# ---- design 1 ----
### Ports around the boundary, design 1

Pins as bars across the die edge, other pins in gray.
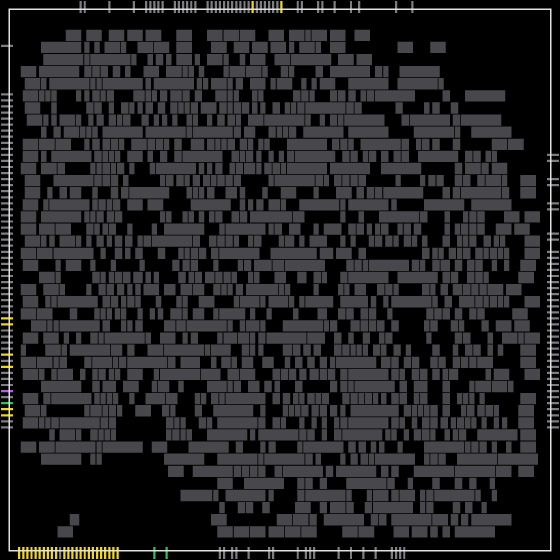

--- config.mk ---
export PLATFORM = sky130hd
export DESIGN_NAME = load_store_unit
export DESIGN_NICKNAME = d
export VERILOG_FILES = /design/src/rtl/lsu_pkg.sv /design/src/rtl/lsu_load_align.sv /design/src/rtl/load_store_unit.sv
export SDC_FILE = /design/constraint.sdc
export NUM_CORES = 1
export LEC_CHECK = 0
export ABC_AREA = 1
export CAP_MARGIN = 20
export CORE_MARGIN = 2
export CORE_UTILIZATION = 49
export DETAILED_ROUTE_END_ITERATION = 7
export PLACE_DENSITY = 0.81
export SLEW_MARGIN = 0
export SYNTH_ARGS = -nofsm -noshare
export SYNTH_HDL_FRONTEND = slang
export SYNTH_SLANG_ARGS = --single-unit
--- constraint.sdc ---
create_clock -name clk -period 4.2 [get_ports clk]
set_clock_uncertainty 0.05 [all_clocks]
set_input_delay 1.05 -clock clk [delete_from_list [all_inputs] [get_ports clk]]
set_output_delay 1.05 -clock clk [all_outputs]
set_load 0.01 [all_outputs]
--- src/rtl/lsu_pkg.sv ---
// Load/store unit shared definitions.
// Holds the FSM state encoding, the RV32 load/store funct3 codes and small
// helpers that decode access size, word crossing and request legality.
package lsu_pkg;

  typedef enum logic [1:0] {
    ST_IDLE = 2'd0,
    ST_ACC1 = 2'd1,
    ST_ACC2 = 2'd2,
    ST_RESP = 2'd3
  } lsu_state_t;

  localparam logic [2:0] F3_B  = 3'b000;
  localparam logic [2:0] F3_H  = 3'b001;
  localparam logic [2:0] F3_W  = 3'b010;
  localparam logic [2:0] F3_BU = 3'b100;
  localparam logic [2:0] F3_HU = 3'b101;

  // Byte-lane mask of an access at lane 0 (funct3[1:0] encodes the size).
  function automatic logic [3:0] size_mask(input logic [2:0] funct3);
    logic [3:0] m;
    case (funct3[1:0])
      2'b00:   m = 4'b0001;
      2'b01:   m = 4'b0011;
      default: m = 4'b1111;
    endcase
    return m;
  endfunction

  // True when the access spills past byte 3 of its first word.
  function automatic logic crosses_word(input logic [1:0] off, input logic [2:0] funct3);
    logic [2:0] nbytes;
    case (funct3[1:0])
      2'b00:   nbytes = 3'd1;
      2'b01:   nbytes = 3'd2;
      default: nbytes = 3'd4;
    endcase
    return (({1'b0, off} + nbytes) > 3'd4);
  endfunction

  // Illegal: not exactly one of read/write, reserved funct3, or unsigned store.
  function automatic logic is_illegal(input logic rd, input logic wr, input logic [2:0] funct3);
    logic bad;
    bad = (rd == wr);
    case (funct3)
      F3_B, F3_H, F3_W: bad = bad;
      F3_BU, F3_HU:     bad = bad | wr;
      default:          bad = 1'b1;
    endcase
    return bad;
  endfunction

endpackage

--- src/rtl/lsu_load_align.sv ---
// Load data alignment and extension.
// Ports: lo   - first word read (holds the addressed byte at lane off)
//        hi   - low 3 bytes of the following word (0 when not read)
//        off  - byte offset of the access inside lo
//        funct3 - load type, selects size and sign/zero extension
//        rdata  - right-aligned, extended load result
module lsu_load_align
  import lsu_pkg::*;
(
  input  logic [31:0] lo,
  input  logic [23:0] hi,
  input  logic [1:0]  off,
  input  logic [2:0]  funct3,
  output logic [31:0] rdata
);

  logic [31:0] shifted_s;

  // Select the 4 bytes starting at off from the {hi,lo} byte stream.
  // A word at off 3 needs at most hi[23:0], so hi byte 3 is never kept.
  always_comb begin
    case (off)
      2'd0:    shifted_s = lo;
      2'd1:    shifted_s = {hi[7:0],  lo[31:8]};
      2'd2:    shifted_s = {hi[15:0], lo[31:16]};
      2'd3:    shifted_s = {hi[23:0], lo[31:24]};
      default: shifted_s = 32'd0;
    endcase
  end

  // Truncate to the access size and extend.
  always_comb begin
    case (funct3)
      F3_B:    rdata = {{24{shifted_s[7]}}, shifted_s[7:0]};
      F3_BU:   rdata = {24'd0, shifted_s[7:0]};
      F3_H:    rdata = {{16{shifted_s[15]}}, shifted_s[15:0]};
      F3_HU:   rdata = {16'd0, shifted_s[15:0]};
      F3_W:    rdata = shifted_s;
      default: rdata = 32'd0;
    endcase
  end

endmodule

--- src/rtl/load_store_unit.sv ---
// MEM-stage load/store unit between EX/MEM and a word-addressed data memory.
// Converts one byte-addressed request into one or two word accesses with
// byte-lane masks, merges/extends load data, and holds busy for the stall.
// Ports: clk/rst (async active-high); req_* request handshake from EX/MEM;
//        resp_valid/resp_err/resp_rdata one-cycle completion; busy to the
//        hazard unit; mem_* word-indexed memory interface (combinational read).
module load_store_unit
  import lsu_pkg::*;
#(
  parameter int ADDR_WIDTH = 32,
  parameter int DEPTH      = 64,
  parameter int WIDTH      = 32,
  parameter int WORD_AW    = 6
) (
  input  logic                  clk,
  input  logic                  rst,
  input  logic                  req_valid,
  output logic                  req_ready,
  input  logic                  req_read,
  input  logic                  req_write,
  input  logic [ADDR_WIDTH-1:0] req_addr,
  input  logic [WIDTH-1:0]      req_wdata,
  input  logic [2:0]            req_funct3,
  output logic                  resp_valid,
  output logic                  resp_err,
  output logic [WIDTH-1:0]      resp_rdata,
  output logic                  busy,
  output logic [WORD_AW-1:0]    mem_addr,
  output logic                  mem_re,
  output logic                  mem_we,
  output logic [3:0]            mem_wmask,
  output logic [WIDTH-1:0]      mem_wdata,
  input  logic [WIDTH-1:0]      mem_rdata
);

  lsu_state_t          state_q, state_d;
  logic [WORD_AW+1:0]  addr_q, addr_d;
  logic [WIDTH-1:0]    wdata_q, wdata_d;
  logic [2:0]          funct3_q, funct3_d;
  logic                load_q, load_d;
  logic                err_q, err_d;
  logic [WIDTH-1:0]    lo_q, lo_d;
  logic [23:0]         hi_q, hi_d;

  logic [7:0]          lane_mask_s;
  logic [2*WIDTH-1:0]  lane_data_s;
  logic [WIDTH-1:0]    align_rdata_s;
  logic [WORD_AW-1:0]  index_s;
  logic                unused_addr_bits;

  // Address bits above the memory's byte range are don't-care.
  assign unused_addr_bits = ^req_addr[ADDR_WIDTH-1:WORD_AW+2];

  assign index_s = addr_q[WORD_AW+1:2];
  // Lanes/data of the whole access as an 8-byte window; low half goes to
  // the first word, high half to the following word.
  assign lane_mask_s = 8'({4'b0000, size_mask(funct3_q)}) << addr_q[1:0];
  assign lane_data_s = {{WIDTH{1'b0}}, wdata_q} << {addr_q[1:0], 3'b000};

  lsu_load_align u_align (
    .lo     (lo_q),
    .hi     (hi_q),
    .off    (addr_q[1:0]),
    .funct3 (funct3_q),
    .rdata  (align_rdata_s)
  );

  // State and holding registers.
  always_ff @(posedge clk or posedge rst) begin
    if (rst) begin
      state_q  <= ST_IDLE;
      addr_q   <= '0;
      wdata_q  <= '0;
      funct3_q <= 3'd0;
      load_q   <= 1'b0;
      err_q    <= 1'b0;
      lo_q     <= '0;
      hi_q     <= 24'd0;
    end else begin
      state_q  <= state_d;
      addr_q   <= addr_d;
      wdata_q  <= wdata_d;
      funct3_q <= funct3_d;
      load_q   <= load_d;
      err_q    <= err_d;
      lo_q     <= lo_d;
      hi_q     <= hi_d;
    end
  end

  // Next-state and holding-register update.
  always_comb begin
    state_d  = state_q;
    addr_d   = addr_q;
    wdata_d  = wdata_q;
    funct3_d = funct3_q;
    load_d   = load_q;
    err_d    = err_q;
    lo_d     = lo_q;
    hi_d     = hi_q;
    case (state_q)
      ST_IDLE: begin
        if (req_valid) begin
          addr_d   = req_addr[WORD_AW+1:0];
          wdata_d  = req_wdata;
          funct3_d = req_funct3;
          load_d   = req_read;
          err_d    = is_illegal(req_read, req_write, req_funct3);
          lo_d     = '0;
          hi_d     = 24'd0;
          state_d  = is_illegal(req_read, req_write, req_funct3) ? ST_RESP : ST_ACC1;
        end else begin
          state_d  = ST_IDLE;
        end
      end
      ST_ACC1: begin
        if (load_q) begin
          lo_d = mem_rdata;
        end else begin
          lo_d = lo_q;
        end
        state_d = crosses_word(addr_q[1:0], funct3_q) ? ST_ACC2 : ST_RESP;
      end
      ST_ACC2: begin
        if (load_q) begin
          hi_d = mem_rdata[23:0];
        end else begin
          hi_d = hi_q;
        end
        state_d = ST_RESP;
      end
      ST_RESP: state_d = ST_IDLE;
      default: state_d = ST_IDLE;
    endcase
  end

  // Outputs decoded from the registered state; mem_we follows state_q so
  // it falls as soon as rst asserts.
  always_comb begin
    req_ready  = 1'b0;
    resp_valid = 1'b0;
    resp_err   = 1'b0;
    resp_rdata = '0;
    mem_addr   = '0;
    mem_re     = 1'b0;
    mem_we     = 1'b0;
    mem_wmask  = 4'b0000;
    mem_wdata  = '0;
    // Stall already in the accepting cycle so the pipeline holds the op.
    busy       = (state_q != ST_IDLE) || req_valid;
    case (state_q)
      ST_IDLE: req_ready = 1'b1;
      ST_ACC1: begin
        mem_addr = index_s;
        if (load_q) begin
          mem_re = 1'b1;
        end else begin
          mem_we    = 1'b1;
          mem_wmask = lane_mask_s[3:0];
          mem_wdata = lane_data_s[WIDTH-1:0];
        end
      end
      ST_ACC2: begin
        // Index naturally wraps from DEPTH-1 to 0 in WORD_AW bits.
        mem_addr = index_s + {{(WORD_AW-1){1'b0}}, 1'b1};
        if (load_q) begin
          mem_re = 1'b1;
        end else begin
          mem_we    = 1'b1;
          mem_wmask = lane_mask_s[7:4];
          mem_wdata = lane_data_s[2*WIDTH-1:WIDTH];
        end
      end
      ST_RESP: begin
        resp_valid = 1'b1;
        resp_err   = err_q;
        if (load_q && !err_q) begin
          resp_rdata = align_rdata_s;
        end else begin
          resp_rdata = '0;
        end
      end
      default: req_ready = 1'b0;
    endcase
  end

endmodule

# ---- design 2 ----
`src/rtl/output_pkg.sv`:
```
// ---------------------------------------------------------------------------
// output_pkg
// Shared definitions for the output-register arbiter:
//   state_t        FSM encoding (IDLE / WRITE / HOLD)
//   REQ_CPU/DBG    requester IDs used for grants and last_grant
//   DEFAULT_WIDTH  default data width of requests and the output register
// ---------------------------------------------------------------------------
package output_pkg;

  typedef enum logic [1:0] {
    IDLE  = 2'd0,
    WRITE = 2'd1,
    HOLD  = 2'd2
  } state_t;

  localparam logic REQ_CPU = 1'b0;
  localparam logic REQ_DBG = 1'b1;

  localparam int DEFAULT_WIDTH = 16;

endpackage

```
`src/rtl/rr_arbiter2.sv`:
```
// ---------------------------------------------------------------------------
// rr_arbiter2
// Combinational two-way round-robin grant. The priority register itself
// lives in the parent; this block only decides who wins this cycle.
// Ports:
//   valid0, valid1  request lines of requester 0 (CPU) and 1 (debug)
//   rr_prio         requester that wins when both are valid
//   grant_valid     at least one request is pending
//   grant_id        ID of the winning requester (meaningful with grant_valid)
// ---------------------------------------------------------------------------
module rr_arbiter2
  import output_pkg::*;
(
  input  logic valid0,
  input  logic valid1,
  input  logic rr_prio,
  output logic grant_valid,
  output logic grant_id
);

  assign grant_valid = valid0 | valid1;

  always_comb begin
    grant_id = REQ_CPU;
    if (valid0 && valid1) begin
      grant_id = rr_prio;
    end else if (valid1) begin
      grant_id = REQ_DBG;
    end
  end

endmodule

```
`src/rtl/output_port_arbiter.sv`:
```
// ---------------------------------------------------------------------------
// output_port_arbiter
// Shares the output register between the CPU store path (requester 0) and
// the debug/monitor path (requester 1). An accepted request produces a
// one-cycle write pulse with the captured data, then the value is held for
// HOLD_CYCLES cycles so the display can show it before the next grant.
// Ports:
//   clock, reset            clock and synchronous active-high reset
//   req0_valid/data/ready   CPU request, data, one-cycle acknowledge
//   req1_valid/data/ready   debug request, data, one-cycle acknowledge
//   out_data, out_write     output register data_in and outputWrite pulse
//   busy                    high whenever the FSM is not IDLE
//   last_grant              ID of the most recently granted requester
//   write_count             completed writes, wrapping at 2^CNT_W
// All outputs are registered.
// ---------------------------------------------------------------------------
module output_port_arbiter
  import output_pkg::*;
#(
  parameter int WIDTH       = DEFAULT_WIDTH,
  parameter int HOLD_CYCLES = 4,
  parameter int CNT_W       = 8
) (
  input  logic             clock,
  input  logic             reset,
  input  logic             req0_valid,
  input  logic [WIDTH-1:0] req0_data,
  output logic             req0_ready,
  input  logic             req1_valid,
  input  logic [WIDTH-1:0] req1_data,
  output logic             req1_ready,
  output logic [WIDTH-1:0] out_data,
  output logic             out_write,
  output logic             busy,
  output logic             last_grant,
  output logic [CNT_W-1:0] write_count
);

  // The hold counter only needs to hold HOLD_CYCLES-1.
  localparam int HC_W = (HOLD_CYCLES > 1) ? $clog2(HOLD_CYCLES) : 1;
  localparam logic [HC_W-1:0] HOLD_INIT =
    (HOLD_CYCLES > 0) ? HC_W'(HOLD_CYCLES - 1) : '0;

  state_t           state_reg, state_next;
  logic [WIDTH-1:0] out_data_reg, out_data_next;
  logic             out_write_reg, out_write_next;
  logic             ready0_reg, ready0_next;
  logic             ready1_reg, ready1_next;
  logic             busy_reg, busy_next;
  logic             last_grant_reg, last_grant_next;
  logic [CNT_W-1:0] count_reg, count_next;
  logic             rr_prio_reg, rr_prio_next;
  logic [HC_W-1:0]  hold_reg, hold_next;

  logic grant_valid;
  logic grant_id;

  rr_arbiter2 u_rr_arbiter2 (
    .valid0      (req0_valid),
    .valid1      (req1_valid),
    .rr_prio     (rr_prio_reg),
    .grant_valid (grant_valid),
    .grant_id    (grant_id)
  );

  always_comb begin
    state_next      = state_reg;
    out_data_next   = out_data_reg;
    out_write_next  = 1'b0;
    ready0_next     = 1'b0;
    ready1_next     = 1'b0;
    last_grant_next = last_grant_reg;
    count_next      = count_reg;
    rr_prio_next    = rr_prio_reg;
    hold_next       = hold_reg;

    case (state_reg)
      IDLE: begin
        // Requests are only looked at here; WRITE and HOLD ignore them.
        if (grant_valid) begin
          out_data_next   = (grant_id == REQ_DBG) ? req1_data : req0_data;
          out_write_next  = 1'b1;
          ready0_next     = (grant_id == REQ_CPU);
          ready1_next     = (grant_id == REQ_DBG);
          last_grant_next = grant_id;
          rr_prio_next    = ~grant_id;
          count_next      = count_reg + CNT_W'(1);
          state_next      = WRITE;
        end
      end
      WRITE: begin
        if (HOLD_CYCLES == 0) begin
          state_next = IDLE;
        end else begin
          state_next = HOLD;
          hold_next  = HOLD_INIT;
        end
      end
      HOLD: begin
        if (hold_reg == '0) begin
          state_next = IDLE;
        end else begin
          hold_next = hold_reg - HC_W'(1);
        end
      end
      default: begin
        state_next = IDLE;
      end
    endcase

    busy_next = (state_next != IDLE);
  end

  always_ff @(posedge clock) begin
    if (reset) begin
      state_reg      <= IDLE;
      out_data_reg   <= '0;
      out_write_reg  <= 1'b0;
      ready0_reg     <= 1'b0;
      ready1_reg     <= 1'b0;
      busy_reg       <= 1'b0;
      last_grant_reg <= REQ_CPU;
      count_reg      <= '0;
      rr_prio_reg    <= REQ_CPU;
      hold_reg       <= '0;
    end else begin
      state_reg      <= state_next;
      out_data_reg   <= out_data_next;
      out_write_reg  <= out_write_next;
      ready0_reg     <= ready0_next;
      ready1_reg     <= ready1_next;
      busy_reg       <= busy_next;
      last_grant_reg <= last_grant_next;
      count_reg      <= count_next;
      rr_prio_reg    <= rr_prio_next;
      hold_reg       <= hold_next;
    end
  end

  assign out_data    = out_data_reg;
  assign out_write   = out_write_reg;
  assign req0_ready  = ready0_reg;
  assign req1_ready  = ready1_reg;
  assign busy        = busy_reg;
  assign last_grant  = last_grant_reg;
  assign write_count = count_reg;

endmodule
```
`config.mk`:
```
export PLATFORM = sky130hd
export DESIGN_NAME = output_port_arbiter
export DESIGN_NICKNAME = d
export VERILOG_FILES = /design/src/rtl/output_pkg.sv /design/src/rtl/rr_arbiter2.sv /design/src/rtl/output_port_arbiter.sv
export SDC_FILE = /design/constraint.sdc
export NUM_CORES = 1
export LEC_CHECK = 0
export CORE_ASPECT_RATIO = 0.8
export CORE_MARGIN = 1.5
export CORE_UTILIZATION = 44
export CTS_BUF_LIST = sky130_fd_sc_hd__clkbuf_16
export DETAILED_ROUTE_END_ITERATION = 16
export HOLD_SLACK_MARGIN = 0.12
export PLACE_DENSITY_LB_ADDON = 0.25
export RECOVER_POWER = 25
export SYNTH_ARGS = -nofsm -noshare
export SYNTH_HDL_FRONTEND = slang
export SYNTH_SLANG_ARGS = --single-unit
```
`constraint.sdc`:
```
create_clock -name clock -period 4.5 [get_ports clock]
set_clock_uncertainty 0.05 [all_clocks]
set_input_delay 1.125 -clock clock [delete_from_list [all_inputs] [get_ports clock]]
set_output_delay 1.125 -clock clock [all_outputs]
set_load 0.005 [all_outputs]
```
# ---- design 3 ----
## src/rtl/lc3_pkg.sv

```systemverilog
//==============================================================================
// lc3_pkg: device address map and controller state encoding for the LC-3
// memory/IO controller.  Rev 1.0
//==============================================================================
`default_nettype none

package lc3_pkg;

    localparam logic [15:0] DEV_BASE  = 16'hFE00;
    localparam logic [15:0] KBSR_ADDR = 16'hFE00;
    localparam logic [15:0] KBDR_ADDR = 16'hFE02;
    localparam logic [15:0] DSR_ADDR  = 16'hFE04;
    localparam logic [15:0] DDR_ADDR  = 16'hFE06;
    localparam logic [15:0] MCR_ADDR  = 16'hFFFE;

    typedef enum logic [1:0] {
        ST_IDLE   = 2'd0,
        ST_ACCESS = 2'd1,
        ST_DONE   = 2'd2
    } state_t;

    function automatic logic is_dev(input logic [15:0] addr);
        return addr >= DEV_BASE;
    endfunction

endpackage

`default_nettype wire

```

## src/rtl/lc3_dev_regs.sv

```systemverilog
//==============================================================================
// lc3_dev_regs: memory-mapped KBSR/KBDR/DSR/DDR/MCR with keyboard and display
// handshakes.  Rev 1.0
//==============================================================================
`default_nettype none

module lc3_dev_regs
    import lc3_pkg::*;
(
    input  logic        clk,
    input  logic        rst,
    input  logic        acc,
    input  logic        we,
    input  logic [15:0] addr,
    input  logic [7:0]  wdata_lo,
    input  logic        wdata_msb,
    output logic [15:0] rd_val,
    input  logic        kb_valid,
    input  logic [7:0]  kb_data,
    output logic        kb_ready,
    output logic        disp_valid,
    output logic [7:0]  disp_data,
    input  logic        disp_ready,
    output logic        run
);

    logic       kbsr15;
    logic [7:0] kbdr;
    logic       dsr15;
    logic       mcr15;
    logic       kbdr_rd;
    logic       ddr_wr;
    logic       mcr_wr;

    // acc is asserted only on the edge the controller leaves IDLE for DONE
    assign kbdr_rd  = acc && !we && (addr == KBDR_ADDR);
    assign ddr_wr   = acc &&  we && (addr == DDR_ADDR);
    assign mcr_wr   = acc &&  we && (addr == MCR_ADDR);
    assign kb_ready = ~kbsr15;
    assign run      = mcr15;

    always_comb begin
        rd_val = 16'h0000;
        case (addr)
            KBSR_ADDR: rd_val = {kbsr15, 15'b0};
            KBDR_ADDR: rd_val = {8'h00, kbdr};
            DSR_ADDR:  rd_val = {dsr15, 15'b0};
            MCR_ADDR:  rd_val = {mcr15, 15'b0};
            default:   rd_val = 16'h0000;
        endcase
    end

    always_ff @(posedge clk or negedge rst) begin
        if (!rst) begin
            kbsr15     <= 1'b0;
            kbdr       <= 8'h00;
            dsr15      <= 1'b1;
            disp_valid <= 1'b0;
            disp_data  <= 8'h00;
            mcr15      <= 1'b1;
        end else begin
            // a KBDR read beats a simultaneous keystroke, which stays pending
            if (kbdr_rd) begin
                kbsr15 <= 1'b0;
            end else if (kb_valid && !kbsr15) begin
                kbdr   <= kb_data;
                kbsr15 <= 1'b1;
            end

            if (ddr_wr) begin
                disp_data  <= wdata_lo;
                disp_valid <= 1'b1;
                dsr15      <= 1'b0;
            end else if (disp_valid && disp_ready) begin
                disp_valid <= 1'b0;
                dsr15      <= 1'b1;
            end

            if (mcr_wr) begin
                mcr15 <= wdata_msb;
            end
        end
    end

endmodule

`default_nettype wire

```

## src/rtl/lc3_mem_ctrl.sv

```systemverilog
//==============================================================================
// lc3_mem_ctrl: LC-3 memory/IO access controller; fixed-wait SRAM cycles below
// DEV_BASE, single-cycle device register accesses above it.  Rev 1.0
//==============================================================================
`default_nettype none

module lc3_mem_ctrl
    import lc3_pkg::*;
#(
    parameter int MEM_WAIT = 2
) (
    input  logic        clk,
    input  logic        rst,
    input  logic        mio_en,
    input  logic        r_w,
    input  logic [15:0] mar,
    input  logic [15:0] mdr_in,
    output logic        ready,
    output logic [15:0] rdata,
    output logic        sram_en,
    output logic        sram_we,
    output logic [15:0] sram_addr,
    output logic [15:0] sram_wdata,
    input  logic [15:0] sram_rdata,
    input  logic        kb_valid,
    input  logic [7:0]  kb_data,
    output logic        kb_ready,
    output logic        disp_valid,
    output logic [7:0]  disp_data,
    input  logic        disp_ready,
    output logic        run
);

    localparam logic [3:0] WAIT_LAST = 4'(MEM_WAIT - 1);

    state_t      state;
    logic [3:0]  cnt;
    logic [15:0] addr_q;
    logic [15:0] wdata_q;
    logic        we_q;
    logic        dev_acc;
    logic [15:0] dev_rd;

    assign dev_acc    = (state == ST_IDLE) && mio_en && is_dev(mar);
    assign sram_addr  = addr_q;
    assign sram_wdata = wdata_q;

    lc3_dev_regs u_dev_regs (
        .clk        (clk),
        .rst        (rst),
        .acc        (dev_acc),
        .we         (r_w),
        .addr       (mar),
        .wdata_lo   (mdr_in[7:0]),
        .wdata_msb  (mdr_in[15]),
        .rd_val     (dev_rd),
        .kb_valid   (kb_valid),
        .kb_data    (kb_data),
        .kb_ready   (kb_ready),
        .disp_valid (disp_valid),
        .disp_data  (disp_data),
        .disp_ready (disp_ready),
        .run        (run)
    );

    always_ff @(posedge clk or negedge rst) begin
        if (!rst) begin
            state   <= ST_IDLE;
            cnt     <= 4'd0;
            addr_q  <= 16'h0000;
            wdata_q <= 16'h0000;
            we_q    <= 1'b0;
            ready   <= 1'b0;
            sram_en <= 1'b0;
            sram_we <= 1'b0;
            rdata   <= 16'h0000;
        end else begin
            case (state)
                ST_IDLE: begin
                    ready <= 1'b0;
                    if (mio_en) begin
                        addr_q  <= mar;
                        we_q    <= r_w;
                        wdata_q <= mdr_in;
                        if (is_dev(mar)) begin
                            state <= ST_DONE;
                            ready <= 1'b1;
                            if (!r_w) begin
                                rdata <= dev_rd;
                            end
                        end else begin
                            state   <= ST_ACCESS;
                            cnt     <= WAIT_LAST;
                            sram_en <= 1'b1;
                            sram_we <= r_w;
                        end
                    end
                end
                ST_ACCESS: begin
                    // sram_rdata is only guaranteed in the final strobe cycle
                    if (cnt == 4'd0) begin
                        sram_en <= 1'b0;
                        sram_we <= 1'b0;
                        ready   <= 1'b1;
                        state   <= ST_DONE;
                        if (!we_q) begin
                            rdata <= sram_rdata;
                        end
                    end else begin
                        cnt <= cnt - 4'd1;
                    end
                end
                ST_DONE: begin
                    ready <= 1'b0;
                    state <= ST_IDLE;
                end
                default: begin
                    state   <= ST_IDLE;
                    ready   <= 1'b0;
                    sram_en <= 1'b0;
                    sram_we <= 1'b0;
                end
            endcase
        end
    end

endmodule

`default_nettype wire

```

## config.mk

```make
export PLATFORM = sky130hd
export DESIGN_NAME = lc3_mem_ctrl
export DESIGN_NICKNAME = d
export VERILOG_FILES = /design/src/rtl/lc3_pkg.sv /design/src/rtl/lc3_dev_regs.sv /design/src/rtl/lc3_mem_ctrl.sv
export SDC_FILE = /design/constraint.sdc
export NUM_CORES = 1
export LEC_CHECK = 0
export CORE_ASPECT_RATIO = 1.1
export CORE_MARGIN = 4
export CORE_UTILIZATION = 48
export CTS_CLUSTER_SIZE = 25
export DETAILED_ROUTE_END_ITERATION = 8
export MAX_ROUTING_LAYER = met4
export PLACE_DENSITY = 0.83
export SETUP_SLACK_MARGIN = 0.02
export SLEW_MARGIN = 20
export SYNTH_ARGS = -nofsm -noshare
export SYNTH_HDL_FRONTEND = slang
export SYNTH_SLANG_ARGS = --single-unit
```

## constraint.sdc

```tcl
create_clock -name clk -period 3.37 [get_ports clk]
set_clock_uncertainty 0.1 [all_clocks]
set_input_delay 0.8425 -clock clk [delete_from_list [all_inputs] [get_ports clk]]
set_output_delay 0.8425 -clock clk [all_outputs]
set_load 0.02 [all_outputs]
```

# ---- design 4 ----
`src/rtl/regfile_mp_sb.sv`:
```
// -----------------------------------------------------------------------------
// regfile_mp_sb
//   Multi-port integer register file with a load-use scoreboard.
//   - W0: ALU/EX writeback. W1: late load/memory writeback, which also retires
//     the pending-load (busy) bit of its destination.
//   - NUM_RD combinational read ports. Register 0 reads as zero and is never busy.
//   - BYPASS=1 forwards same-cycle write data to the read ports (W1 before W0).
//   - Busy bits are set by iss_en and cleared by W1 writes or by sb_flush.
//
// Ports
//   clk, rst            clock (posedge), asynchronous active-high reset
//   rd_addr / rd_data   packed read ports; port k = [k*AW +: AW] / [k*XLEN +: XLEN]
//   rd_busy             per-port "source is a pending load" flag
//   w0_en/addr/data     write port 0
//   w1_en/addr/data     write port 1 (wins on collision with W0, clears busy)
//   iss_en, iss_addr    mark a load destination busy
//   any_busy            OR of all busy bits
//   sb_flush            clear all busy bits (register contents kept)
//
// Optional build macro REGFILE_DBG_PORT_EN adds dbg_addr/dbg_data (a bypass-free
// combinational read port for the register viewer) and dbg_busy (raw busy vector).
// -----------------------------------------------------------------------------
module regfile_mp_sb #(
    parameter int XLEN   = 32'sd32,
    parameter int NREGS  = 32'sd32,
    parameter int NUM_RD = 32'sd2,
    parameter int BYPASS = 32'sd1,
    localparam int AW    = $clog2(NREGS)
) (
    input  logic                   clk,
    input  logic                   rst,
    input  logic [NUM_RD*AW-1:0]   rd_addr,
    output logic [NUM_RD*XLEN-1:0] rd_data,
    output logic [NUM_RD-1:0]      rd_busy,
    input  logic                   w0_en,
    input  logic [AW-1:0]          w0_addr,
    input  logic [XLEN-1:0]        w0_data,
    input  logic                   w1_en,
    input  logic [AW-1:0]          w1_addr,
    input  logic [XLEN-1:0]        w1_data,
    input  logic                   iss_en,
    input  logic [AW-1:0]          iss_addr,
    output logic                   any_busy,
    input  logic                   sb_flush
`ifdef REGFILE_DBG_PORT_EN
    ,
    input  logic [AW-1:0]          dbg_addr,
    output logic [XLEN-1:0]        dbg_data,
    output logic [NREGS-1:0]       dbg_busy
`endif
);

    localparam bit BYP_EN = (BYPASS != 32'sd0);

    logic [XLEN-1:0]  regs_r [NREGS];
    logic [NREGS-1:0] busy_r;
    logic [NREGS-1:0] busy_nxt_s;
    logic [AW-1:0]    ra_s;

    // Register storage: W1 has priority over W0 (younger load result); x0 stays zero.
    always_ff @(posedge clk or posedge rst) begin
        if (rst) begin
            for (int i = 0; i < NREGS; i++) begin
                regs_r[i] <= '0;
            end
        end else begin
            regs_r[0] <= '0;
            for (int i = 1; i < NREGS; i++) begin
                if (w1_en && (w1_addr == AW'(i))) begin
                    regs_r[i] <= w1_data;
                end else if (w0_en && (w0_addr == AW'(i))) begin
                    regs_r[i] <= w0_data;
                end else begin
                    regs_r[i] <= regs_r[i];
                end
            end
        end
    end

    // Scoreboard next state: flush first, then issue-set beats W1-clear on one address.
    always_comb begin
        if (sb_flush) begin
            busy_nxt_s = '0;
        end else begin
            busy_nxt_s = busy_r;
        end
        for (int i = 1; i < NREGS; i++) begin
            if (iss_en && (iss_addr == AW'(i))) begin
                busy_nxt_s[i] = 1'b1;
            end else if (w1_en && (w1_addr == AW'(i))) begin
                busy_nxt_s[i] = 1'b0;
            end else begin
                busy_nxt_s[i] = busy_nxt_s[i];
            end
        end
        busy_nxt_s[0] = 1'b0;
    end

    // Scoreboard register.
    always_ff @(posedge clk or posedge rst) begin
        if (rst) begin
            busy_r <= '0;
        end else begin
            busy_r <= busy_nxt_s;
        end
    end

    // Read ports: x0 forced to zero/not busy; a retiring W1 load is forwarded and not a stall.
    always_comb begin
        rd_data = '0;
        rd_busy = '0;
        ra_s    = '0;
        for (int k = 0; k < NUM_RD; k++) begin
            ra_s = rd_addr[k*AW +: AW];
            if (ra_s == '0) begin
                rd_data[k*XLEN +: XLEN] = '0;
                rd_busy[k]              = 1'b0;
            end else if (BYP_EN && w1_en && (w1_addr == ra_s)) begin
                rd_data[k*XLEN +: XLEN] = w1_data;
                rd_busy[k]              = 1'b0;
            end else if (BYP_EN && w0_en && (w0_addr == ra_s)) begin
                rd_data[k*XLEN +: XLEN] = w0_data;
                rd_busy[k]              = busy_r[ra_s];
            end else begin
                rd_data[k*XLEN +: XLEN] = regs_r[ra_s];
                rd_busy[k]              = busy_r[ra_s];
            end
        end
    end

    assign any_busy = |busy_r;

`ifdef REGFILE_DBG_PORT_EN
    assign dbg_data = regs_r[dbg_addr];
    assign dbg_busy = busy_r;
`endif

endmodule

```
`config.mk`:
```
export PLATFORM = sky130hd
export DESIGN_NAME = regfile_mp_sb
export DESIGN_NICKNAME = d
export VERILOG_FILES = /design/src/rtl/regfile_mp_sb.sv
export SDC_FILE = /design/constraint.sdc
export NUM_CORES = 2
export LEC_CHECK = 0
export CAP_MARGIN = 20
export CORE_MARGIN = 10
export CORE_UTILIZATION = 25
export CTS_CLUSTER_SIZE = 30
export DETAILED_ROUTE_END_ITERATION = 8
export PLACE_DENSITY = 0.46
export REMOVE_ABC_BUFFERS = 1
export SLEW_MARGIN = 25
export SYNTH_ARGS = -nofsm -noshare
export SYNTH_HDL_FRONTEND = slang
export SYNTH_SLANG_ARGS = --single-unit
```
`constraint.sdc`:
```
create_clock -name clk -period 85.1 [get_ports clk]
set_clock_uncertainty 0.1 [all_clocks]
set_input_delay 21.275 -clock clk [delete_from_list [all_inputs] [get_ports clk]]
set_output_delay 21.275 -clock clk [all_outputs]
set_load 0.005 [all_outputs]
```
### Register map, names as in the netlist, design 1

The bar under the picture is 20 um long. Other sequential cells in the stronger gray, the rest of the logic in the fainter gray.
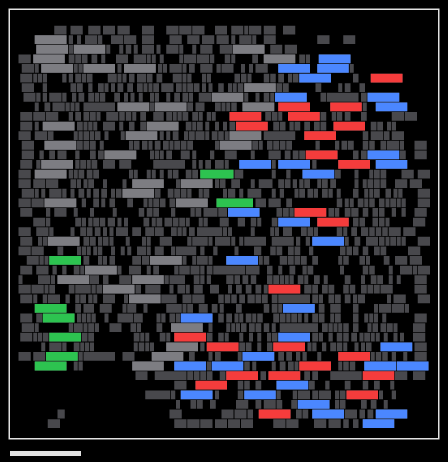
`addr_q`: shown in green, placed flops 8. `lo_q`: shown in blue, placed flops 32. `hi_q`: shown in red, placed flops 24.
fraction of area in registers: 29.6%
sequential cell power: 1.70 mW

About 'Ports around the boundary' of design 1:
`req_funct3`: shown in green, pins 3, direction input, edge 2 bottom, 1 left. `req_read`: shown in purple, pins 1, direction input, edge left. `req_addr`: shown in yellow, pins 32, direction input, edge 24 bottom, 6 left, 2 top.
All pins by edge: 57 left, 46 bottom, 43 top, 38 right.
Die Ht: 121 um
Die X: 121 um
# port buffers: 159

==> flow_summary_export.csv, design 1 <==
group,metric,value,unit
power_and_ir_drop,vdd_drop_max,381,uV
power_and_ir_drop,swShare,50.3,%
routing,met1_length,9100,um
clock_network,h-tree-depth,3,
synthesis,compound_area_share,22.1,%
worst_setup_path,cp-end-kind,"primary output",
routing,post-route-drc-count,0,
worst_setup_path,critical_path_class,"reg2out",
worst_setup_path,r2r_slack,1.93,ns
worst_setup_path,cp.required,3.10,ns
clock_network,cts_resized,4,
final_timing,rsz0062_at_grt,"false",
hold_path,hold_path_class,"reg2reg",
hold_path,hold_path_depth,2,
grt,grt_use_met2,49.6,%
clock_network,cts_buffers,9,
finish,seq_cell_count,103,
finish,area_delta_synth_final,29.4,%
floorplanning,well_tap_count,176,
floorplanning,die-area,14700,um2
routing,wl,22200,um
routing,dr_wl_met3,2220,um
grt,grt_usage,30.9,%
synthesis,fa_ha_area_share,1.78,%
finish,n_all_buffers,178,
floorplanning,row_count,42,
finish,fin_area,8720,um2
clock_network,clkLatencyLatePin,0.36,ns
worst_setup_path,crit_chain,"inv_2 -> nand2_1 -> o22ai_1 -> o21ai_0 -> a21oi_1 -> clkdlybuf4s50_1",
worst_setup_path,cp.arrival,2.97,ns
synthesis,synthArstFlopShare,100,%
finish,layout-drive-gt1-share,5.57,%
floorplanning,core,13300,um2
finish,lay_top_count,"nand2_1",
clock_network,clockBufferDepth,2,
finish,nets,1240,
synthesis,top_area_share,38.2,%
status,outcome,"finished, final reports clean",
final_timing,drv_slew,0,
routing,routed.top_layer,"met4",
synthesis,yosys_cells,1004,
clock_network,path_clk_slew,0.07,ns
final_timing,slew_headroom,56.1,%
clock_network,hold_buffers,0,
routing,drtPass1Iterations,6,
synthesis,ys_warn_count,0,
grt,grt_pass1_wl,35800,um
synthesis,syn_area_per_cell,6.71,um2
synthesis,xor_area_share,0.130,%
synthesis,synth_cells,1004,
synthesis,top_cells_by_count,"251 x nand2_1, 143 x o21ai_0, 130 x inv_1",
floorplanning,fp_util,50.5,%
worst_setup_path,start_kind,"register",
power_and_ir_drop,power,6.01,mW
finish,sh_comb_area,38.4,%
run,cap_violations,0,
finish,comb_area,3350,um2
power_and_ir_drop,pwr-share-comb,57.3,%
power_and_ir_drop,leakagePower,3.97,nW
finish,largest_class,"combinational gates",
synthesis,synth.most_common_cell,"nand2_1",
worst_setup_path,crit_buf_inv,2,
clock_network,cts_setup_buffers,0,
clock_network,cts_tree,"yes",
worst_setup_path,cp_slowest_cell,"dfrtp_4",
worst_setup_path,cp-startpoint,"addr_q[0]",
worst_setup_path,r2r_cells,7,
power_and_ir_drop,comb_power,3.44,mW
final_timing,fin_crit,4.07,ns
synthesis,ff_type,"dfrtp_1",
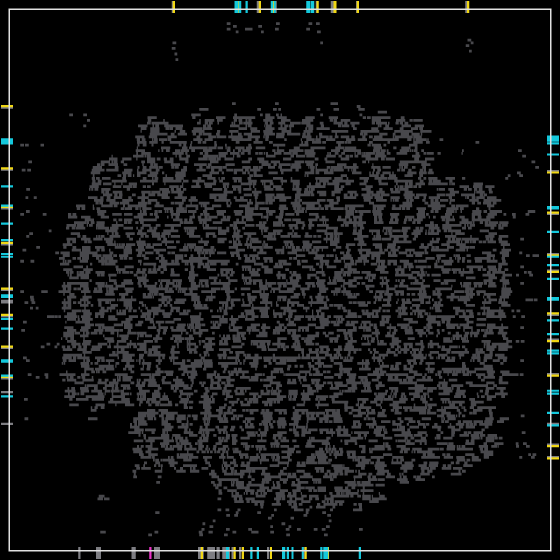
*Ports around the boundary, design 4*
Pins as bars across the die edge, other pins in gray.
`any_busy`: shown in magenta, pins 1, direction output, edge bottom. `w0_data`: shown in yellow, pins 32, direction input, edge 9 right, 9 top, 8 left, 6 bottom. `rd_data`: shown in cyan, pins 64, direction output, edge 22 right, 18 left, 14 bottom, 10 top.
All pins by edge: 55 bottom, 41 right, 38 left, 28 top.

==> flow_summary_export.csv, design 4 <==
group,metric,value,unit
floorplanning,well_tap_count,3496,
synthesis,simple_gate_area_share,9.35,%
finish,largest_register,"regs_r",
finish,lay_top_cells,"1,095 x mux2i_1, 1,023 x dfrtp_1, 592 x nand2_1",
placed_design,placed_area,69900,um2
synthesis,synth_cells,6360,
power_and_ir_drop,seqPwrFrac,42.3,%
worst_setup_path,crit_chain,"buf_8 -> buf_4 -> buf_4 -> buf_4 -> mux2_2 -> a221oi_1 -> o21ai_0 -> o21ai_0 -> o21ai_0 -> clkdlybuf4s50_1",
grt,grt_pass1_vias,51900,
routing,ant_nets,0,
final_timing,hold_viol_final,0,
floorplanning,fp_util,25.2,%
final_timing,worst_slew_pin_slew,1.20,ns
clock_network,root_buffer,"clkbuf_16",
grt,grt_usage,20.0,%
power_and_ir_drop,netSwitchingPower,0.535,mW
routing,wl,296000,um
worst_setup_path,cp-startpoint,"rd_addr[6]",
synthesis,yosys_cells,6360,
finish,nets,6130,
clock_network,cts.sinks,1023,
clock_network,cts_buffers,121,
grt,overflow,0,
worst_setup_path,cp-end-kind,"primary output",
final_timing,fin_crit_sh,56.2,%
hold_path,min_to,"busy_r[13]",
finish,largest_class,"combinational gates",
hold_path,hold_path_class,"reg2reg",
status,outcome,"finished, final reports clean",
synthesis,ys_seq_share,39.1,%
grt,grt_use_met1,26.8,%
synthesis,mux_share,32.9,%
power_and_ir_drop,power_leader,"registers",
clock_network,cts_tree,"yes",
worst_setup_path,r2r_start,"busy_r[6]",
finish,logic_gate_count,4512,
synthesis,ys_types,61,
### Ports around the boundary, design 3

Pins as bars across the die edge, other pins in gray.
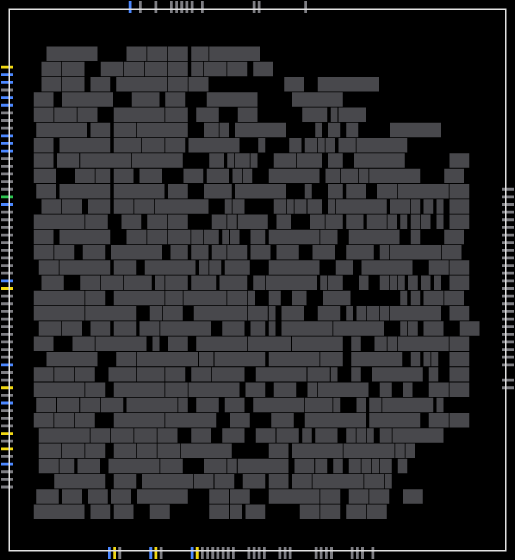
`run`: shown in green, pins 1, direction output, edge left. `mdr_in`: shown in blue, pins 16, direction input, edge 12 left, 3 bottom, 1 top. `disp_data`: shown in yellow, pins 8, direction output, edge 5 left, 3 bottom.
# port buffers: 123
Die X: 88.2 um

### Logic cells by family, design 3

The bar under the picture is 20 um long.
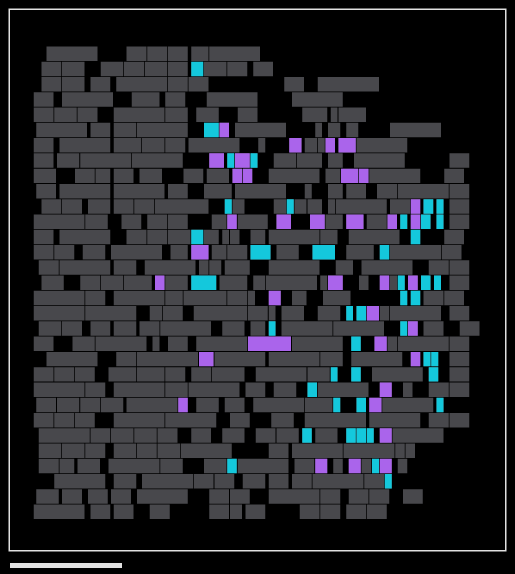
inverting AOI/OAI gates: shown in purple, cells 36. NAND gates: shown in cyan, cells 43, most used nand2_1.
Comb/total area: 27.6%
Top cell excl fill/tap: clkdlybuf4s50_1
fin cells: 487

==> flow_summary_export.csv, design 3 <==
group,metric,value,unit
worst_setup_path,cp_slowest_cell,"or4_4",
worst_setup_path,crit_path_max_fanout,9,
finish,regArea,1950,um2
clock_network,cts_tree,"yes",
power_and_ir_drop,seqPwrFrac,35.3,%
clock_network,path_clk_slew,0.08,ns
worst_setup_path,slowest_delay,0.60,ns
worst_setup_path,critical_path_class,"in2reg",
hold_path,hold_path_depth,1,
final_timing,fin_ws,0.682,ns
power_and_ir_drop,intPower,2.81,mW
final_timing,worst_slew_pin_slew,0.957,ns
routing,vias,2708,
floorplanning,die-area,8480,um2
routing,ant_nets,0,
synthesis,top_area_share,56.0,%
synthesis,syn-num-nets,333,
synthesis,synthArstFlopShare,100,%
synthesis,ys_warn_count,0,
grt,overflow,0,
finish,seq_cell_count,78,
grt,use_met3,8.73,%
placed_design,gp_congestion,0.788,
placed_design,placed_area,4740,um2
power_and_ir_drop,netSwitchingPower,1.52,mW
hold_path,min_from,"sram_wdata[6]",
worst_setup_path,cp-endpoint,"u_dev_regs.disp_data[6]",
floorplanning,core,6710,um2
worst_setup_path,r2r_start,"state[1]",
power_and_ir_drop,power_leader,"combinational logic",
status,outcome,"finished, final reports clean",
worst_setup_path,r2r_slack,1.28,ns
routing,viasPerCell,5.56,
final_timing,hold_viol_final,0,
synthesis,simple_gate_area_share,14.5,%
worst_setup_path,reg2reg_to,"rdata[9]",
grt,grt_max_degree,79,
floorplanning,fp_util,50.6,%
synthesis,mux_share,17.6,%
clock_network,clkLatencyLatePin,0.34,ns
final_timing,drv_slew,0,
final_timing,slew_headroom,36.2,%
grt,antenna_found_initial,0,
clock_network,cts.sinks,78,
run,cap_violations,0,
grt,grt_use_met2,36.6,%
worst_setup_path,crit_buf_inv,1,
routing,dr_wl_met3,920,um
floorplanning,well_tap_count,82,
finish,final_util,74.3,%
worst_setup_path,cp-end-kind,"register",
placed_design,dp_cells,471,
placed_design,hpwl,6430,um
clock_network,hold_buffers,0,
grt,grt_most_used_layer,"met2",
final_timing,hold_slack,0.410,ns
clock_network,h-tree-depth,3,
routing,drtPass1Iterations,4,
power_and_ir_drop,power_clock,0.855,mW
power_and_ir_drop,power,4.33,mW
power_and_ir_drop,leakagePower,2.13,nW
### Clock wiring as the flow saved it, design 2

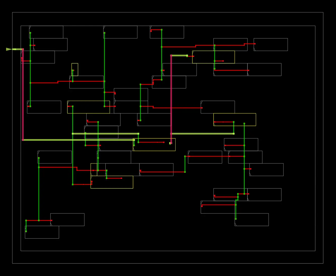
# clk buffers: 5
Clk power: 0.306 mW
CTS buffer count: 5
Sink Count: 34
Clk Latency, worst-skew pair: 0.27 ns

==> flow_summary_export.csv, design 2 <==
group,metric,value,unit
status,outcome,"finished, final reports clean",
synthesis,simple_gate_area_share,17.9,%
worst_setup_path,cp.required,4.62,ns
worst_setup_path,crit_buf_inv,1,
finish,nets,257,
synthesis,ys_seq_share,46.5,%
finish,inverters,2,
power_and_ir_drop,swShare,25.1,%
routing,wl_met2,1780,um
power_and_ir_drop,pwr-share-clk,36.7,%
finish,area_delta_synth_final,52.9,%
finish,antennaDiodeCount,0,
placed_design,dp_cells,252,
clock_network,h-tree-depth,2,
worst_setup_path,start_kind,"primary input",
routing,drtIter0Drc,77,
finish,buffer_area_share,29.3,%
finish,lay_top_cells,"49 x clkdlybuf4s50_1, 34 x dfxtp_1, 21 x nor2_1",
grt,overflow,0,
floorplanning,die_y,54.6,um
synthesis,syn_area,1470,um2
floorplanning,io_pins,65,
finish,largest_class,"combinational gates",
final_timing,fin_ws,1.64,ns
synthesis,synthArstFlopShare,0,%
grt,grt_pass1_wl,5570,um
routing,drtPass1Iterations,4,
synthesis,top_cells_by_count,"34 x dfxtp_1, 21 x nor2_1, 18 x nand2_1",
finish,logic_gate_count,110,
finish,largest_reg_flops,16,
worst_setup_path,r2r_slack,2.63,ns
final_timing,hold_slack,0.436,ns
worst_setup_path,critical_path_class,"in2reg",
synthesis,synthTopLogicFamily,"AND-OR/OR-AND gates",
final_timing,rsz0062_at_grt,"false",
worst_setup_path,crit_chain,"clkdlybuf4s50_1 -> or3b_4 -> a21oi_4 -> a22oi_1 -> a21oi_1",
placed_design,preCtsSetupSlack,1.38,ns
hold_path,min_to,"last_grant",
synthesis,syn-num-nets,194,
finish,clockNetworkAreaShare,5.92,%
floorplanning,well_tap_count,40,
floorplanning,row_count,18,
run,tool_warnings,26,
routing,routed.top_layer,"met4",
clock_network,cts_setup_buffers,0,
synthesis,top_area_share,46.5,%
hold_path,min_from,"last_grant",
power_and_ir_drop,vdd_drop_max,314,uV
worst_setup_path,cp-end-kind,"register",
power_and_ir_drop,netSwitchingPower,0.210,mW
synthesis,ys_chip_area,1470,um2
synthesis,yosys_cells,156,
worst_setup_path,cp-startpoint,"req0_valid",
power_and_ir_drop,intPower,0.626,mW
run,cap_violations,0,
power_and_ir_drop,power_leader,"registers",
grt,antenna_found_initial,0,

==> layout pictures side by side <==
Signal wires by layer.
Two of the layers only.
picture 1
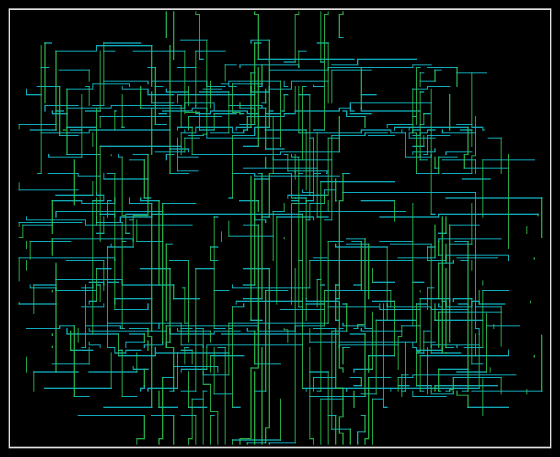
picture 2
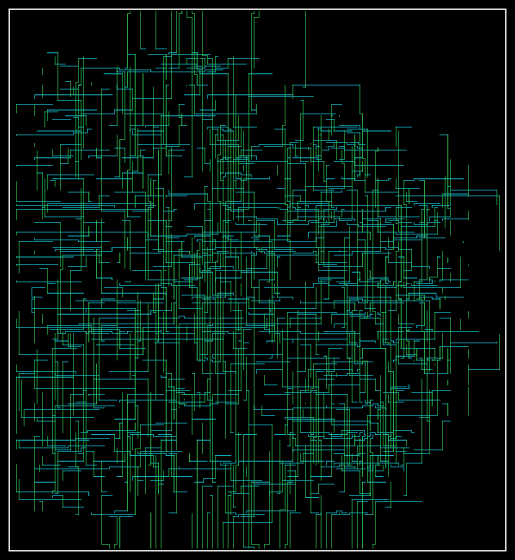
picture 3
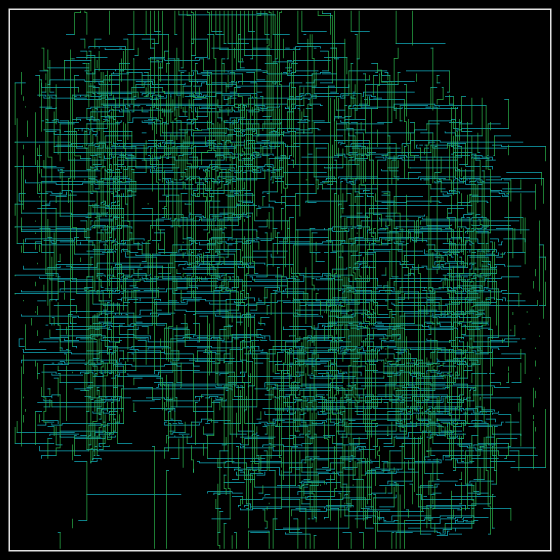
picture 4
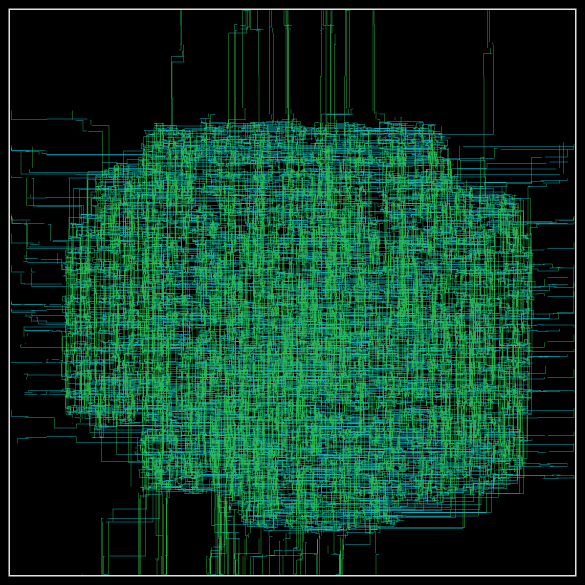
Design 4 is picture 4.
Design 3 is picture 2.
Design 2 is picture 1.
Design 1 is picture 3.


# ---- design 5 ----
[src/rtl/gp_block_serializer.sv]
// Buffers 128-bit grasshopper cipher blocks in a small FIFO and streams them out one byte at a time.
// Define GP_SER_BYTE_SWAP_EN to emit bytes LSB first; the default build emits them MSB first.
module gp_block_serializer #(
  parameter int DEPTH = 4
) (
  input  logic         clk,
  input  logic         rst,
  input  logic [127:0] data_i,
  input  logic         valid_i,
  output logic         ack_o,
  output logic         full_o,
  output logic [7:0]   byte_o,
  output logic         byte_valid_o,
  input  logic         byte_ready_i,
  output logic         last_o,
  output logic         busy_o,
  output logic         overflow_o
);

  localparam int AW = (DEPTH > 1) ? $clog2(DEPTH) : 1;
  localparam int CW = $clog2(DEPTH) + 1;
  localparam logic [CW-1:0] LP_FULL = CW'(DEPTH);

  typedef enum logic {ST_IDLE, ST_SHIFT} state_t;

  state_t         r_state;
  state_t         w_state_nxt;
  logic [127:0]   r_mem [DEPTH];
  logic [AW-1:0]  r_wptr;
  logic [AW-1:0]  r_rptr;
  logic [CW-1:0]  r_count;
  logic [127:0]   r_shreg;
  logic [3:0]     r_idx;
  logic           r_ack;
  logic           r_overflow;

  logic           w_fifo_ne;
  logic           w_full;
  logic           w_xfer;
  logic           w_last_xfer;
  logic           w_pop;
  logic           w_push;
  logic [7:0]     w_byte;
  logic [127:0]   w_shreg_adv;

  assign w_fifo_ne   = (r_count != '0);
  assign w_full      = (r_count == LP_FULL);
  assign w_xfer      = (r_state == ST_SHIFT) && byte_ready_i;
  assign w_last_xfer = w_xfer && (r_idx == 4'd15);
  // A block leaves the FIFO when the shifter is idle or is finishing its last byte.
  assign w_pop       = w_fifo_ne && ((r_state == ST_IDLE) || w_last_xfer);
  assign w_push      = valid_i && (!w_full || w_pop);

`ifdef GP_SER_BYTE_SWAP_EN
  assign w_byte      = r_shreg[7:0];
  assign w_shreg_adv = {8'h00, r_shreg[127:8]};
`else
  assign w_byte      = r_shreg[127:120];
  assign w_shreg_adv = {r_shreg[119:0], 8'h00};
`endif

  always_ff @(posedge clk or negedge rst) begin
    if (!rst) r_state <= ST_IDLE;
    else      r_state <= w_state_nxt;
  end

  always_comb begin
    w_state_nxt = r_state;
    case (r_state)
      ST_IDLE:  if (w_fifo_ne) w_state_nxt = ST_SHIFT;
      ST_SHIFT: if (w_last_xfer && !w_fifo_ne) w_state_nxt = ST_IDLE;
      default:  w_state_nxt = ST_IDLE;
    endcase
  end

  always_comb begin
    byte_valid_o = 1'b0;
    last_o       = 1'b0;
    byte_o       = 8'h00;
    if (r_state == ST_SHIFT) begin
      byte_valid_o = 1'b1;
      last_o       = (r_idx == 4'd15);
      byte_o       = w_byte;
    end
  end

  always_ff @(posedge clk or negedge rst) begin
    if (!rst) begin
      r_wptr     <= '0;
      r_rptr     <= '0;
      r_count    <= '0;
      r_idx      <= 4'd0;
      r_ack      <= 1'b0;
      r_overflow <= 1'b0;
    end else begin
      r_ack <= w_push;
      if (valid_i && !w_push) r_overflow <= 1'b1;
      if (w_push) r_wptr <= r_wptr + AW'(1);
      if (w_pop)  r_rptr <= r_rptr + AW'(1);
      case ({w_push, w_pop})
        2'b10:   r_count <= r_count + CW'(1);
        2'b01:   r_count <= r_count - CW'(1);
        default: r_count <= r_count;
      endcase
      if (w_pop)       r_idx <= 4'd0;
      else if (w_xfer) r_idx <= r_idx + 4'd1;
    end
  end

  // Block storage and shifter contents carry no reset; byte_o is masked while idle.
  always_ff @(posedge clk) begin
    if (w_push) r_mem[r_wptr] <= data_i;
    if (w_pop)       r_shreg <= r_mem[r_rptr];
    else if (w_xfer) r_shreg <= w_shreg_adv;
  end

  assign ack_o      = r_ack;
  assign overflow_o = r_overflow;
  assign full_o     = w_full;
  assign busy_o     = w_fifo_ne || (r_state == ST_SHIFT);

endmodule

[config.mk]
export PLATFORM = sky130hd
export DESIGN_NAME = gp_block_serializer
export DESIGN_NICKNAME = d
export VERILOG_FILES = /design/src/rtl/gp_block_serializer.sv
export SDC_FILE = /design/constraint.sdc
export NUM_CORES = 1
export LEC_CHECK = 0
export CAP_MARGIN = 40
export CORE_UTILIZATION = 58
export CTS_BUF_LIST = sky130_fd_sc_hd__clkbuf_8 sky130_fd_sc_hd__clkbuf_16
export CTS_CLUSTER_SIZE = 30
export DETAILED_ROUTE_END_ITERATION = 8
export PLACE_DENSITY = 0.78
export SLEW_MARGIN = 20
export SYNTH_ARGS = -nofsm -noshare
export SYNTH_HDL_FRONTEND = slang
export SYNTH_SLANG_ARGS = --single-unit
[constraint.sdc]
create_clock -name clk -period 24.4 [get_ports clk]
set_input_delay 2.44 -clock clk [delete_from_list [all_inputs] [get_ports clk]]
set_output_delay 2.44 -clock clk [all_outputs]
set_load 0.05 [all_outputs]
# ---- design 6 ----
**src/rtl/mc_ctrl_fsm_pkg.sv**
```systemverilog
// Shared definitions for the multi-cycle main controller: opcodes, state
// encoding, datapath select encodings and the decoded control bundle.
package mc_pkg;

  localparam logic [5:0] OP_R    = 6'h00;
  localparam logic [5:0] OP_LW   = 6'h23;
  localparam logic [5:0] OP_SW   = 6'h2B;
  localparam logic [5:0] OP_BEQ  = 6'h04;
  localparam logic [5:0] OP_J    = 6'h02;
  localparam logic [5:0] OP_ADDI = 6'h08;
  localparam logic [5:0] OP_ORI  = 6'h0D;

  typedef enum logic [3:0] {
    S_FETCH  = 4'd0,
    S_DECODE = 4'd1,
    S_MEMADR = 4'd2,
    S_MEMRD  = 4'd3,
    S_MEMWB  = 4'd4,
    S_MEMWR  = 4'd5,
    S_EXEC   = 4'd6,
    S_ALUWB  = 4'd7,
    S_BRANCH = 4'd8,
    S_JUMP   = 4'd9,
    S_IEXEC  = 4'd10,
    S_IWB    = 4'd11,
    S_TRAP   = 4'd12
  } state_t;

  typedef enum logic [1:0] {
    SRCB_REG     = 2'b00,
    SRCB_FOUR    = 2'b01,
    SRCB_IMM     = 2'b10,
    SRCB_IMM_SH2 = 2'b11
  } srcb_t;

  typedef enum logic [1:0] {
    ALU_ADD   = 2'b00,
    ALU_SUB   = 2'b01,
    ALU_FUNCT = 2'b10,
    ALU_OR    = 2'b11
  } aluop_t;

  typedef enum logic [1:0] {
    PC_ALU    = 2'b00,
    PC_ALUOUT = 2'b01,
    PC_JUMP   = 2'b10
  } pcsrc_t;

  typedef struct packed {
    logic   pcwrite;
    logic   pcwritecond;
    logic   iord;
    logic   memread;
    logic   memwrite;
    logic   irwrite;
    logic   memtoreg;
    logic   regdst;
    logic   regwrite;
    logic   alusrca;
    srcb_t  alusrcb;
    aluop_t aluop;
    pcsrc_t pcsrc;
  } ctrl_t;

endpackage

```
**src/rtl/mc_ctrl_fsm_if.sv**
```systemverilog
// Controller <-> datapath bundle: IR opcode / status in, selects and enables out.
interface mc_ctrl_fsm_if #(
    parameter int CNT_W = 32
);
    logic [5:0]       opcode;
    logic             zero;
    logic             mem_ready;
    logic             pcwrite;
    logic             pcwritecond;
    logic             iord;
    logic             memread;
    logic             memwrite;
    logic             irwrite;
    logic             memtoreg;
    logic             regdst;
    logic             regwrite;
    logic             alusrca;
    logic [1:0]       alusrcb;
    logic [1:0]       aluop;
    logic [1:0]       pcsrc;
    logic [CNT_W-1:0] instret;
    logic             illegal_op;

    modport master (
        input  opcode, zero, mem_ready,
        output pcwrite, pcwritecond, iord, memread, memwrite, irwrite,
               memtoreg, regdst, regwrite, alusrca, alusrcb, aluop, pcsrc,
               instret, illegal_op
    );

    modport slave (
        output opcode, zero, mem_ready,
        input  pcwrite, pcwritecond, iord, memread, memwrite, irwrite,
               memtoreg, regdst, regwrite, alusrca, alusrcb, aluop, pcsrc,
               instret, illegal_op
    );
endinterface

```
**src/rtl/mc_ctrl_fsm_decode.sv**
```systemverilog
// State-to-control decoder; FETCH additionally gates the IR/PC loads on the
// effective memory-ready so a stalled fetch never commits.
module mc_ctrl_decode
    import mc_pkg::*;
(
    input  state_t     state,
    input  logic [5:0] opcode,
    input  logic       ready,
    output ctrl_t      ctrl
);

    always_comb begin
        ctrl = '0;
        case (state)
            S_FETCH: begin
                ctrl.memread = 1'b1;
                ctrl.alusrcb = SRCB_FOUR;
                ctrl.aluop   = ALU_ADD;
                ctrl.irwrite = ready;
                ctrl.pcwrite = ready;
            end
            S_DECODE: begin
                ctrl.alusrcb = SRCB_IMM_SH2;
                ctrl.aluop   = ALU_ADD;
            end
            S_MEMADR: begin
                ctrl.alusrca = 1'b1;
                ctrl.alusrcb = SRCB_IMM;
                ctrl.aluop   = ALU_ADD;
            end
            S_MEMRD: begin
                ctrl.iord    = 1'b1;
                ctrl.memread = 1'b1;
            end
            S_MEMWB: begin
                ctrl.regwrite = 1'b1;
                ctrl.memtoreg = 1'b1;
            end
            S_MEMWR: begin
                ctrl.iord     = 1'b1;
                ctrl.memwrite = 1'b1;
            end
            S_EXEC: begin
                ctrl.alusrca = 1'b1;
                ctrl.alusrcb = SRCB_REG;
                ctrl.aluop   = ALU_FUNCT;
            end
            S_ALUWB: begin
                ctrl.regwrite = 1'b1;
                ctrl.regdst   = 1'b1;
            end
            S_BRANCH: begin
                ctrl.alusrca     = 1'b1;
                ctrl.alusrcb     = SRCB_REG;
                ctrl.aluop       = ALU_SUB;
                ctrl.pcwritecond = 1'b1;
                ctrl.pcsrc       = PC_ALUOUT;
            end
            S_JUMP: begin
                ctrl.pcwrite = 1'b1;
                ctrl.pcsrc   = PC_JUMP;
            end
            S_IEXEC: begin
                ctrl.alusrca = 1'b1;
                ctrl.alusrcb = SRCB_IMM;
                ctrl.aluop   = (opcode == OP_ORI) ? ALU_OR : ALU_ADD;
            end
            S_IWB: begin
                ctrl.regwrite = 1'b1;
            end
            default: ctrl = '0;
        endcase
    end

endmodule

```
**src/rtl/mc_ctrl_fsm.sv**
```systemverilog
// Multi-cycle main controller: state register, next-state logic and the
// retired-instruction counter. Define MC_ILLEGAL_TRAP_EN to trap unknown opcodes.
module mc_ctrl_fsm
    import mc_pkg::*;
#(
    parameter int CNT_W    = 32,
    parameter int MEM_WAIT = 1
) (
    input  logic              clk,
    input  logic              rst,
    mc_ctrl_fsm_if.master     bus
);

    state_t           state;
    logic [CNT_W-1:0] instret;
    logic             ready;
    ctrl_t            ctrl;

    assign ready = (MEM_WAIT != 0) ? bus.mem_ready : 1'b1;

    mc_ctrl_decode u_decode (
        .state  (state),
        .opcode (bus.opcode),
        .ready  (ready),
        .ctrl   (ctrl)
    );

`ifdef MC_ILLEGAL_TRAP_EN
    logic illegal;

    always_ff @(posedge clk) begin
        if (rst) begin
            illegal <= 1'b0;
        end else if (state == S_DECODE &&
                     !(bus.opcode inside {OP_LW, OP_SW, OP_R, OP_BEQ, OP_J,
                                          OP_ADDI, OP_ORI})) begin
            illegal <= 1'b1;
        end
    end

    assign bus.illegal_op = illegal;
`else
    assign bus.illegal_op = 1'b0;
`endif

    always_ff @(posedge clk) begin
        if (rst) begin
            state   <= S_FETCH;
            instret <= '0;
        end else begin
            case (state)
                S_FETCH:  if (ready) state <= S_DECODE;
                S_DECODE: begin
                    case (bus.opcode)
                        OP_LW, OP_SW:    state <= S_MEMADR;
                        OP_R:            state <= S_EXEC;
                        OP_BEQ:          state <= S_BRANCH;
                        OP_J:            state <= S_JUMP;
                        OP_ADDI, OP_ORI: state <= S_IEXEC;
                        default: begin
`ifdef MC_ILLEGAL_TRAP_EN
                            state <= S_TRAP;
`else
                            state   <= S_FETCH;
                            instret <= instret + CNT_W'(1);
`endif
                        end
                    endcase
                end
                S_MEMADR: state <= (bus.opcode == OP_SW) ? S_MEMWR : S_MEMRD;
                S_MEMRD:  if (ready) state <= S_MEMWB;
                S_MEMWR: begin
                    if (ready) begin
                        state   <= S_FETCH;
                        instret <= instret + CNT_W'(1);
                    end
                end
                S_EXEC:   state <= S_ALUWB;
                S_IEXEC:  state <= S_IWB;
                S_MEMWB, S_ALUWB, S_BRANCH, S_JUMP, S_IWB: begin
                    state   <= S_FETCH;
                    instret <= instret + CNT_W'(1);
                end
`ifdef MC_ILLEGAL_TRAP_EN
                S_TRAP:   state <= S_TRAP;
`endif
                default:  state <= S_FETCH;
            endcase
        end
    end

    assign bus.pcwrite     = ctrl.pcwrite;
    assign bus.pcwritecond = ctrl.pcwritecond;
    assign bus.iord        = ctrl.iord;
    assign bus.memread     = ctrl.memread;
    assign bus.memwrite    = ctrl.memwrite;
    assign bus.irwrite     = ctrl.irwrite;
    assign bus.memtoreg    = ctrl.memtoreg;
    assign bus.regdst      = ctrl.regdst;
    assign bus.regwrite    = ctrl.regwrite;
    assign bus.alusrca     = ctrl.alusrca;
    assign bus.alusrcb     = ctrl.alusrcb;
    assign bus.aluop       = ctrl.aluop;
    assign bus.pcsrc       = ctrl.pcsrc;
    assign bus.instret     = instret;

endmodule

```
**src/flat_wrapper.sv**
```systemverilog
// flat-port wrapper written by rule: the top's interface ports become plain ports
module mc_ctrl_fsm_flat import mc_pkg::*;
#(
    parameter int CNT_W    = 32,
    parameter int MEM_WAIT = 1
)
  (clk, rst, bus_opcode, bus_zero, bus_mem_ready, bus_pcwrite, bus_pcwritecond, bus_iord, bus_memread, bus_memwrite, bus_irwrite, bus_memtoreg, bus_regdst, bus_regwrite, bus_alusrca, bus_alusrcb, bus_aluop, bus_pcsrc, bus_instret, bus_illegal_op);
  mc_ctrl_fsm_if #(.CNT_W(CNT_W)) bus_i ();
  input  logic clk;
  input  logic rst;
  input wire logic [$bits(bus_i.opcode)-1:0] bus_opcode;
  input wire logic [$bits(bus_i.zero)-1:0] bus_zero;
  input wire logic [$bits(bus_i.mem_ready)-1:0] bus_mem_ready;
  output wire logic [$bits(bus_i.pcwrite)-1:0] bus_pcwrite;
  output wire logic [$bits(bus_i.pcwritecond)-1:0] bus_pcwritecond;
  output wire logic [$bits(bus_i.iord)-1:0] bus_iord;
  output wire logic [$bits(bus_i.memread)-1:0] bus_memread;
  output wire logic [$bits(bus_i.memwrite)-1:0] bus_memwrite;
  output wire logic [$bits(bus_i.irwrite)-1:0] bus_irwrite;
  output wire logic [$bits(bus_i.memtoreg)-1:0] bus_memtoreg;
  output wire logic [$bits(bus_i.regdst)-1:0] bus_regdst;
  output wire logic [$bits(bus_i.regwrite)-1:0] bus_regwrite;
  output wire logic [$bits(bus_i.alusrca)-1:0] bus_alusrca;
  output wire logic [$bits(bus_i.alusrcb)-1:0] bus_alusrcb;
  output wire logic [$bits(bus_i.aluop)-1:0] bus_aluop;
  output wire logic [$bits(bus_i.pcsrc)-1:0] bus_pcsrc;
  output wire logic [$bits(bus_i.instret)-1:0] bus_instret;
  output wire logic [$bits(bus_i.illegal_op)-1:0] bus_illegal_op;
  assign bus_i.opcode = bus_opcode;
  assign bus_i.zero = bus_zero;
  assign bus_i.mem_ready = bus_mem_ready;
  assign bus_pcwrite = bus_i.pcwrite;
  assign bus_pcwritecond = bus_i.pcwritecond;
  assign bus_iord = bus_i.iord;
  assign bus_memread = bus_i.memread;
  assign bus_memwrite = bus_i.memwrite;
  assign bus_irwrite = bus_i.irwrite;
  assign bus_memtoreg = bus_i.memtoreg;
  assign bus_regdst = bus_i.regdst;
  assign bus_regwrite = bus_i.regwrite;
  assign bus_alusrca = bus_i.alusrca;
  assign bus_alusrcb = bus_i.alusrcb;
  assign bus_aluop = bus_i.aluop;
  assign bus_pcsrc = bus_i.pcsrc;
  assign bus_instret = bus_i.instret;
  assign bus_illegal_op = bus_i.illegal_op;
  mc_ctrl_fsm #(.CNT_W(CNT_W), .MEM_WAIT(MEM_WAIT)) u_core (.clk(clk), .rst(rst), .bus(bus_i));
endmodule
```
**config.mk**
```make
export PLATFORM = sky130hd
export DESIGN_NAME = mc_ctrl_fsm_flat
export DESIGN_NICKNAME = d
export VERILOG_FILES = /design/src/rtl/mc_ctrl_fsm_pkg.sv /design/src/rtl/mc_ctrl_fsm_if.sv /design/src/rtl/mc_ctrl_fsm_decode.sv /design/src/rtl/mc_ctrl_fsm.sv /design/src/flat_wrapper.sv
export SDC_FILE = /design/constraint.sdc
export NUM_CORES = 1
export LEC_CHECK = 0
export CELL_PAD_IN_SITES_DETAIL_PLACEMENT = 1
export CELL_PAD_IN_SITES_GLOBAL_PLACEMENT = 1
export CORE_ASPECT_RATIO = 0.6
export CORE_MARGIN = 2
export CORE_UTILIZATION = 32
export DETAILED_ROUTE_END_ITERATION = 16
export GPL_TIMING_DRIVEN = 0
export PLACE_DENSITY_LB_ADDON = 0.1
export SKIP_CTS_REPAIR_TIMING = 1
export SYNTH_ARGS = -nofsm -noshare
export SYNTH_HDL_FRONTEND = slang
export SYNTH_SLANG_ARGS = --single-unit
```
**constraint.sdc**
```tcl
create_clock -name clk -period 1.9 [get_ports clk]
set_clock_uncertainty 0.05 [all_clocks]
set_input_delay 0.285 -clock clk [delete_from_list [all_inputs] [get_ports clk]]
set_output_delay 0.285 -clock clk [all_outputs]
set_load 0.05 [all_outputs]
```
# ---- design 7 ----
[src/rtl/melody_sequencer.sv]
// Plays a note table from a synchronous ROM through the Music tone player, one note at a time,
// with a forced silent gap between notes, rest muting and optional looping of the score.
module melody_sequencer #(
    parameter int ADDR_W     = 8,
    parameter int GAP_CYCLES = 1000
) (
    input  logic              clk,
    input  logic              rst_n,
    input  logic              start,
    input  logic              stop,
    input  logic              loop,
    output logic [ADDR_W-1:0] rom_addr,
    input  logic [15:0]       rom_data,
    output logic              note_en,
    output logic [2:0]        scale,
    output logic [10:0]       play_time,
    input  logic              note_finish,
    input  logic              beep_in,
    output logic              beep_out,
    output logic              busy,
    output logic              done,
    output logic [2:0]        dbg_state
);

    localparam int GAP_W = $clog2(GAP_CYCLES + 1);

    typedef enum logic [2:0] {
        IDLE  = 3'd0,
        FETCH = 3'd1,
        LATCH = 3'd2,
        PLAY  = 3'd3,
        GAP   = 3'd4,
        DONE  = 3'd5
    } state_t;

    state_t state, state_nx;

    logic             mute;
    logic             fin_s1, fin_s2;
    logic [1:0]       en_cnt;
    logic [GAP_W-1:0] gap_cnt;

    logic addr_zero, addr_inc, load_note, play_end;
    logic fin_ok, gap_last, addr_max, rom_end;

    assign rom_end  = rom_data[15];
    assign addr_max = &rom_addr;
    assign gap_last = (gap_cnt == GAP_W'(GAP_CYCLES - 1));
    // A finish is trusted only after note_en has been high for two cycles, which flushes
    // any level left in the synchroniser from the previous note.
    assign fin_ok   = (state == PLAY) && en_cnt[1] && fin_s2;

    always_ff @(posedge clk or negedge rst_n) begin
        if (!rst_n) state <= IDLE;
        else        state <= state_nx;
    end

    always_comb begin
        state_nx  = state;
        addr_zero = 1'b0;
        addr_inc  = 1'b0;
        load_note = 1'b0;
        play_end  = 1'b0;
        case (state)
            IDLE: begin
                if (start) begin
                    state_nx  = FETCH;
                    addr_zero = 1'b1;
                end
            end
            FETCH: state_nx = LATCH;
            LATCH: begin
                if (rom_end) begin
                    // An END at address 0 would spin forever if looped, so it always finishes.
                    if ((rom_addr == '0) || !loop) begin
                        state_nx = DONE;
                    end else begin
                        state_nx  = FETCH;
                        addr_zero = 1'b1;
                    end
                end else begin
                    state_nx  = PLAY;
                    load_note = 1'b1;
                end
            end
            PLAY: begin
                if (fin_ok) begin
                    state_nx = GAP;
                    play_end = 1'b1;
                end
            end
            GAP: begin
                if (gap_last) begin
                    if (addr_max) begin
                        addr_zero = 1'b1;
                        state_nx  = loop ? FETCH : DONE;
                    end else begin
                        addr_inc = 1'b1;
                        state_nx = FETCH;
                    end
                end
            end
            DONE:    state_nx = IDLE;
            default: state_nx = IDLE;
        endcase
        if (stop) begin
            state_nx  = IDLE;
            addr_zero = 1'b1;
            addr_inc  = 1'b0;
            load_note = 1'b0;
            play_end  = 1'b0;
        end
    end

    always_ff @(posedge clk or negedge rst_n) begin
        if (!rst_n) begin
            rom_addr  <= '0;
            note_en   <= 1'b0;
            scale     <= 3'd0;
            play_time <= 11'd0;
            mute      <= 1'b0;
        end else begin
            if (addr_zero)     rom_addr <= '0;
            else if (addr_inc) rom_addr <= rom_addr + ADDR_W'(1);

            if (stop || play_end) begin
                note_en <= 1'b0;
                mute    <= 1'b0;
            end else if (load_note) begin
                note_en   <= 1'b1;
                mute      <= rom_data[14];
                scale     <= rom_data[13:11];
                play_time <= rom_data[10:0];
            end
        end
    end

    always_ff @(posedge clk or negedge rst_n) begin
        if (!rst_n) begin
            fin_s1  <= 1'b0;
            fin_s2  <= 1'b0;
            en_cnt  <= 2'd0;
            gap_cnt <= '0;
        end else begin
            fin_s1 <= note_finish;
            fin_s2 <= fin_s1;
            if (state != PLAY)  en_cnt <= 2'd0;
            else if (!en_cnt[1]) en_cnt <= en_cnt + 2'd1;
            if (state != GAP) gap_cnt <= '0;
            else              gap_cnt <= gap_cnt + GAP_W'(1);
        end
    end

    assign beep_out  = beep_in & ~mute;
    assign busy      = (state != IDLE);
    assign done      = (state == DONE);
    assign dbg_state = state;

endmodule

[config.mk]
export PLATFORM = sky130hd
export DESIGN_NAME = melody_sequencer
export DESIGN_NICKNAME = d
export VERILOG_FILES = /design/src/rtl/melody_sequencer.sv
export SDC_FILE = /design/constraint.sdc
export NUM_CORES = 1
export LEC_CHECK = 0
export ABC_AREA = 0
export CAP_MARGIN = 20
export CORE_MARGIN = 4
export CORE_UTILIZATION = 48
export DETAILED_ROUTE_END_ITERATION = 10
export GPL_ROUTABILITY_DRIVEN = 0
export PLACE_DENSITY = 0.82
export REMOVE_ABC_BUFFERS = 1
export SLEW_MARGIN = 5
export SYNTH_ARGS = -nofsm -noshare
export SYNTH_HDL_FRONTEND = slang
export SYNTH_SLANG_ARGS = --single-unit
[constraint.sdc]
create_clock -name clk -period 2.6 [get_ports clk]
set_clock_uncertainty 0.15 [all_clocks]
set_input_delay 0.52 -clock clk [delete_from_list [all_inputs] [get_ports clk]]
set_output_delay 0.52 -clock clk [all_outputs]
set_load 0.1 [all_outputs]

==> screenshots <==
Clock wiring as the flow saved it.
panel A
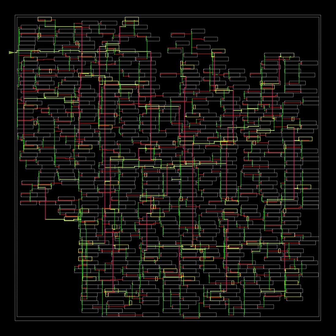
panel B
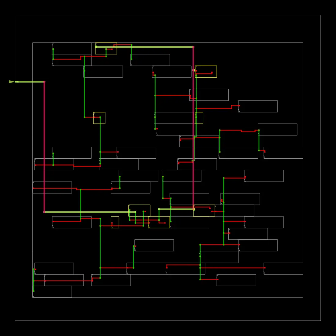
panel C
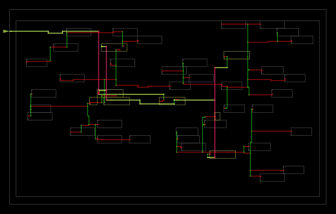
design 6 -> panel C
design 5 -> panel A
design 7 -> panel B
Of these, most sequential cells: panel A

### Ports around the boundary, design 6

Pins as bars across the die edge, other pins in gray.
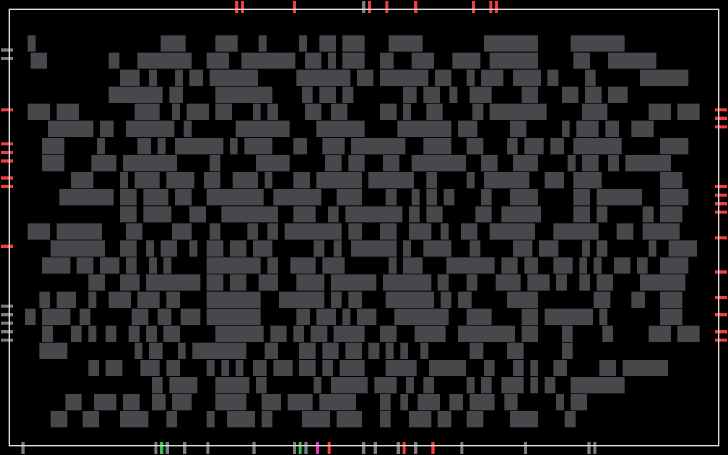
`bus_pcsrc`: shown in green, pins 2, direction output, edge bottom. `bus_instret`: shown in red, pins 32, direction output, edge 13 right, 9 top, 7 left, 3 bottom. `bus_mem_ready`: shown in magenta, pins 1, direction input, edge bottom.
All pins by edge: 22 bottom, 14 left, 13 right, 10 top.
Die Ht: 69.3 um
# port buffers: 54

### Register map, names as in the netlist, design 6

The bar under the picture is 20 um long. Other cells in gray.
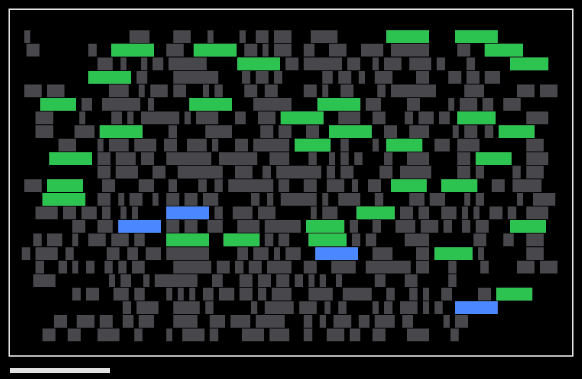
`u_core.state`: shown in blue, placed flops 4. `u_core.bus.instret`: shown in green, placed flops 32.
Core Util, Final: 55.5%
Reg area: 797 um2

==> flow_summary_export.csv, design 6 <==
group,metric,value,unit
synthesis,ys_warn_count,0,
power_and_ir_drop,vdd_drop_max,408,uV
routing,met1_length,4670,um
clock_network,clkLatencyLatePin,0.29,ns
power_and_ir_drop,power,2.03,mW
synthesis,xor_area_share,1.16,%
finish,seq_cell_count,36,
routing,vias,2716,
synthesis,top_area_share,31.7,%
final_timing,hold_slack,0.317,ns
worst_setup_path,reg2reg_to,"u_core.bus.instret[27]",
worst_setup_path,r2r_slack,-0.17,ns
finish,largest_class,"combinational gates",
synthesis,synth-seq-cells,36,
status,outcome,"complete, but fails checks",
run,tool_warnings,29,
power_and_ir_drop,leakagePower,1.50,nW
final_timing,fin_ws,-0.171,ns
routing,ant_nets,0,
placed_design,gp_congestion,0.836,
synthesis,ff_type,"dfxtp_1",
final_timing,fmax,483,MHz
power_and_ir_drop,pwr-share-comb,17.2,%
synthesis,syn_area_per_cell,7.78,um2
power_and_ir_drop,intPower,1.44,mW
placed_design,dp_cells,433,
status,violations,"negative setup slack",
finish,clockNetworkAreaShare,4.33,%
routing,wl_per_cell,20.6,um
synthesis,mux_share,3.41,%
clock_network,cts.sinks,36,
floorplanning,fp_util,33.6,%
finish,layout-drive-gt1-share,40.8,%
grt,grt_use_met1,33.7,%
routing,post-route-drc-count,0,
synthesis,synth.most_common_cell,"dfxtp_1",
worst_setup_path,critical_path_class,"reg2reg",
routing,wl,9500,um
grt,grt_max_degree,13,
clock_network,clockBufferDepth,2,
floorplanning,row_count,23,
final_timing,setup_violations,14,
grt,overflow,0,
synthesis,top_cells_by_count,"36 x dfxtp_1, 31 x a21oi_1, 23 x nand2_1, 23 x nor2_1, 19 x o31ai_1",
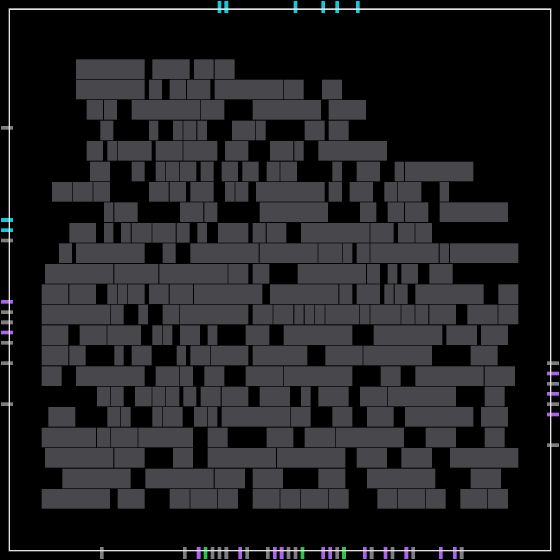
*Ports around the boundary, design 7*
Pins as bars across the die edge, other pins in gray.
`rom_data`: shown in purple, pins 16, direction input, edge 11 bottom, 3 right, 2 left. `rom_addr`: shown in cyan, pins 8, direction output, edge 6 top, 2 left. `scale`: shown in green, pins 3, direction output, edge bottom.
All pins by edge: 28 bottom, 11 left, 7 right, 6 top.
Die X: 71.8 um
Die Ht: 71.8 um

==> flow_summary_export.csv, design 7 <==
group,metric,value,unit
status,outcome,"finished, final reports clean",
worst_setup_path,cp.arrival,2.36,ns
routing,dr_wl_met3,172,um
worst_setup_path,crit_buf_inv,1,
finish,largest_reg_flops,11,
power_and_ir_drop,pwr-share-comb,49.1,%
routing,drtIter0Drc,81,
floorplanning,well_tap_count,48,
finish,largest_class,"sequential cells",
grt,grt_pass1_vias,1636,
clock_network,cts_setup_buffers,0,
finish,final_cell_count_no_fill,287,
finish,largest_register,"play_time",
worst_setup_path,reg2reg_to,"rom_addr[5]",
grt,use_met3,5.61,%
final_timing,drv_slew,0,
power_and_ir_drop,swShare,49.9,%
synthesis,synthArstFlopShare,100,%
clock_network,clockBufferDepth,2,
synthesis,topCellsByArea,"dfrtp_1 53%, mux2_2 7.5%, nor2_1 3.5%",
routing,met1_length,1790,um
run,tool_warnings,26,
worst_setup_path,cp_slowest_cell,"o41ai_1",
finish,logic_gate_count,123,
hold_path,hold_path_depth,0,
power_and_ir_drop,seqPwrFrac,33.4,%
final_timing,fmax,431,MHz
final_timing,fin_tns_setup,0,ns
placed_design,io_buffers,51,
worst_setup_path,critical_path_class,"reg2reg",
finish,seq_share,39.6,%
power_and_ir_drop,leakagePower,1.11,nW
placed_design,hpwl,3140,um
grt,overflow,0,
power_and_ir_drop,power.density,911,nW/um2
synthesis,syn_area,1950,um2
floorplanning,fp_util,51.4,%
routing,wl_per_cell,14.7,um
finish,regArea,1030,um2
final_timing,setup_violations,0,
finish,seq_cell_count,41,
grt,grt_most_used_layer,"met2",
clock_network,hold_buffers,1,
clock_network,cts.sinks,41,
worst_setup_path,r2r_start,"rom_addr[0]",
worst_setup_path,cp-startpoint,"rom_addr[0]",
final_timing,rsz0062_at_grt,"false",
power_and_ir_drop,seq-power,0.789,mW
### Signal wires by layer, design 5

Two of the layers only.
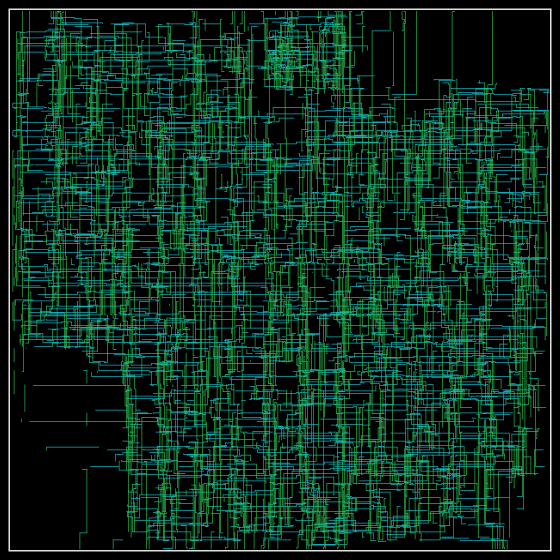
metal 1: shown in cyan, wire length 18,300 um. metal 2: shown in green, wire length 23.4 mm.
final WL: 45,100 um
DR vias: 10,800
total track usage: 21.5%

==> flow_summary_export.csv, design 5 <==
group,metric,value,unit
finish,seq_share,68.1,%
placed_design,gp_congestion,0.756,
routing,viasPerCell,5.97,
final_timing,hold_viol_final,0,
routing,dr_wl_met3,2160,um
routing,ant_nets,0,
placed_design,preCtsSetupSlack,18.13,ns
worst_setup_path,reg2reg_to,"r_mem[0][59]",
final_timing,fin_crit_sh,23.2,%
status,outcome,"finished, final reports clean",
final_timing,hold_slack,0.513,ns
final_timing,fin_ws,18.74,ns
hold_path,hold_path_class,"reg2reg",
power_and_ir_drop,leakagePower,9.35,nW
run,cap_violations,0,
synthesis,synth.most_common_cell,"edfxtp_1",
clock_network,cts_tree,"yes",
worst_setup_path,cp-startpoint,"byte_ready_i",
synthesis,synthTopLogicFamily,"multiplexers",
hold_path,min_from,"overflow_o",
grt,use_met3,3.92,%
power_and_ir_drop,netSwitchingPower,0.772,mW
final_timing,worst_slew_pin_slew,0.838,ns
finish,largest_class,"sequential cells",
run,tool_warnings,29,
synthesis,edf_count,640,
synthesis,topCellsByArea,"edfxtp_1 78%, mux4_2 12%, mux2_2 5.3%",
power_and_ir_drop,swShare,25.2,%
synthesis,ys_chip_area,24600,um2
finish,final_cell_count_no_fill,1803,

# ---- design 8 ----
### Clock distribution, design 8

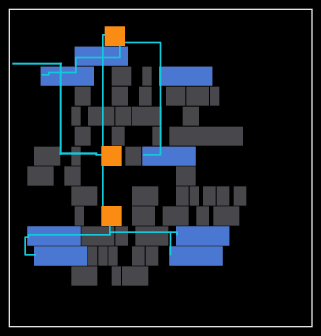

`src/rtl/sysid_wait_timer.sv`:
```
// Clearable saturating stall counter; terminal flags the last stall cycle
// a read may take before it is aborted.
module sysid_wait_timer #(
   parameter int TIMEOUT_CYCLES = 255
) (
   input  logic clock,
   input  logic reset,
   input  logic clear,
   input  logic inc,
   output logic terminal
);

   localparam int W = $clog2(TIMEOUT_CYCLES + 1);
   localparam logic [W-1:0] LAST = W'(TIMEOUT_CYCLES - 1);

   logic [W-1:0] count;

   always_ff @(posedge clock) begin
      if (reset || clear) begin
         count <= '0;
      end else if (inc && (count != '1)) begin
         count <= count + 1'b1;
      end
   end

   assign terminal = (count == LAST);

endmodule

```
`config.mk`:
```
export PLATFORM = sky130hd
export DESIGN_NAME = sysid_wait_timer
export DESIGN_NICKNAME = d
export VERILOG_FILES = /design/src/rtl/sysid_wait_timer.sv
export SDC_FILE = /design/constraint.sdc
export NUM_CORES = 1
export LEC_CHECK = 0
export CAP_MARGIN = 20
export CORE_AREA = 2 2 39 41
export CTS_CLUSTER_DIAMETER = 60
export DETAILED_ROUTE_END_ITERATION = 12
export DIE_AREA = 0 0 41 43
export PLACE_DENSITY = 0.52
export SLEW_MARGIN = 15
export SYNTH_ARGS = -nofsm -noshare
export SYNTH_HDL_FRONTEND = slang
export SYNTH_SLANG_ARGS = --single-unit
```
`constraint.sdc`:
```
create_clock -name clock -period 4.1 [get_ports clock]
set_clock_uncertainty 0.15 [all_clocks]
set_input_delay 0.82 -clock clock [delete_from_list [all_inputs] [get_ports clock]]
set_output_delay 0.82 -clock clock [all_outputs]
set_load 0.1 [all_outputs]
```
# ---- design 9 ----
File: src/rtl/raw_readout_pkg.sv
// Shared constants and FSM state encoding for the raw hit memory readout.
package raw_readout_pkg;
  localparam int AW  = 8;
  localparam int DW  = 288;
  localparam int OW  = 16;
  localparam int NW  = DW / OW;
  localparam int WCW = $clog2(NW);

  typedef enum logic [2:0] {
    IDLE,
    ADDR,
    LOAD,
    SHIFT,
    DONE
  } state_t;
endpackage

File: src/rtl/raw_frame_slicer.sv
// Holds one memory frame and presents it a word at a time, LSB word first.
module raw_frame_slicer
  import raw_readout_pkg::*;
(
  input  logic           clk,
  input  logic           rst_n,
  input  logic           load,
  input  logic           adv,
  input  logic [DW-1:0]  din,
  output logic [OW-1:0]  word,
  output logic [WCW-1:0] wcnt,
  output logic           last
);
  logic [DW-1:0] frame;

  always_ff @(posedge clk) begin
    if (!rst_n) begin
      frame <= '0;
      wcnt  <= '0;
    end else if (load) begin
      frame <= din;
      wcnt  <= '0;
    end else if (adv) begin
      wcnt  <= wcnt + WCW'(1);
    end
  end

  assign word = frame[int'(wcnt)*OW +: OW];
  assign last = (wcnt == WCW'(NW - 1));
endmodule

File: src/rtl/raw_readout.sv
// Drains whole blocks of frames from the raw hit memory and streams them as
// 16-bit words; advancing adb releases the drained block back to the writer.
module raw_readout
  import raw_readout_pkg::*;
(
  input  logic          clk,
  input  logic          rst_n,
  input  logic [AW-1:0] adw,
  input  logic [AW-1:0] wblock,
  input  logic [DW-1:0] dr,
  output logic [AW-1:0] adr,
  output logic [AW-1:0] adb,
  output logic [OW-1:0] dout,
  output logic          dvalid,
  input  logic          dready,
  output logic          dfirst,
  output logic          dlast,
  output logic          busy
);
  state_t         state, state_nxt;
  logic [AW-1:0]  wb_l, fcnt, avail;
  logic           start, load, adv, next_frame, hs, last_word, last_frame;
  logic [WCW-1:0] wcnt;

  // mod-2^AW difference, so a wrapped writer still yields the right fill level
  assign avail      = adw - adb;
  assign hs         = dvalid & dready;
  assign last_frame = (fcnt == wb_l - AW'(1));

  raw_frame_slicer u_slicer (
    .clk   (clk),
    .rst_n (rst_n),
    .load  (load),
    .adv   (adv),
    .din   (dr),
    .word  (dout),
    .wcnt  (wcnt),
    .last  (last_word)
  );

  always_comb begin
    state_nxt  = state;
    start      = 1'b0;
    load       = 1'b0;
    adv        = 1'b0;
    next_frame = 1'b0;
    case (state)
      IDLE: if (wblock != '0 && avail >= wblock) begin
        start     = 1'b1;
        state_nxt = ADDR;
      end
      ADDR: state_nxt = LOAD;
      LOAD: begin
        load      = 1'b1;
        state_nxt = SHIFT;
      end
      SHIFT: if (hs) begin
        if (!last_word)      adv = 1'b1;
        else if (!last_frame) begin
          next_frame = 1'b1;
          state_nxt  = ADDR;
        end else             state_nxt = DONE;
      end
      DONE:    state_nxt = IDLE;
      default: state_nxt = IDLE;
    endcase
  end

  always_ff @(posedge clk) begin
    if (!rst_n) begin
      state  <= IDLE;
      dvalid <= 1'b0;
      adr    <= '0;
      adb    <= '0;
      wb_l   <= '0;
      fcnt   <= '0;
    end else begin
      state  <= state_nxt;
      dvalid <= (state_nxt == SHIFT);
      if (start) begin
        wb_l <= wblock;
        adr  <= adb;
        fcnt <= '0;
      end
      if (next_frame) begin
        adr  <= adr + AW'(1);
        fcnt <= fcnt + AW'(1);
      end
      if (state == DONE) adb <= adb + wb_l;
    end
  end

  // Derived from registers only, so they hold while the sink stalls
  assign dfirst = dvalid && (fcnt == '0) && (wcnt == '0);
  assign dlast  = dvalid && last_frame && last_word;
  assign busy   = (state != IDLE);
endmodule
File: config.mk
export PLATFORM = sky130hd
export DESIGN_NAME = raw_readout
export DESIGN_NICKNAME = d
export VERILOG_FILES = /design/src/rtl/raw_readout_pkg.sv /design/src/rtl/raw_frame_slicer.sv /design/src/rtl/raw_readout.sv
export SDC_FILE = /design/constraint.sdc
export NUM_CORES = 1
export LEC_CHECK = 0
export ABC_AREA = 1
export CORE_MARGIN = 2
export CORE_UTILIZATION = 54
export CTS_CLUSTER_DIAMETER = 40
export DETAILED_ROUTE_END_ITERATION = 12
export GPL_ROUTABILITY_DRIVEN = 0
export PLACE_DENSITY = 0.95
export REMOVE_ABC_BUFFERS = 1
export SKIP_CTS_REPAIR_TIMING = 1
export SLEW_MARGIN = 10
export SYNTH_ARGS = -nofsm -noshare
export SYNTH_HDL_FRONTEND = slang
export SYNTH_SLANG_ARGS = --single-unit
File: constraint.sdc
create_clock -name clk -period 6 [get_ports clk]
set_clock_uncertainty 0.2 [all_clocks]
set_input_delay 0.6 -clock clk [delete_from_list [all_inputs] [get_ports clk]]
set_output_delay 0.6 -clock clk [all_outputs]
set_load 0.02 [all_outputs]
# ---- design 10 ----
### src/rtl/mips_multicycle_ctrl_pkg.sv
// Shared encodings for the multicycle MIPS control: opcodes, functs, ALU codes,
// FSM states and the instruction classes produced by the decoder.
package mips_multicycle_ctrl_pkg;

  localparam logic [5:0] MIPS_RTYPE = 6'h00;
  localparam logic [5:0] MIPS_J     = 6'h02;
  localparam logic [5:0] MIPS_BEQ   = 6'h04;
  localparam logic [5:0] MIPS_BNE   = 6'h05;
  localparam logic [5:0] MIPS_ADDI  = 6'h08;
  localparam logic [5:0] MIPS_ANDI  = 6'h0c;
  localparam logic [5:0] MIPS_ORI   = 6'h0d;
  localparam logic [5:0] MIPS_LW    = 6'h23;
  localparam logic [5:0] MIPS_SW    = 6'h2b;

  localparam logic [5:0] MIPS_ADD   = 6'h20;
  localparam logic [5:0] MIPS_SUB   = 6'h22;
  localparam logic [5:0] MIPS_AND   = 6'h24;
  localparam logic [5:0] MIPS_OR    = 6'h25;
  localparam logic [5:0] MIPS_SLT   = 6'h2a;

  localparam logic [2:0] ALU_ADD    = 3'b000;
  localparam logic [2:0] ALU_SUB    = 3'b001;
  localparam logic [2:0] ALU_AND    = 3'b010;
  localparam logic [2:0] ALU_OR     = 3'b011;
  localparam logic [2:0] ALU_SLT    = 3'b100;
  localparam logic [2:0] ALU_UNDEF  = 3'b111;

  localparam logic [1:0] PCSRC_ALU  = 2'b00;
  localparam logic [1:0] PCSRC_BR   = 2'b01;
  localparam logic [1:0] PCSRC_JMP  = 2'b10;

  localparam logic [1:0] SRCB_RT    = 2'b00;
  localparam logic [1:0] SRCB_FOUR  = 2'b01;
  localparam logic [1:0] SRCB_IMM   = 2'b10;
  localparam logic [1:0] SRCB_IMMSH = 2'b11;

  typedef enum logic [3:0] {
    ST_FETCH  = 4'd0,
    ST_DECODE = 4'd1,
    ST_EXEC_R = 4'd2,
    ST_EXEC_I = 4'd3,
    ST_ADDR   = 4'd4,
    ST_MEM_RD = 4'd5,
    ST_MEM_WR = 4'd6,
    ST_WB_R   = 4'd7,
    ST_WB_I   = 4'd8,
    ST_WB_LD  = 4'd9,
    ST_BRANCH = 4'd10,
    ST_JUMP   = 4'd11,
    ST_TRAP   = 4'd12
  } state_e;

  typedef enum logic [2:0] {
    IC_R    = 3'd0,
    IC_I    = 3'd1,
    IC_LW   = 3'd2,
    IC_SW   = 3'd3,
    IC_BEQ  = 3'd4,
    IC_BNE  = 3'd5,
    IC_JUMP = 3'd6,
    IC_INV  = 3'd7
  } iclass_e;

  // States that hold a memory access open and therefore run the wait counter.
  function automatic logic is_mem_wait(input state_e s);
    return (s == ST_FETCH) || (s == ST_MEM_RD) || (s == ST_MEM_WR);
  endfunction

endpackage

### src/rtl/mips_multicycle_ctrl_instr_class.sv
// Combinational instruction classifier: opcode/funct to class, ALU operation
// and an invalid flag for encodings the core does not implement.
module mips_instr_class
  import mips_multicycle_ctrl_pkg::*;
(
  input  logic [5:0] i_opc,
  input  logic [5:0] i_func,
  output iclass_e    o_iclass,
  output logic [2:0] o_aluFunc,
  output logic       o_invalid
);

  always_comb begin
    o_iclass  = IC_INV;
    o_aluFunc = ALU_UNDEF;
    case (i_opc)
      MIPS_RTYPE: begin
        case (i_func)
          MIPS_ADD: begin o_iclass = IC_R; o_aluFunc = ALU_ADD; end
          MIPS_SUB: begin o_iclass = IC_R; o_aluFunc = ALU_SUB; end
          MIPS_AND: begin o_iclass = IC_R; o_aluFunc = ALU_AND; end
          MIPS_OR:  begin o_iclass = IC_R; o_aluFunc = ALU_OR;  end
          MIPS_SLT: begin o_iclass = IC_R; o_aluFunc = ALU_SLT; end
          default:  ;
        endcase
      end
      MIPS_LW:   begin o_iclass = IC_LW;   o_aluFunc = ALU_ADD; end
      MIPS_SW:   begin o_iclass = IC_SW;   o_aluFunc = ALU_ADD; end
      MIPS_BEQ:  begin o_iclass = IC_BEQ;  o_aluFunc = ALU_SUB; end
      MIPS_BNE:  begin o_iclass = IC_BNE;  o_aluFunc = ALU_SUB; end
      MIPS_J:    begin o_iclass = IC_JUMP; end
      MIPS_ADDI: begin o_iclass = IC_I;    o_aluFunc = ALU_ADD; end
      MIPS_ANDI: begin o_iclass = IC_I;    o_aluFunc = ALU_AND; end
      MIPS_ORI:  begin o_iclass = IC_I;    o_aluFunc = ALU_OR;  end
      default:   ;
    endcase
  end

  assign o_invalid = (o_iclass == IC_INV);

endmodule

### src/rtl/mips_multicycle_ctrl.sv
// Multicycle MIPS control FSM: sequences fetch/decode/execute/memory/writeback
// and traps on unsupported encodings or memory accesses that never complete.
module mips_multicycle_ctrl
  import mips_multicycle_ctrl_pkg::*;
#(
  parameter int MEM_TIMEOUT = 16,
  parameter int CNT_W       = 5
) (
  input  logic       clk,
  input  logic       reset,
  input  logic [5:0] opc,
  input  logic [5:0] func,
  input  logic       aluZero,
  input  logic       memReady,
  output logic       pcWrite,
  output logic [1:0] pcSrc,
  output logic       irWrite,
  output logic       iOrD,
  output logic       memRead,
  output logic       memWrite,
  output logic       aluSrcA,
  output logic [1:0] aluSrcB,
  output logic [2:0] aluFunc,
  output logic       bitXtend,
  output logic       rfWriteEnable,
  output logic       rfWriteAddrSel,
  output logic [1:0] rfWriteDataSel,
  output logic       invOpcode,
  output logic       busErr,
  output logic [3:0] state
);

  state_e           r_state;
  state_e           w_next;
  iclass_e          r_iclass;
  iclass_e          w_iclass;
  logic [2:0]       r_aluFunc;
  logic [2:0]       w_aluFunc;
  logic             w_invalid;
  logic [CNT_W-1:0] r_cnt;
  logic             r_invOpcode;
  logic             r_busErr;
  logic             w_memWait;
  logic             w_timeout;

  mips_instr_class u_instr_class (
    .i_opc     (opc),
    .i_func    (func),
    .o_iclass  (w_iclass),
    .o_aluFunc (w_aluFunc),
    .o_invalid (w_invalid)
  );

  // The counter holds the number of wait cycles already spent; once it equals
  // MEM_TIMEOUT a further cycle without memReady traps, while memReady wins.
  assign w_memWait = is_mem_wait(r_state);
  assign w_timeout = w_memWait && !memReady && (r_cnt == CNT_W'(MEM_TIMEOUT));

  always_ff @(posedge clk) begin
    if (reset) begin
      r_state     <= ST_FETCH;
      r_cnt       <= '0;
      r_invOpcode <= 1'b0;
      r_busErr    <= 1'b0;
    end else begin
      r_state <= w_next;
      if (w_memWait && !memReady && !w_timeout)
        r_cnt <= r_cnt + 1'b1;
      else
        r_cnt <= '0;
      if (r_state == ST_DECODE && w_invalid)
        r_invOpcode <= 1'b1;
      if (w_timeout)
        r_busErr <= 1'b1;
    end
  end

  // Decoded instruction fields, captured once per instruction in DECODE.
  always_ff @(posedge clk) begin
    if (r_state == ST_DECODE) begin
      r_iclass  <= w_iclass;
      r_aluFunc <= w_aluFunc;
    end
  end

  always_comb begin
    w_next = r_state;
    case (r_state)
      ST_FETCH: begin
        if (memReady)       w_next = ST_DECODE;
        else if (w_timeout) w_next = ST_TRAP;
      end
      ST_DECODE: begin
        case (w_iclass)
          IC_R:           w_next = ST_EXEC_R;
          IC_I:           w_next = ST_EXEC_I;
          IC_LW, IC_SW:   w_next = ST_ADDR;
          IC_BEQ, IC_BNE: w_next = ST_BRANCH;
          IC_JUMP:        w_next = ST_JUMP;
          default:        w_next = ST_TRAP;
        endcase
      end
      ST_EXEC_R: w_next = ST_WB_R;
      ST_EXEC_I: w_next = ST_WB_I;
      ST_ADDR:   w_next = (r_iclass == IC_SW) ? ST_MEM_WR : ST_MEM_RD;
      ST_MEM_RD: begin
        if (memReady)       w_next = ST_WB_LD;
        else if (w_timeout) w_next = ST_TRAP;
      end
      ST_MEM_WR: begin
        if (memReady)       w_next = ST_FETCH;
        else if (w_timeout) w_next = ST_TRAP;
      end
      ST_WB_R, ST_WB_I, ST_WB_LD, ST_BRANCH, ST_JUMP: w_next = ST_FETCH;
      ST_TRAP:   w_next = ST_TRAP;
      default:   w_next = ST_TRAP;
    endcase
  end

  always_comb begin
    pcWrite        = 1'b0;
    pcSrc          = PCSRC_ALU;
    irWrite        = 1'b0;
    iOrD           = 1'b0;
    memRead        = 1'b0;
    memWrite       = 1'b0;
    aluSrcA        = 1'b0;
    aluSrcB        = SRCB_RT;
    aluFunc        = ALU_ADD;
    bitXtend       = 1'b0;
    rfWriteEnable  = 1'b0;
    rfWriteAddrSel = 1'b0;
    rfWriteDataSel = 2'b00;
    case (r_state)
      ST_FETCH: begin
        memRead = 1'b1;
        aluSrcB = SRCB_FOUR;
        irWrite = memReady;
        pcWrite = memReady;
      end
      ST_DECODE: begin
        aluSrcB  = SRCB_IMMSH;
        bitXtend = 1'b1;
      end
      ST_EXEC_R: begin
        aluSrcA = 1'b1;
        aluFunc = r_aluFunc;
      end
      ST_EXEC_I: begin
        aluSrcA  = 1'b1;
        aluSrcB  = SRCB_IMM;
        aluFunc  = r_aluFunc;
        bitXtend = (r_aluFunc == ALU_ADD);
      end
      ST_ADDR: begin
        aluSrcA  = 1'b1;
        aluSrcB  = SRCB_IMM;
        bitXtend = 1'b1;
      end
      ST_MEM_RD: begin
        memRead = 1'b1;
        iOrD    = 1'b1;
      end
      ST_MEM_WR: begin
        memWrite = 1'b1;
        iOrD     = 1'b1;
      end
      ST_WB_R: begin
        rfWriteEnable  = 1'b1;
        rfWriteAddrSel = 1'b1;
      end
      ST_WB_I: rfWriteEnable = 1'b1;
      ST_WB_LD: begin
        rfWriteEnable  = 1'b1;
        rfWriteDataSel = 2'b01;
      end
      ST_BRANCH: begin
        aluSrcA = 1'b1;
        aluFunc = ALU_SUB;
        pcSrc   = PCSRC_BR;
        pcWrite = (r_iclass == IC_BNE) ? !aluZero : aluZero;
      end
      ST_JUMP: begin
        pcWrite = 1'b1;
        pcSrc   = PCSRC_JMP;
      end
      default: ;
    endcase
    // Reset aborts whatever state is held: no datapath write may happen.
    if (reset) begin
      pcWrite       = 1'b0;
      irWrite       = 1'b0;
      memRead       = 1'b0;
      memWrite      = 1'b0;
      rfWriteEnable = 1'b0;
    end
  end

  assign state     = r_state;
  assign invOpcode = r_invOpcode;
  assign busErr    = r_busErr;

endmodule

### config.mk
export PLATFORM = sky130hd
export DESIGN_NAME = mips_multicycle_ctrl
export DESIGN_NICKNAME = d
export VERILOG_FILES = /design/src/rtl/mips_multicycle_ctrl_pkg.sv /design/src/rtl/mips_multicycle_ctrl_instr_class.sv /design/src/rtl/mips_multicycle_ctrl.sv
export SDC_FILE = /design/constraint.sdc
export NUM_CORES = 1
export LEC_CHECK = 0
export CORE_MARGIN = 8
export CORE_UTILIZATION = 67
export CTS_CLUSTER_SIZE = 8
export DETAILED_ROUTE_END_ITERATION = 12
export DONT_BUFFER_PORTS = 1
export GPL_TIMING_DRIVEN = 0
export PLACE_DENSITY_LB_ADDON = 0.2
export SLEW_MARGIN = 15
export SYNTH_ARGS = -nofsm -noshare
export SYNTH_HDL_FRONTEND = slang
export SYNTH_HIERARCHICAL = 1
export SYNTH_SLANG_ARGS = --single-unit
### constraint.sdc
create_clock -name clk -period 5.45 [get_ports clk]
set_clock_uncertainty 0.05 [all_clocks]
set_input_delay 1.09 -clock clk [delete_from_list [all_inputs] [get_ports clk]]
set_output_delay 1.09 -clock clk [all_outputs]
set_load 0.02 [all_outputs]
# ---- design 11 ----
**src/rtl/cpu_multicycle.sv**
```systemverilog
// ============================================================================
// Module   : cpu_multicycle
// Brief    : Parametrised multicycle accumulator CPU with fetch/execute FSM,
//            ready/valid program-memory handshake and a HLT instruction.
// Revision : 1.0 - initial release
// ============================================================================
`default_nettype none

module cpu_multicycle #(
    parameter int DATA_W = 4,
    parameter int ADDR_W = 4
) (
    input  logic                clk,
    input  logic                reset_n,
    output logic                mem_req,
    output logic [ADDR_W-1:0]   mem_addr,
    input  logic [DATA_W+3:0]   mem_rdata,
    input  logic                mem_ready,
    input  logic [DATA_W-1:0]   switch,
    output logic [DATA_W-1:0]   led,
    output logic                halted
);

    localparam logic [3:0] c_OP_ADD_A  = 4'b0000;
    localparam logic [3:0] c_OP_MOV_AB = 4'b0001;
    localparam logic [3:0] c_OP_IN_A   = 4'b0010;
    localparam logic [3:0] c_OP_MOV_AI = 4'b0011;
    localparam logic [3:0] c_OP_MOV_BA = 4'b0100;
    localparam logic [3:0] c_OP_ADD_B  = 4'b0101;
    localparam logic [3:0] c_OP_IN_B   = 4'b0110;
    localparam logic [3:0] c_OP_MOV_BI = 4'b0111;
    localparam logic [3:0] c_OP_OUT_B  = 4'b1001;
    localparam logic [3:0] c_OP_OUT_I  = 4'b1011;
    localparam logic [3:0] c_OP_HLT    = 4'b1101;
    localparam logic [3:0] c_OP_JNC    = 4'b1110;
    localparam logic [3:0] c_OP_JMP    = 4'b1111;

    typedef enum logic [1:0] {
        S_FETCH = 2'd0,
        S_EXEC  = 2'd1,
        S_HALT  = 2'd2
    } state_t;

    state_t              r_state;
    logic [DATA_W+3:0]   r_ir;
    logic [ADDR_W-1:0]   r_ip;
    logic [DATA_W-1:0]   r_a;
    logic [DATA_W-1:0]   r_b;
    logic [DATA_W-1:0]   r_out;
    logic                r_carry;
    logic                r_mem_req;
    logic                r_halted;

    logic [3:0]          w_opcode;
    logic [DATA_W-1:0]   w_imm;
    logic [DATA_W:0]     w_sum_a;
    logic [DATA_W:0]     w_sum_b;
    logic [ADDR_W-1:0]   w_ip_inc;
    logic [ADDR_W-1:0]   w_jmp_tgt;

    logic [DATA_W-1:0]   w_a_nxt;
    logic [DATA_W-1:0]   w_b_nxt;
    logic [DATA_W-1:0]   w_out_nxt;
    logic                w_carry_nxt;
    logic [ADDR_W-1:0]   w_ip_nxt;
    logic                w_hlt;

    assign w_opcode = r_ir[DATA_W+3:DATA_W];
    assign w_imm    = r_ir[DATA_W-1:0];
    assign w_sum_a  = {1'b0, r_a} + {1'b0, w_imm};
    assign w_sum_b  = {1'b0, r_b} + {1'b0, w_imm};
    assign w_ip_inc = r_ip + ADDR_W'(1);

    // Jump target: immediate zero-extended or truncated to the address width.
    generate
        if (ADDR_W == DATA_W) begin : g_jmp_eq
            assign w_jmp_tgt = w_imm;
        end else if (ADDR_W > DATA_W) begin : g_jmp_zext
            assign w_jmp_tgt = {{(ADDR_W-DATA_W){1'b0}}, w_imm};
        end else begin : g_jmp_trunc
            assign w_jmp_tgt = w_imm[ADDR_W-1:0];
        end
    endgenerate

    // Carry defaults to cleared: only the two ADD forms produce one.
    always_comb begin
        w_a_nxt     = r_a;
        w_b_nxt     = r_b;
        w_out_nxt   = r_out;
        w_carry_nxt = 1'b0;
        w_ip_nxt    = w_ip_inc;
        w_hlt       = 1'b0;
        case (w_opcode)
            c_OP_ADD_A: begin
                w_a_nxt     = w_sum_a[DATA_W-1:0];
                w_carry_nxt = w_sum_a[DATA_W];
            end
            c_OP_MOV_AB: w_a_nxt = r_b;
            c_OP_IN_A:   w_a_nxt = switch;
            c_OP_MOV_AI: w_a_nxt = w_imm;
            c_OP_MOV_BA: w_b_nxt = r_a;
            c_OP_ADD_B: begin
                w_b_nxt     = w_sum_b[DATA_W-1:0];
                w_carry_nxt = w_sum_b[DATA_W];
            end
            c_OP_IN_B:   w_b_nxt   = switch;
            c_OP_MOV_BI: w_b_nxt   = w_imm;
            c_OP_OUT_B:  w_out_nxt = r_b;
            c_OP_OUT_I:  w_out_nxt = w_imm;
            c_OP_JNC: begin
                if (!r_carry) begin
                    w_ip_nxt = w_jmp_tgt;
                end
            end
            c_OP_JMP:    w_ip_nxt  = w_jmp_tgt;
            c_OP_HLT: begin
                w_ip_nxt = r_ip;
                w_hlt    = 1'b1;
            end
            default: ;
        endcase
    end

    always_ff @(posedge clk) begin
        if (!reset_n) begin
            r_state   <= S_FETCH;
            r_ir      <= '0;
            r_ip      <= '0;
            r_a       <= '0;
            r_b       <= '0;
            r_out     <= '0;
            r_carry   <= 1'b0;
            r_mem_req <= 1'b1;
            r_halted  <= 1'b0;
        end else begin
            case (r_state)
                S_FETCH: begin
                    if (mem_ready) begin
                        r_ir      <= mem_rdata;
                        r_state   <= S_EXEC;
                        r_mem_req <= 1'b0;
                    end
                end
                S_EXEC: begin
                    r_a     <= w_a_nxt;
                    r_b     <= w_b_nxt;
                    r_out   <= w_out_nxt;
                    r_carry <= w_carry_nxt;
                    r_ip    <= w_ip_nxt;
                    if (w_hlt) begin
                        r_state  <= S_HALT;
                        r_halted <= 1'b1;
                    end else begin
                        r_state   <= S_FETCH;
                        r_mem_req <= 1'b1;
                    end
                end
                S_HALT: ;
                default: begin
                    r_state   <= S_FETCH;
                    r_mem_req <= 1'b1;
                    r_halted  <= 1'b0;
                end
            endcase
        end
    end

    assign mem_req  = r_mem_req;
    assign mem_addr = r_ip;
    assign led      = r_out;
    assign halted   = r_halted;

endmodule

`default_nettype wire

```
**config.mk**
```make
export PLATFORM = sky130hd
export DESIGN_NAME = cpu_multicycle
export DESIGN_NICKNAME = d
export VERILOG_FILES = /design/src/rtl/cpu_multicycle.sv
export SDC_FILE = /design/constraint.sdc
export NUM_CORES = 1
export LEC_CHECK = 0
export CORE_AREA = 4 4 66 68
export DETAILED_ROUTE_END_ITERATION = 8
export DIE_AREA = 0 0 70 72
export PLACE_DENSITY = 0.81
export SLEW_MARGIN = 10
export SYNTH_ARGS = -nofsm -noshare
export SYNTH_HDL_FRONTEND = slang
export SYNTH_SLANG_ARGS = --single-unit
```
**constraint.sdc**
```tcl
create_clock -name clk -period 3.05 [get_ports clk]
set_input_delay 0.61 -clock clk [delete_from_list [all_inputs] [get_ports clk]]
set_output_delay 0.61 -clock clk [all_outputs]
set_load 0.005 [all_outputs]
```
### Register map, names as in the netlist, design 9

The bar under the picture is 50 um long. Other sequential cells in the stronger gray, the rest of the logic in the fainter gray.
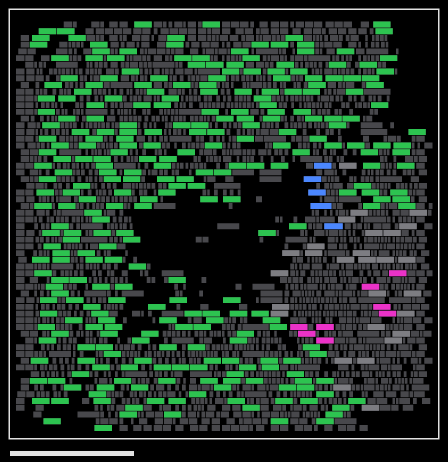
`u_slicer.wcnt`: shown in blue, placed flops 5, where middle right. `u_slicer.frame`: shown in green, placed flops 288, where widely spread. `wb_l`: shown in magenta, placed flops 8, where lower right.
Another 28 sequential cells are not colored.
Reg area: 6590 um2
Core Util, Final: 72.5%
sequential cell power: 2.60 mW

==> flow_summary_export.csv, design 9 <==
group,metric,value,unit
worst_setup_path,crit_chain,"inv_4 -> buf_4 -> a21oi_1 -> o21ai_0 -> nand2_1 -> nand2_1 -> nand3_1 -> o21ai_1 -> o21ai_0 -> clkdlybuf4s50_1",
finish,buffer_area_share,17.4,%
grt,overflow,0,
synthesis,syn_area,15400,um2
grt,grt_use_met1,38.9,%
power_and_ir_drop,power.density,322,nW/um2
clock_network,path_clk_slew,0.05,ns
grt,grt_use_met2,55.0,%
grt,grt_max_degree,125,
floorplanning,row_count,61,
power_and_ir_drop,intPower,4.65,mW
power_and_ir_drop,power_leader,"the clock network",
synthesis,largest_area_cell,"dfxtp_1",
final_timing,hold_slack,0.253,ns
finish,logic_gate_count,1509,
power_and_ir_drop,vdd_drop_max,193,uV
final_timing,hold_viol_final,0,
power_and_ir_drop,swShare,28.9,%
grt,antenna_found_initial,5,
clock_network,clkLatencyLatePin,0.53,ns
floorplanning,fp_util,55.1,%
finish,largest_reg_flops,288,
floorplanning,core,28000,um2
worst_setup_path,critical_path_class,"reg2out",
finish,fin_area,20300,um2
finish,antennaDiodeCount,4,
synthesis,ys_types,39,
final_timing,fin_ws,1.33,ns
grt,grt_pass1_vias,16100,
synthesis,mux_share,0,%
synthesis,ys_warn_count,0,
worst_setup_path,slowest_delay,0.69,ns
status,outcome,"finished, final reports clean",
clock_network,h-tree-depth,2,
worst_setup_path,cp.required,5.20,ns
synthesis,top_cells_by_count,"489 x a21oi_1, 475 x nand2_1, 329 x dfxtp_1",
floorplanning,io_pins,343,
routing,wl_per_cell,17.9,um
worst_setup_path,cp_slowest_cell,"inv_4",
power_and_ir_drop,comb_power,1.31,mW
synthesis,simple_gate_area_share,16.7,%
finish,layout-drive-gt1-share,4.87,%
routing,vias,16700,
placed_design,placed_area,18800,um2
clock_network,clockBufferDepth,3,
clock_network,cts.sinks,329,
worst_setup_path,r2r_start,"adb[2]",
placed_design,hpwl,32800,um
power_and_ir_drop,leakagePower,7.61,nW
final_timing,worst_slew_pin_slew,1.15,ns
finish,area_delta_synth_final,31.5,%
worst_setup_path,cp.depth,10,
placed_design,io_buffers,342,
worst_setup_path,r2r_cells,22,
synthesis,fa_ha_area_share,2.61,%
power_and_ir_drop,pwr-share-clk,40.4,%
synthesis,yosys_cells,2212,
hold_path,min_from,"u_slicer.frame[216]",
finish,largest_register,"u_slicer.frame",
worst_setup_path,cp-end-kind,"primary output",
### Signal wires by layer, design 8

Two of the layers only.
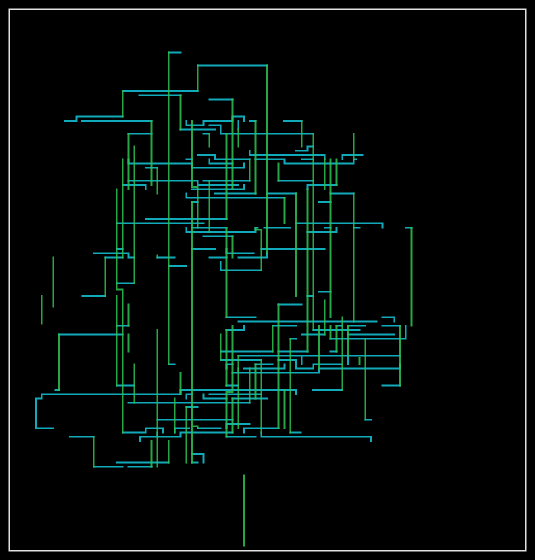
metal 2: shown in green, wire length 392 um. metal 1: shown in cyan, wire length 400 um.

## Picture notes: 'Clock distribution' of design 8
clock wires: shown in cyan, length 121 um. clock drivers: shown in orange, count 3. flip-flops: shown in blue, count 8.
There are 4 routed clock nets.

==> flow_summary_export.csv, design 8 <==
group,metric,value,unit
clock_network,clockBufferDepth,2,
floorplanning,fp_util,32.5,%
final_timing,slew_headroom,35.9,%
final_timing,worst_slew_pin_slew,0.959,ns
worst_setup_path,r2r_slack,2.45,ns
worst_setup_path,crit_path_max_fanout,7,
finish,seq_share,30.1,%
synthesis,ys_types,22,
routing,wl,833,um
synthesis,ys_chip_area,449,um2
power_and_ir_drop,intPower,0.117,mW
power_and_ir_drop,seq-power,0.0794,mW
clock_network,hold_buffers,0,
worst_setup_path,slowest_delay,1.13,ns
power_and_ir_drop,leakagePower,0.163,nW
finish,largest_class,"combinational gates",
power_and_ir_drop,power_clock,0.0587,mW
grt,use_met3,1.57,%
placed_design,hpwl,639,um
grt,grt_pass1_vias,323,
synthesis,syn_area_per_cell,8.98,um2
grt,grt_use_met1,14.6,%
hold_path,min_from,"count[7]",
clock_network,cts_setup_buffers,0,
hold_path,hold_path_depth,1,
finish,clock_buffers,3,
floorplanning,io_pins,5,
routing,ant_nets,0,
clock_network,cts_resized,0,
finish,inverters,3,
routing,met1_length,399,um
clock_network,cts_tree,"yes",
synthesis,topCellsByArea,"dfxtp_1 36%, mux2i_1 6.7%, a2111oi_4 6.1%",
power_and_ir_drop,netSwitchingPower,0.0306,mW
placed_design,placed_area,509,um2
finish,antennaDiodeCount,0,
final_timing,fmax,323,MHz
final_timing,fin_tns_setup,0,ns
worst_setup_path,cp_slowest_cell,"clkdlybuf4s50_1",
routing,wl_per_cell,11.4,um
finish,n_all_buffers,4,
synthesis,fa_ha_area_share,5.57,%
final_timing,fin_crit_sh,75.4,%
finish,nets,65,
routing,dr_wl_met3,29,um
routing,drtPass1Iterations,2,
power_and_ir_drop,seqPwrFrac,54.0,%
power_and_ir_drop,pwr-share-comb,6.1,%
finish,largest_register,"count",
power_and_ir_drop,vdd_drop_max,149,uV
clock_network,root_buffer,"clkbuf_4",
finish,seq_cell_count,8,
finish,area_delta_synth_final,18.4,%
worst_setup_path,r2r_start,"count[1]",
routing,viasPerCell,5.33,
routing,wl_met2,392,um
power_and_ir_drop,comb_power,0.00900,mW
finish,regArea,160,um2
finish,fillers,152,
grt,grt_max_degree,8,
placed_design,gp_congestion,0.746,
power_and_ir_drop,power_leader,"registers",
run,tool_warnings,27,
worst_setup_path,cp.arrival,2.12,ns
worst_setup_path,crit_chain,"nand4_1 -> nor2_1 -> clkdlybuf4s50_1",
status,outcome,"finished, final reports clean",
finish,comb_area,278,um2
floorplanning,row_count,14,
### Signal wires by layer, design 10

Two of the layers only.
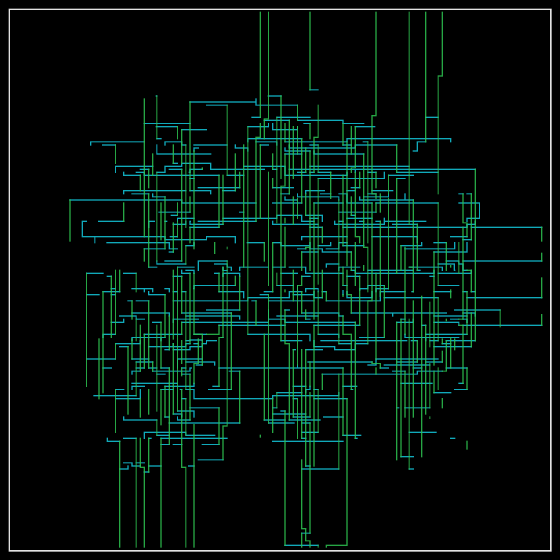
metal 1: shown in cyan, wire length 1,140 um. metal 2: shown in green, wire length 1,520 um.
final WL: 3010 um
DR vias: 1,131
routed length per instance: 16.8 um
total track usage: 17.1%

==> flow_summary_export.csv, design 10 <==
group,metric,value,unit
status,outcome,"finished, final reports clean",
power_and_ir_drop,pwr-share-clk,13.4,%
clock_network,root_buffer,"clkbuf_4",
final_timing,fin_crit,3.32,ns
synthesis,ys_chip_area,1300,um2
synthesis,synth.most_common_cell,"nor2_1",
floorplanning,well_tap_count,27,
synthesis,syn_area_per_cell,8.78,um2
clock_network,cts_tree,"yes",
floorplanning,fp_util,68.4,%
synthesis,fa_ha_area_share,1.92,%
power_and_ir_drop,netSwitchingPower,0.245,mW
placed_design,gp_congestion,0.901,
finish,comb_area,790,um2
synthesis,ff_type,"dfxtp_1",
grt,grt_use_met1,18.5,%
worst_setup_path,cp.arrival,2.18,ns
final_timing,slew_headroom,35.0,%
synthesis,simple_gate_area_share,33.2,%
synthesis,compound_area_share,18.8,%
synthesis,synthTopLogicFamily,"simple AND/OR/NAND/NOR gates",
finish,nets,171,
finish,clockNetworkAreaShare,2.02,%
final_timing,rsz0062_at_grt,"false",
final_timing,fmax,301,MHz
worst_setup_path,cp-startpoint,"state[1]",
floorplanning,core,1900,um2
finish,inverters,5,
power_and_ir_drop,comb_power,0.260,mW
worst_setup_path,crit_path_max_fanout,10,
routing,viasPerCell,6.32,
power_and_ir_drop,seq-power,0.191,mW
clock_network,cts_buffers,3,
### Signal wires by layer, design 11

Two of the layers only.
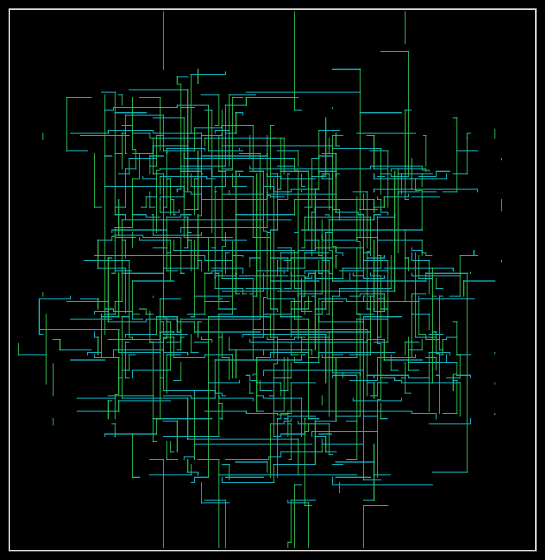
metal 1: shown in cyan, wire length 1,840 um. metal 2: shown in green, wire length 1,930 um.
DR vias: 1,510
total track usage: 17.5%
routed length per instance: 15.2 um

### Logic cells by family, design 11

The bar under the picture is 20 um long.
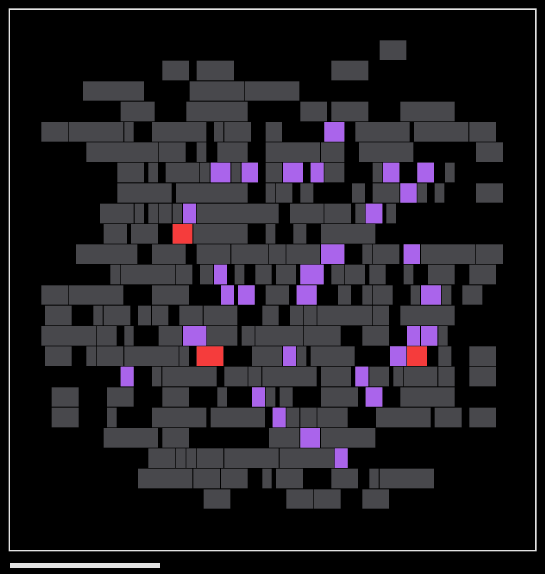
AND-OR and OR-AND gates: shown in red, cells 3, most used o21a_1. inverting AOI/OAI gates: shown in purple, cells 30.
Comb/total area: 51.9%
fin cells: 265
Top cell excl fill/tap: dfxtp_1

==> flow_summary_export.csv, design 11 <==
group,metric,value,unit
power_and_ir_drop,power,0.966,mW
grt,antenna_found_initial,0,
finish,fillers,356,
finish,seq_cell_count,29,
final_timing,hold_viol_final,0,
worst_setup_path,crit_buf_inv,1,
hold_path,hold_path_class,"reg2reg",
clock_network,cts.sinks,29,
grt,grt_use_met2,27.9,%
worst_setup_path,r2r_cells,7,
finish,logic_gate_count,144,
synthesis,top_cells_by_count,"29 x dfxtp_1, 17 x nor2_1, 16 x mux2i_1",
power_and_ir_drop,power_clock,0.418,mW
synthesis,xor_area_share,0.956,%
final_timing,fin_ws,1.00,ns
finish,lay_top_cells,"29 x dfxtp_1, 24 x clkdlybuf4s50_1, 17 x nor2_1",
finish,antennaDiodeCount,0,
power_and_ir_drop,vdd_drop_max,241,uV
final_timing,rsz0062_at_grt,"false",
power_and_ir_drop,netSwitchingPower,0.237,mW
finish,clockNetworkAreaShare,5.34,%
grt,grt_pass1_wl,7010,um
status,outcome,"finished, final reports clean",
hold_path,min_to,"led[0]",
worst_setup_path,cp-endpoint,"r_a[2]",
routing,post-route-drc-count,0,
placed_design,preCtsSetupSlack,0.918,ns
grt,use_met3,4.71,%
worst_setup_path,crit_path_max_fanout,7,
floorplanning,fp_util,47.5,%
routing,wl,4040,um
synthesis,ys_chip_area,1830,um2
floorplanning,io_pins,25,
floorplanning,core,3860,um2
finish,fin_area,2180,um2
finish,inverters,7,
power_and_ir_drop,pwr-share-comb,13.1,%
run,tool_warnings,26,
final_timing,slew_headroom,46.2,%
synthesis,syn-num-nets,217,
synthesis,topCellsByArea,"dfxtp_1 32%, mux2i_1 8.7%, ha_1 6.1%",
final_timing,setup_violations,0,
finish,seq_share,26.6,%
routing,met1_length,1840,um
hold_path,hold_path_depth,2,
grt,overflow,0,
finish,clock_buffers,7,
finish,nets,240,
placed_design,io_buffers,24,


==> notes/layouts.md <==
Pictures saved along the way, in no particular order.

Logic cells by family.
(a)
The bar under the picture is 50 um long.
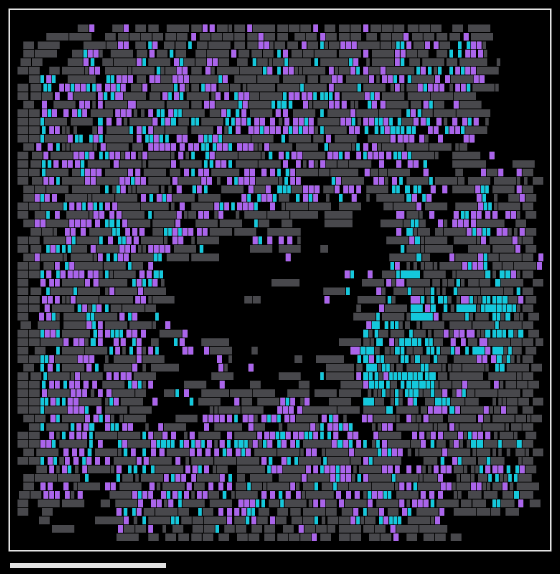
(b)
The bar under the picture is 20 um long.
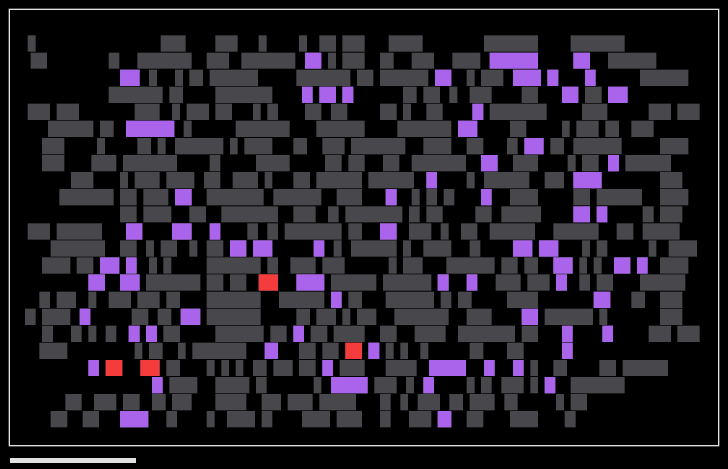
(c)
The bar under the picture is 20 um long.
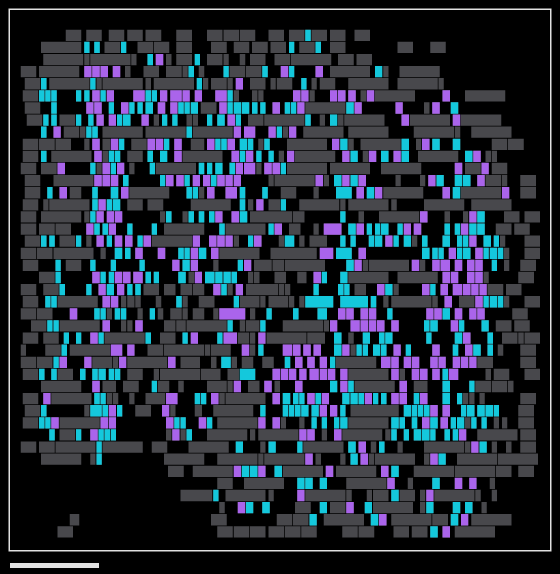
(d)
The bar under the picture is 50 um long.
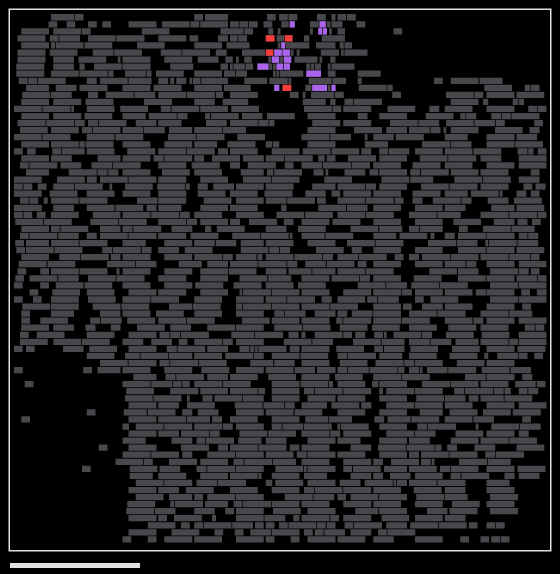
(e)
The bar under the picture is 20 um long.
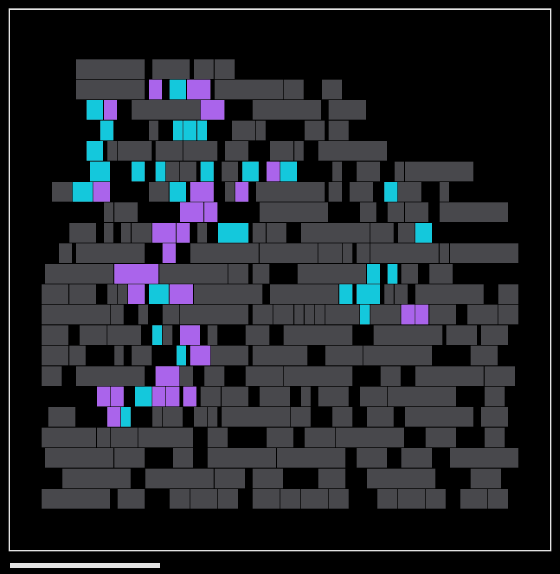
(f)
The bar under the picture is 20 um long.
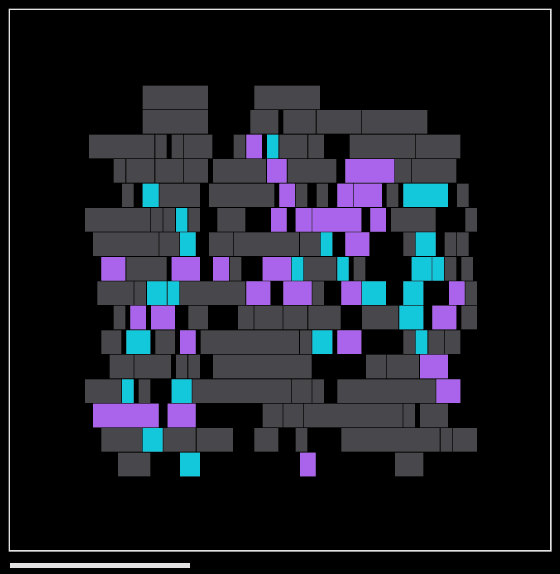
- design 6 = (b)
- design 5 = (d)
- design 9 = (a)
- design 7 = (e)
- design 10 = (f)
- design 1 = (c)

Key to (a):
NAND gates: shown in cyan, cells 549, most used nand2_1, where widely spread. inverting AOI/OAI gates: shown in purple, cells 830, most used a21oi_1, where widely spread.


## Gallery

Signal wires by layer.
Two of the layers only.
Plate I
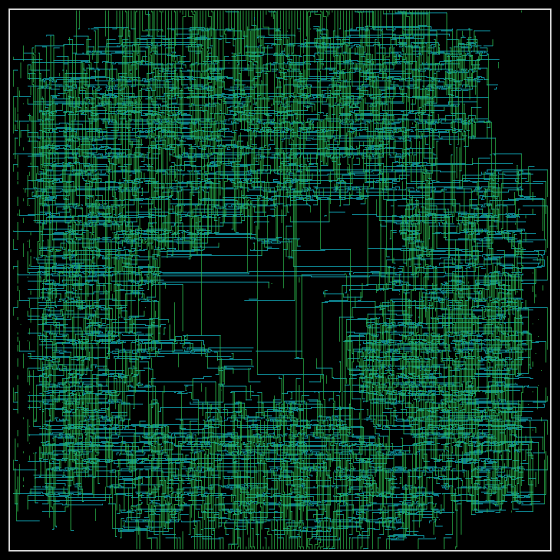
Plate II
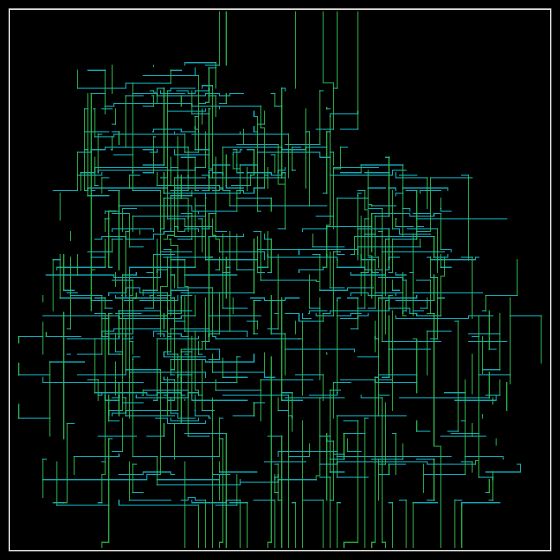
Plate III
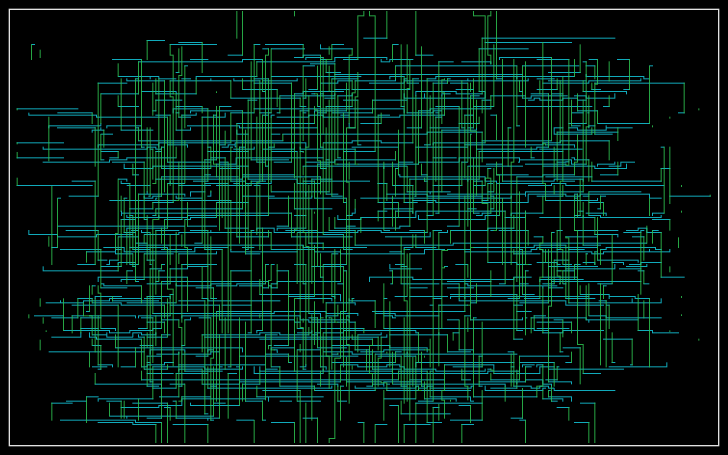
Design 7 is Plate II.
Design 6 is Plate III.
Design 9 is Plate I.
Of these, most wire: Plate I
Of these, least wire: Plate II

No activity file was given, so power comes from the tool's default toggle rates.
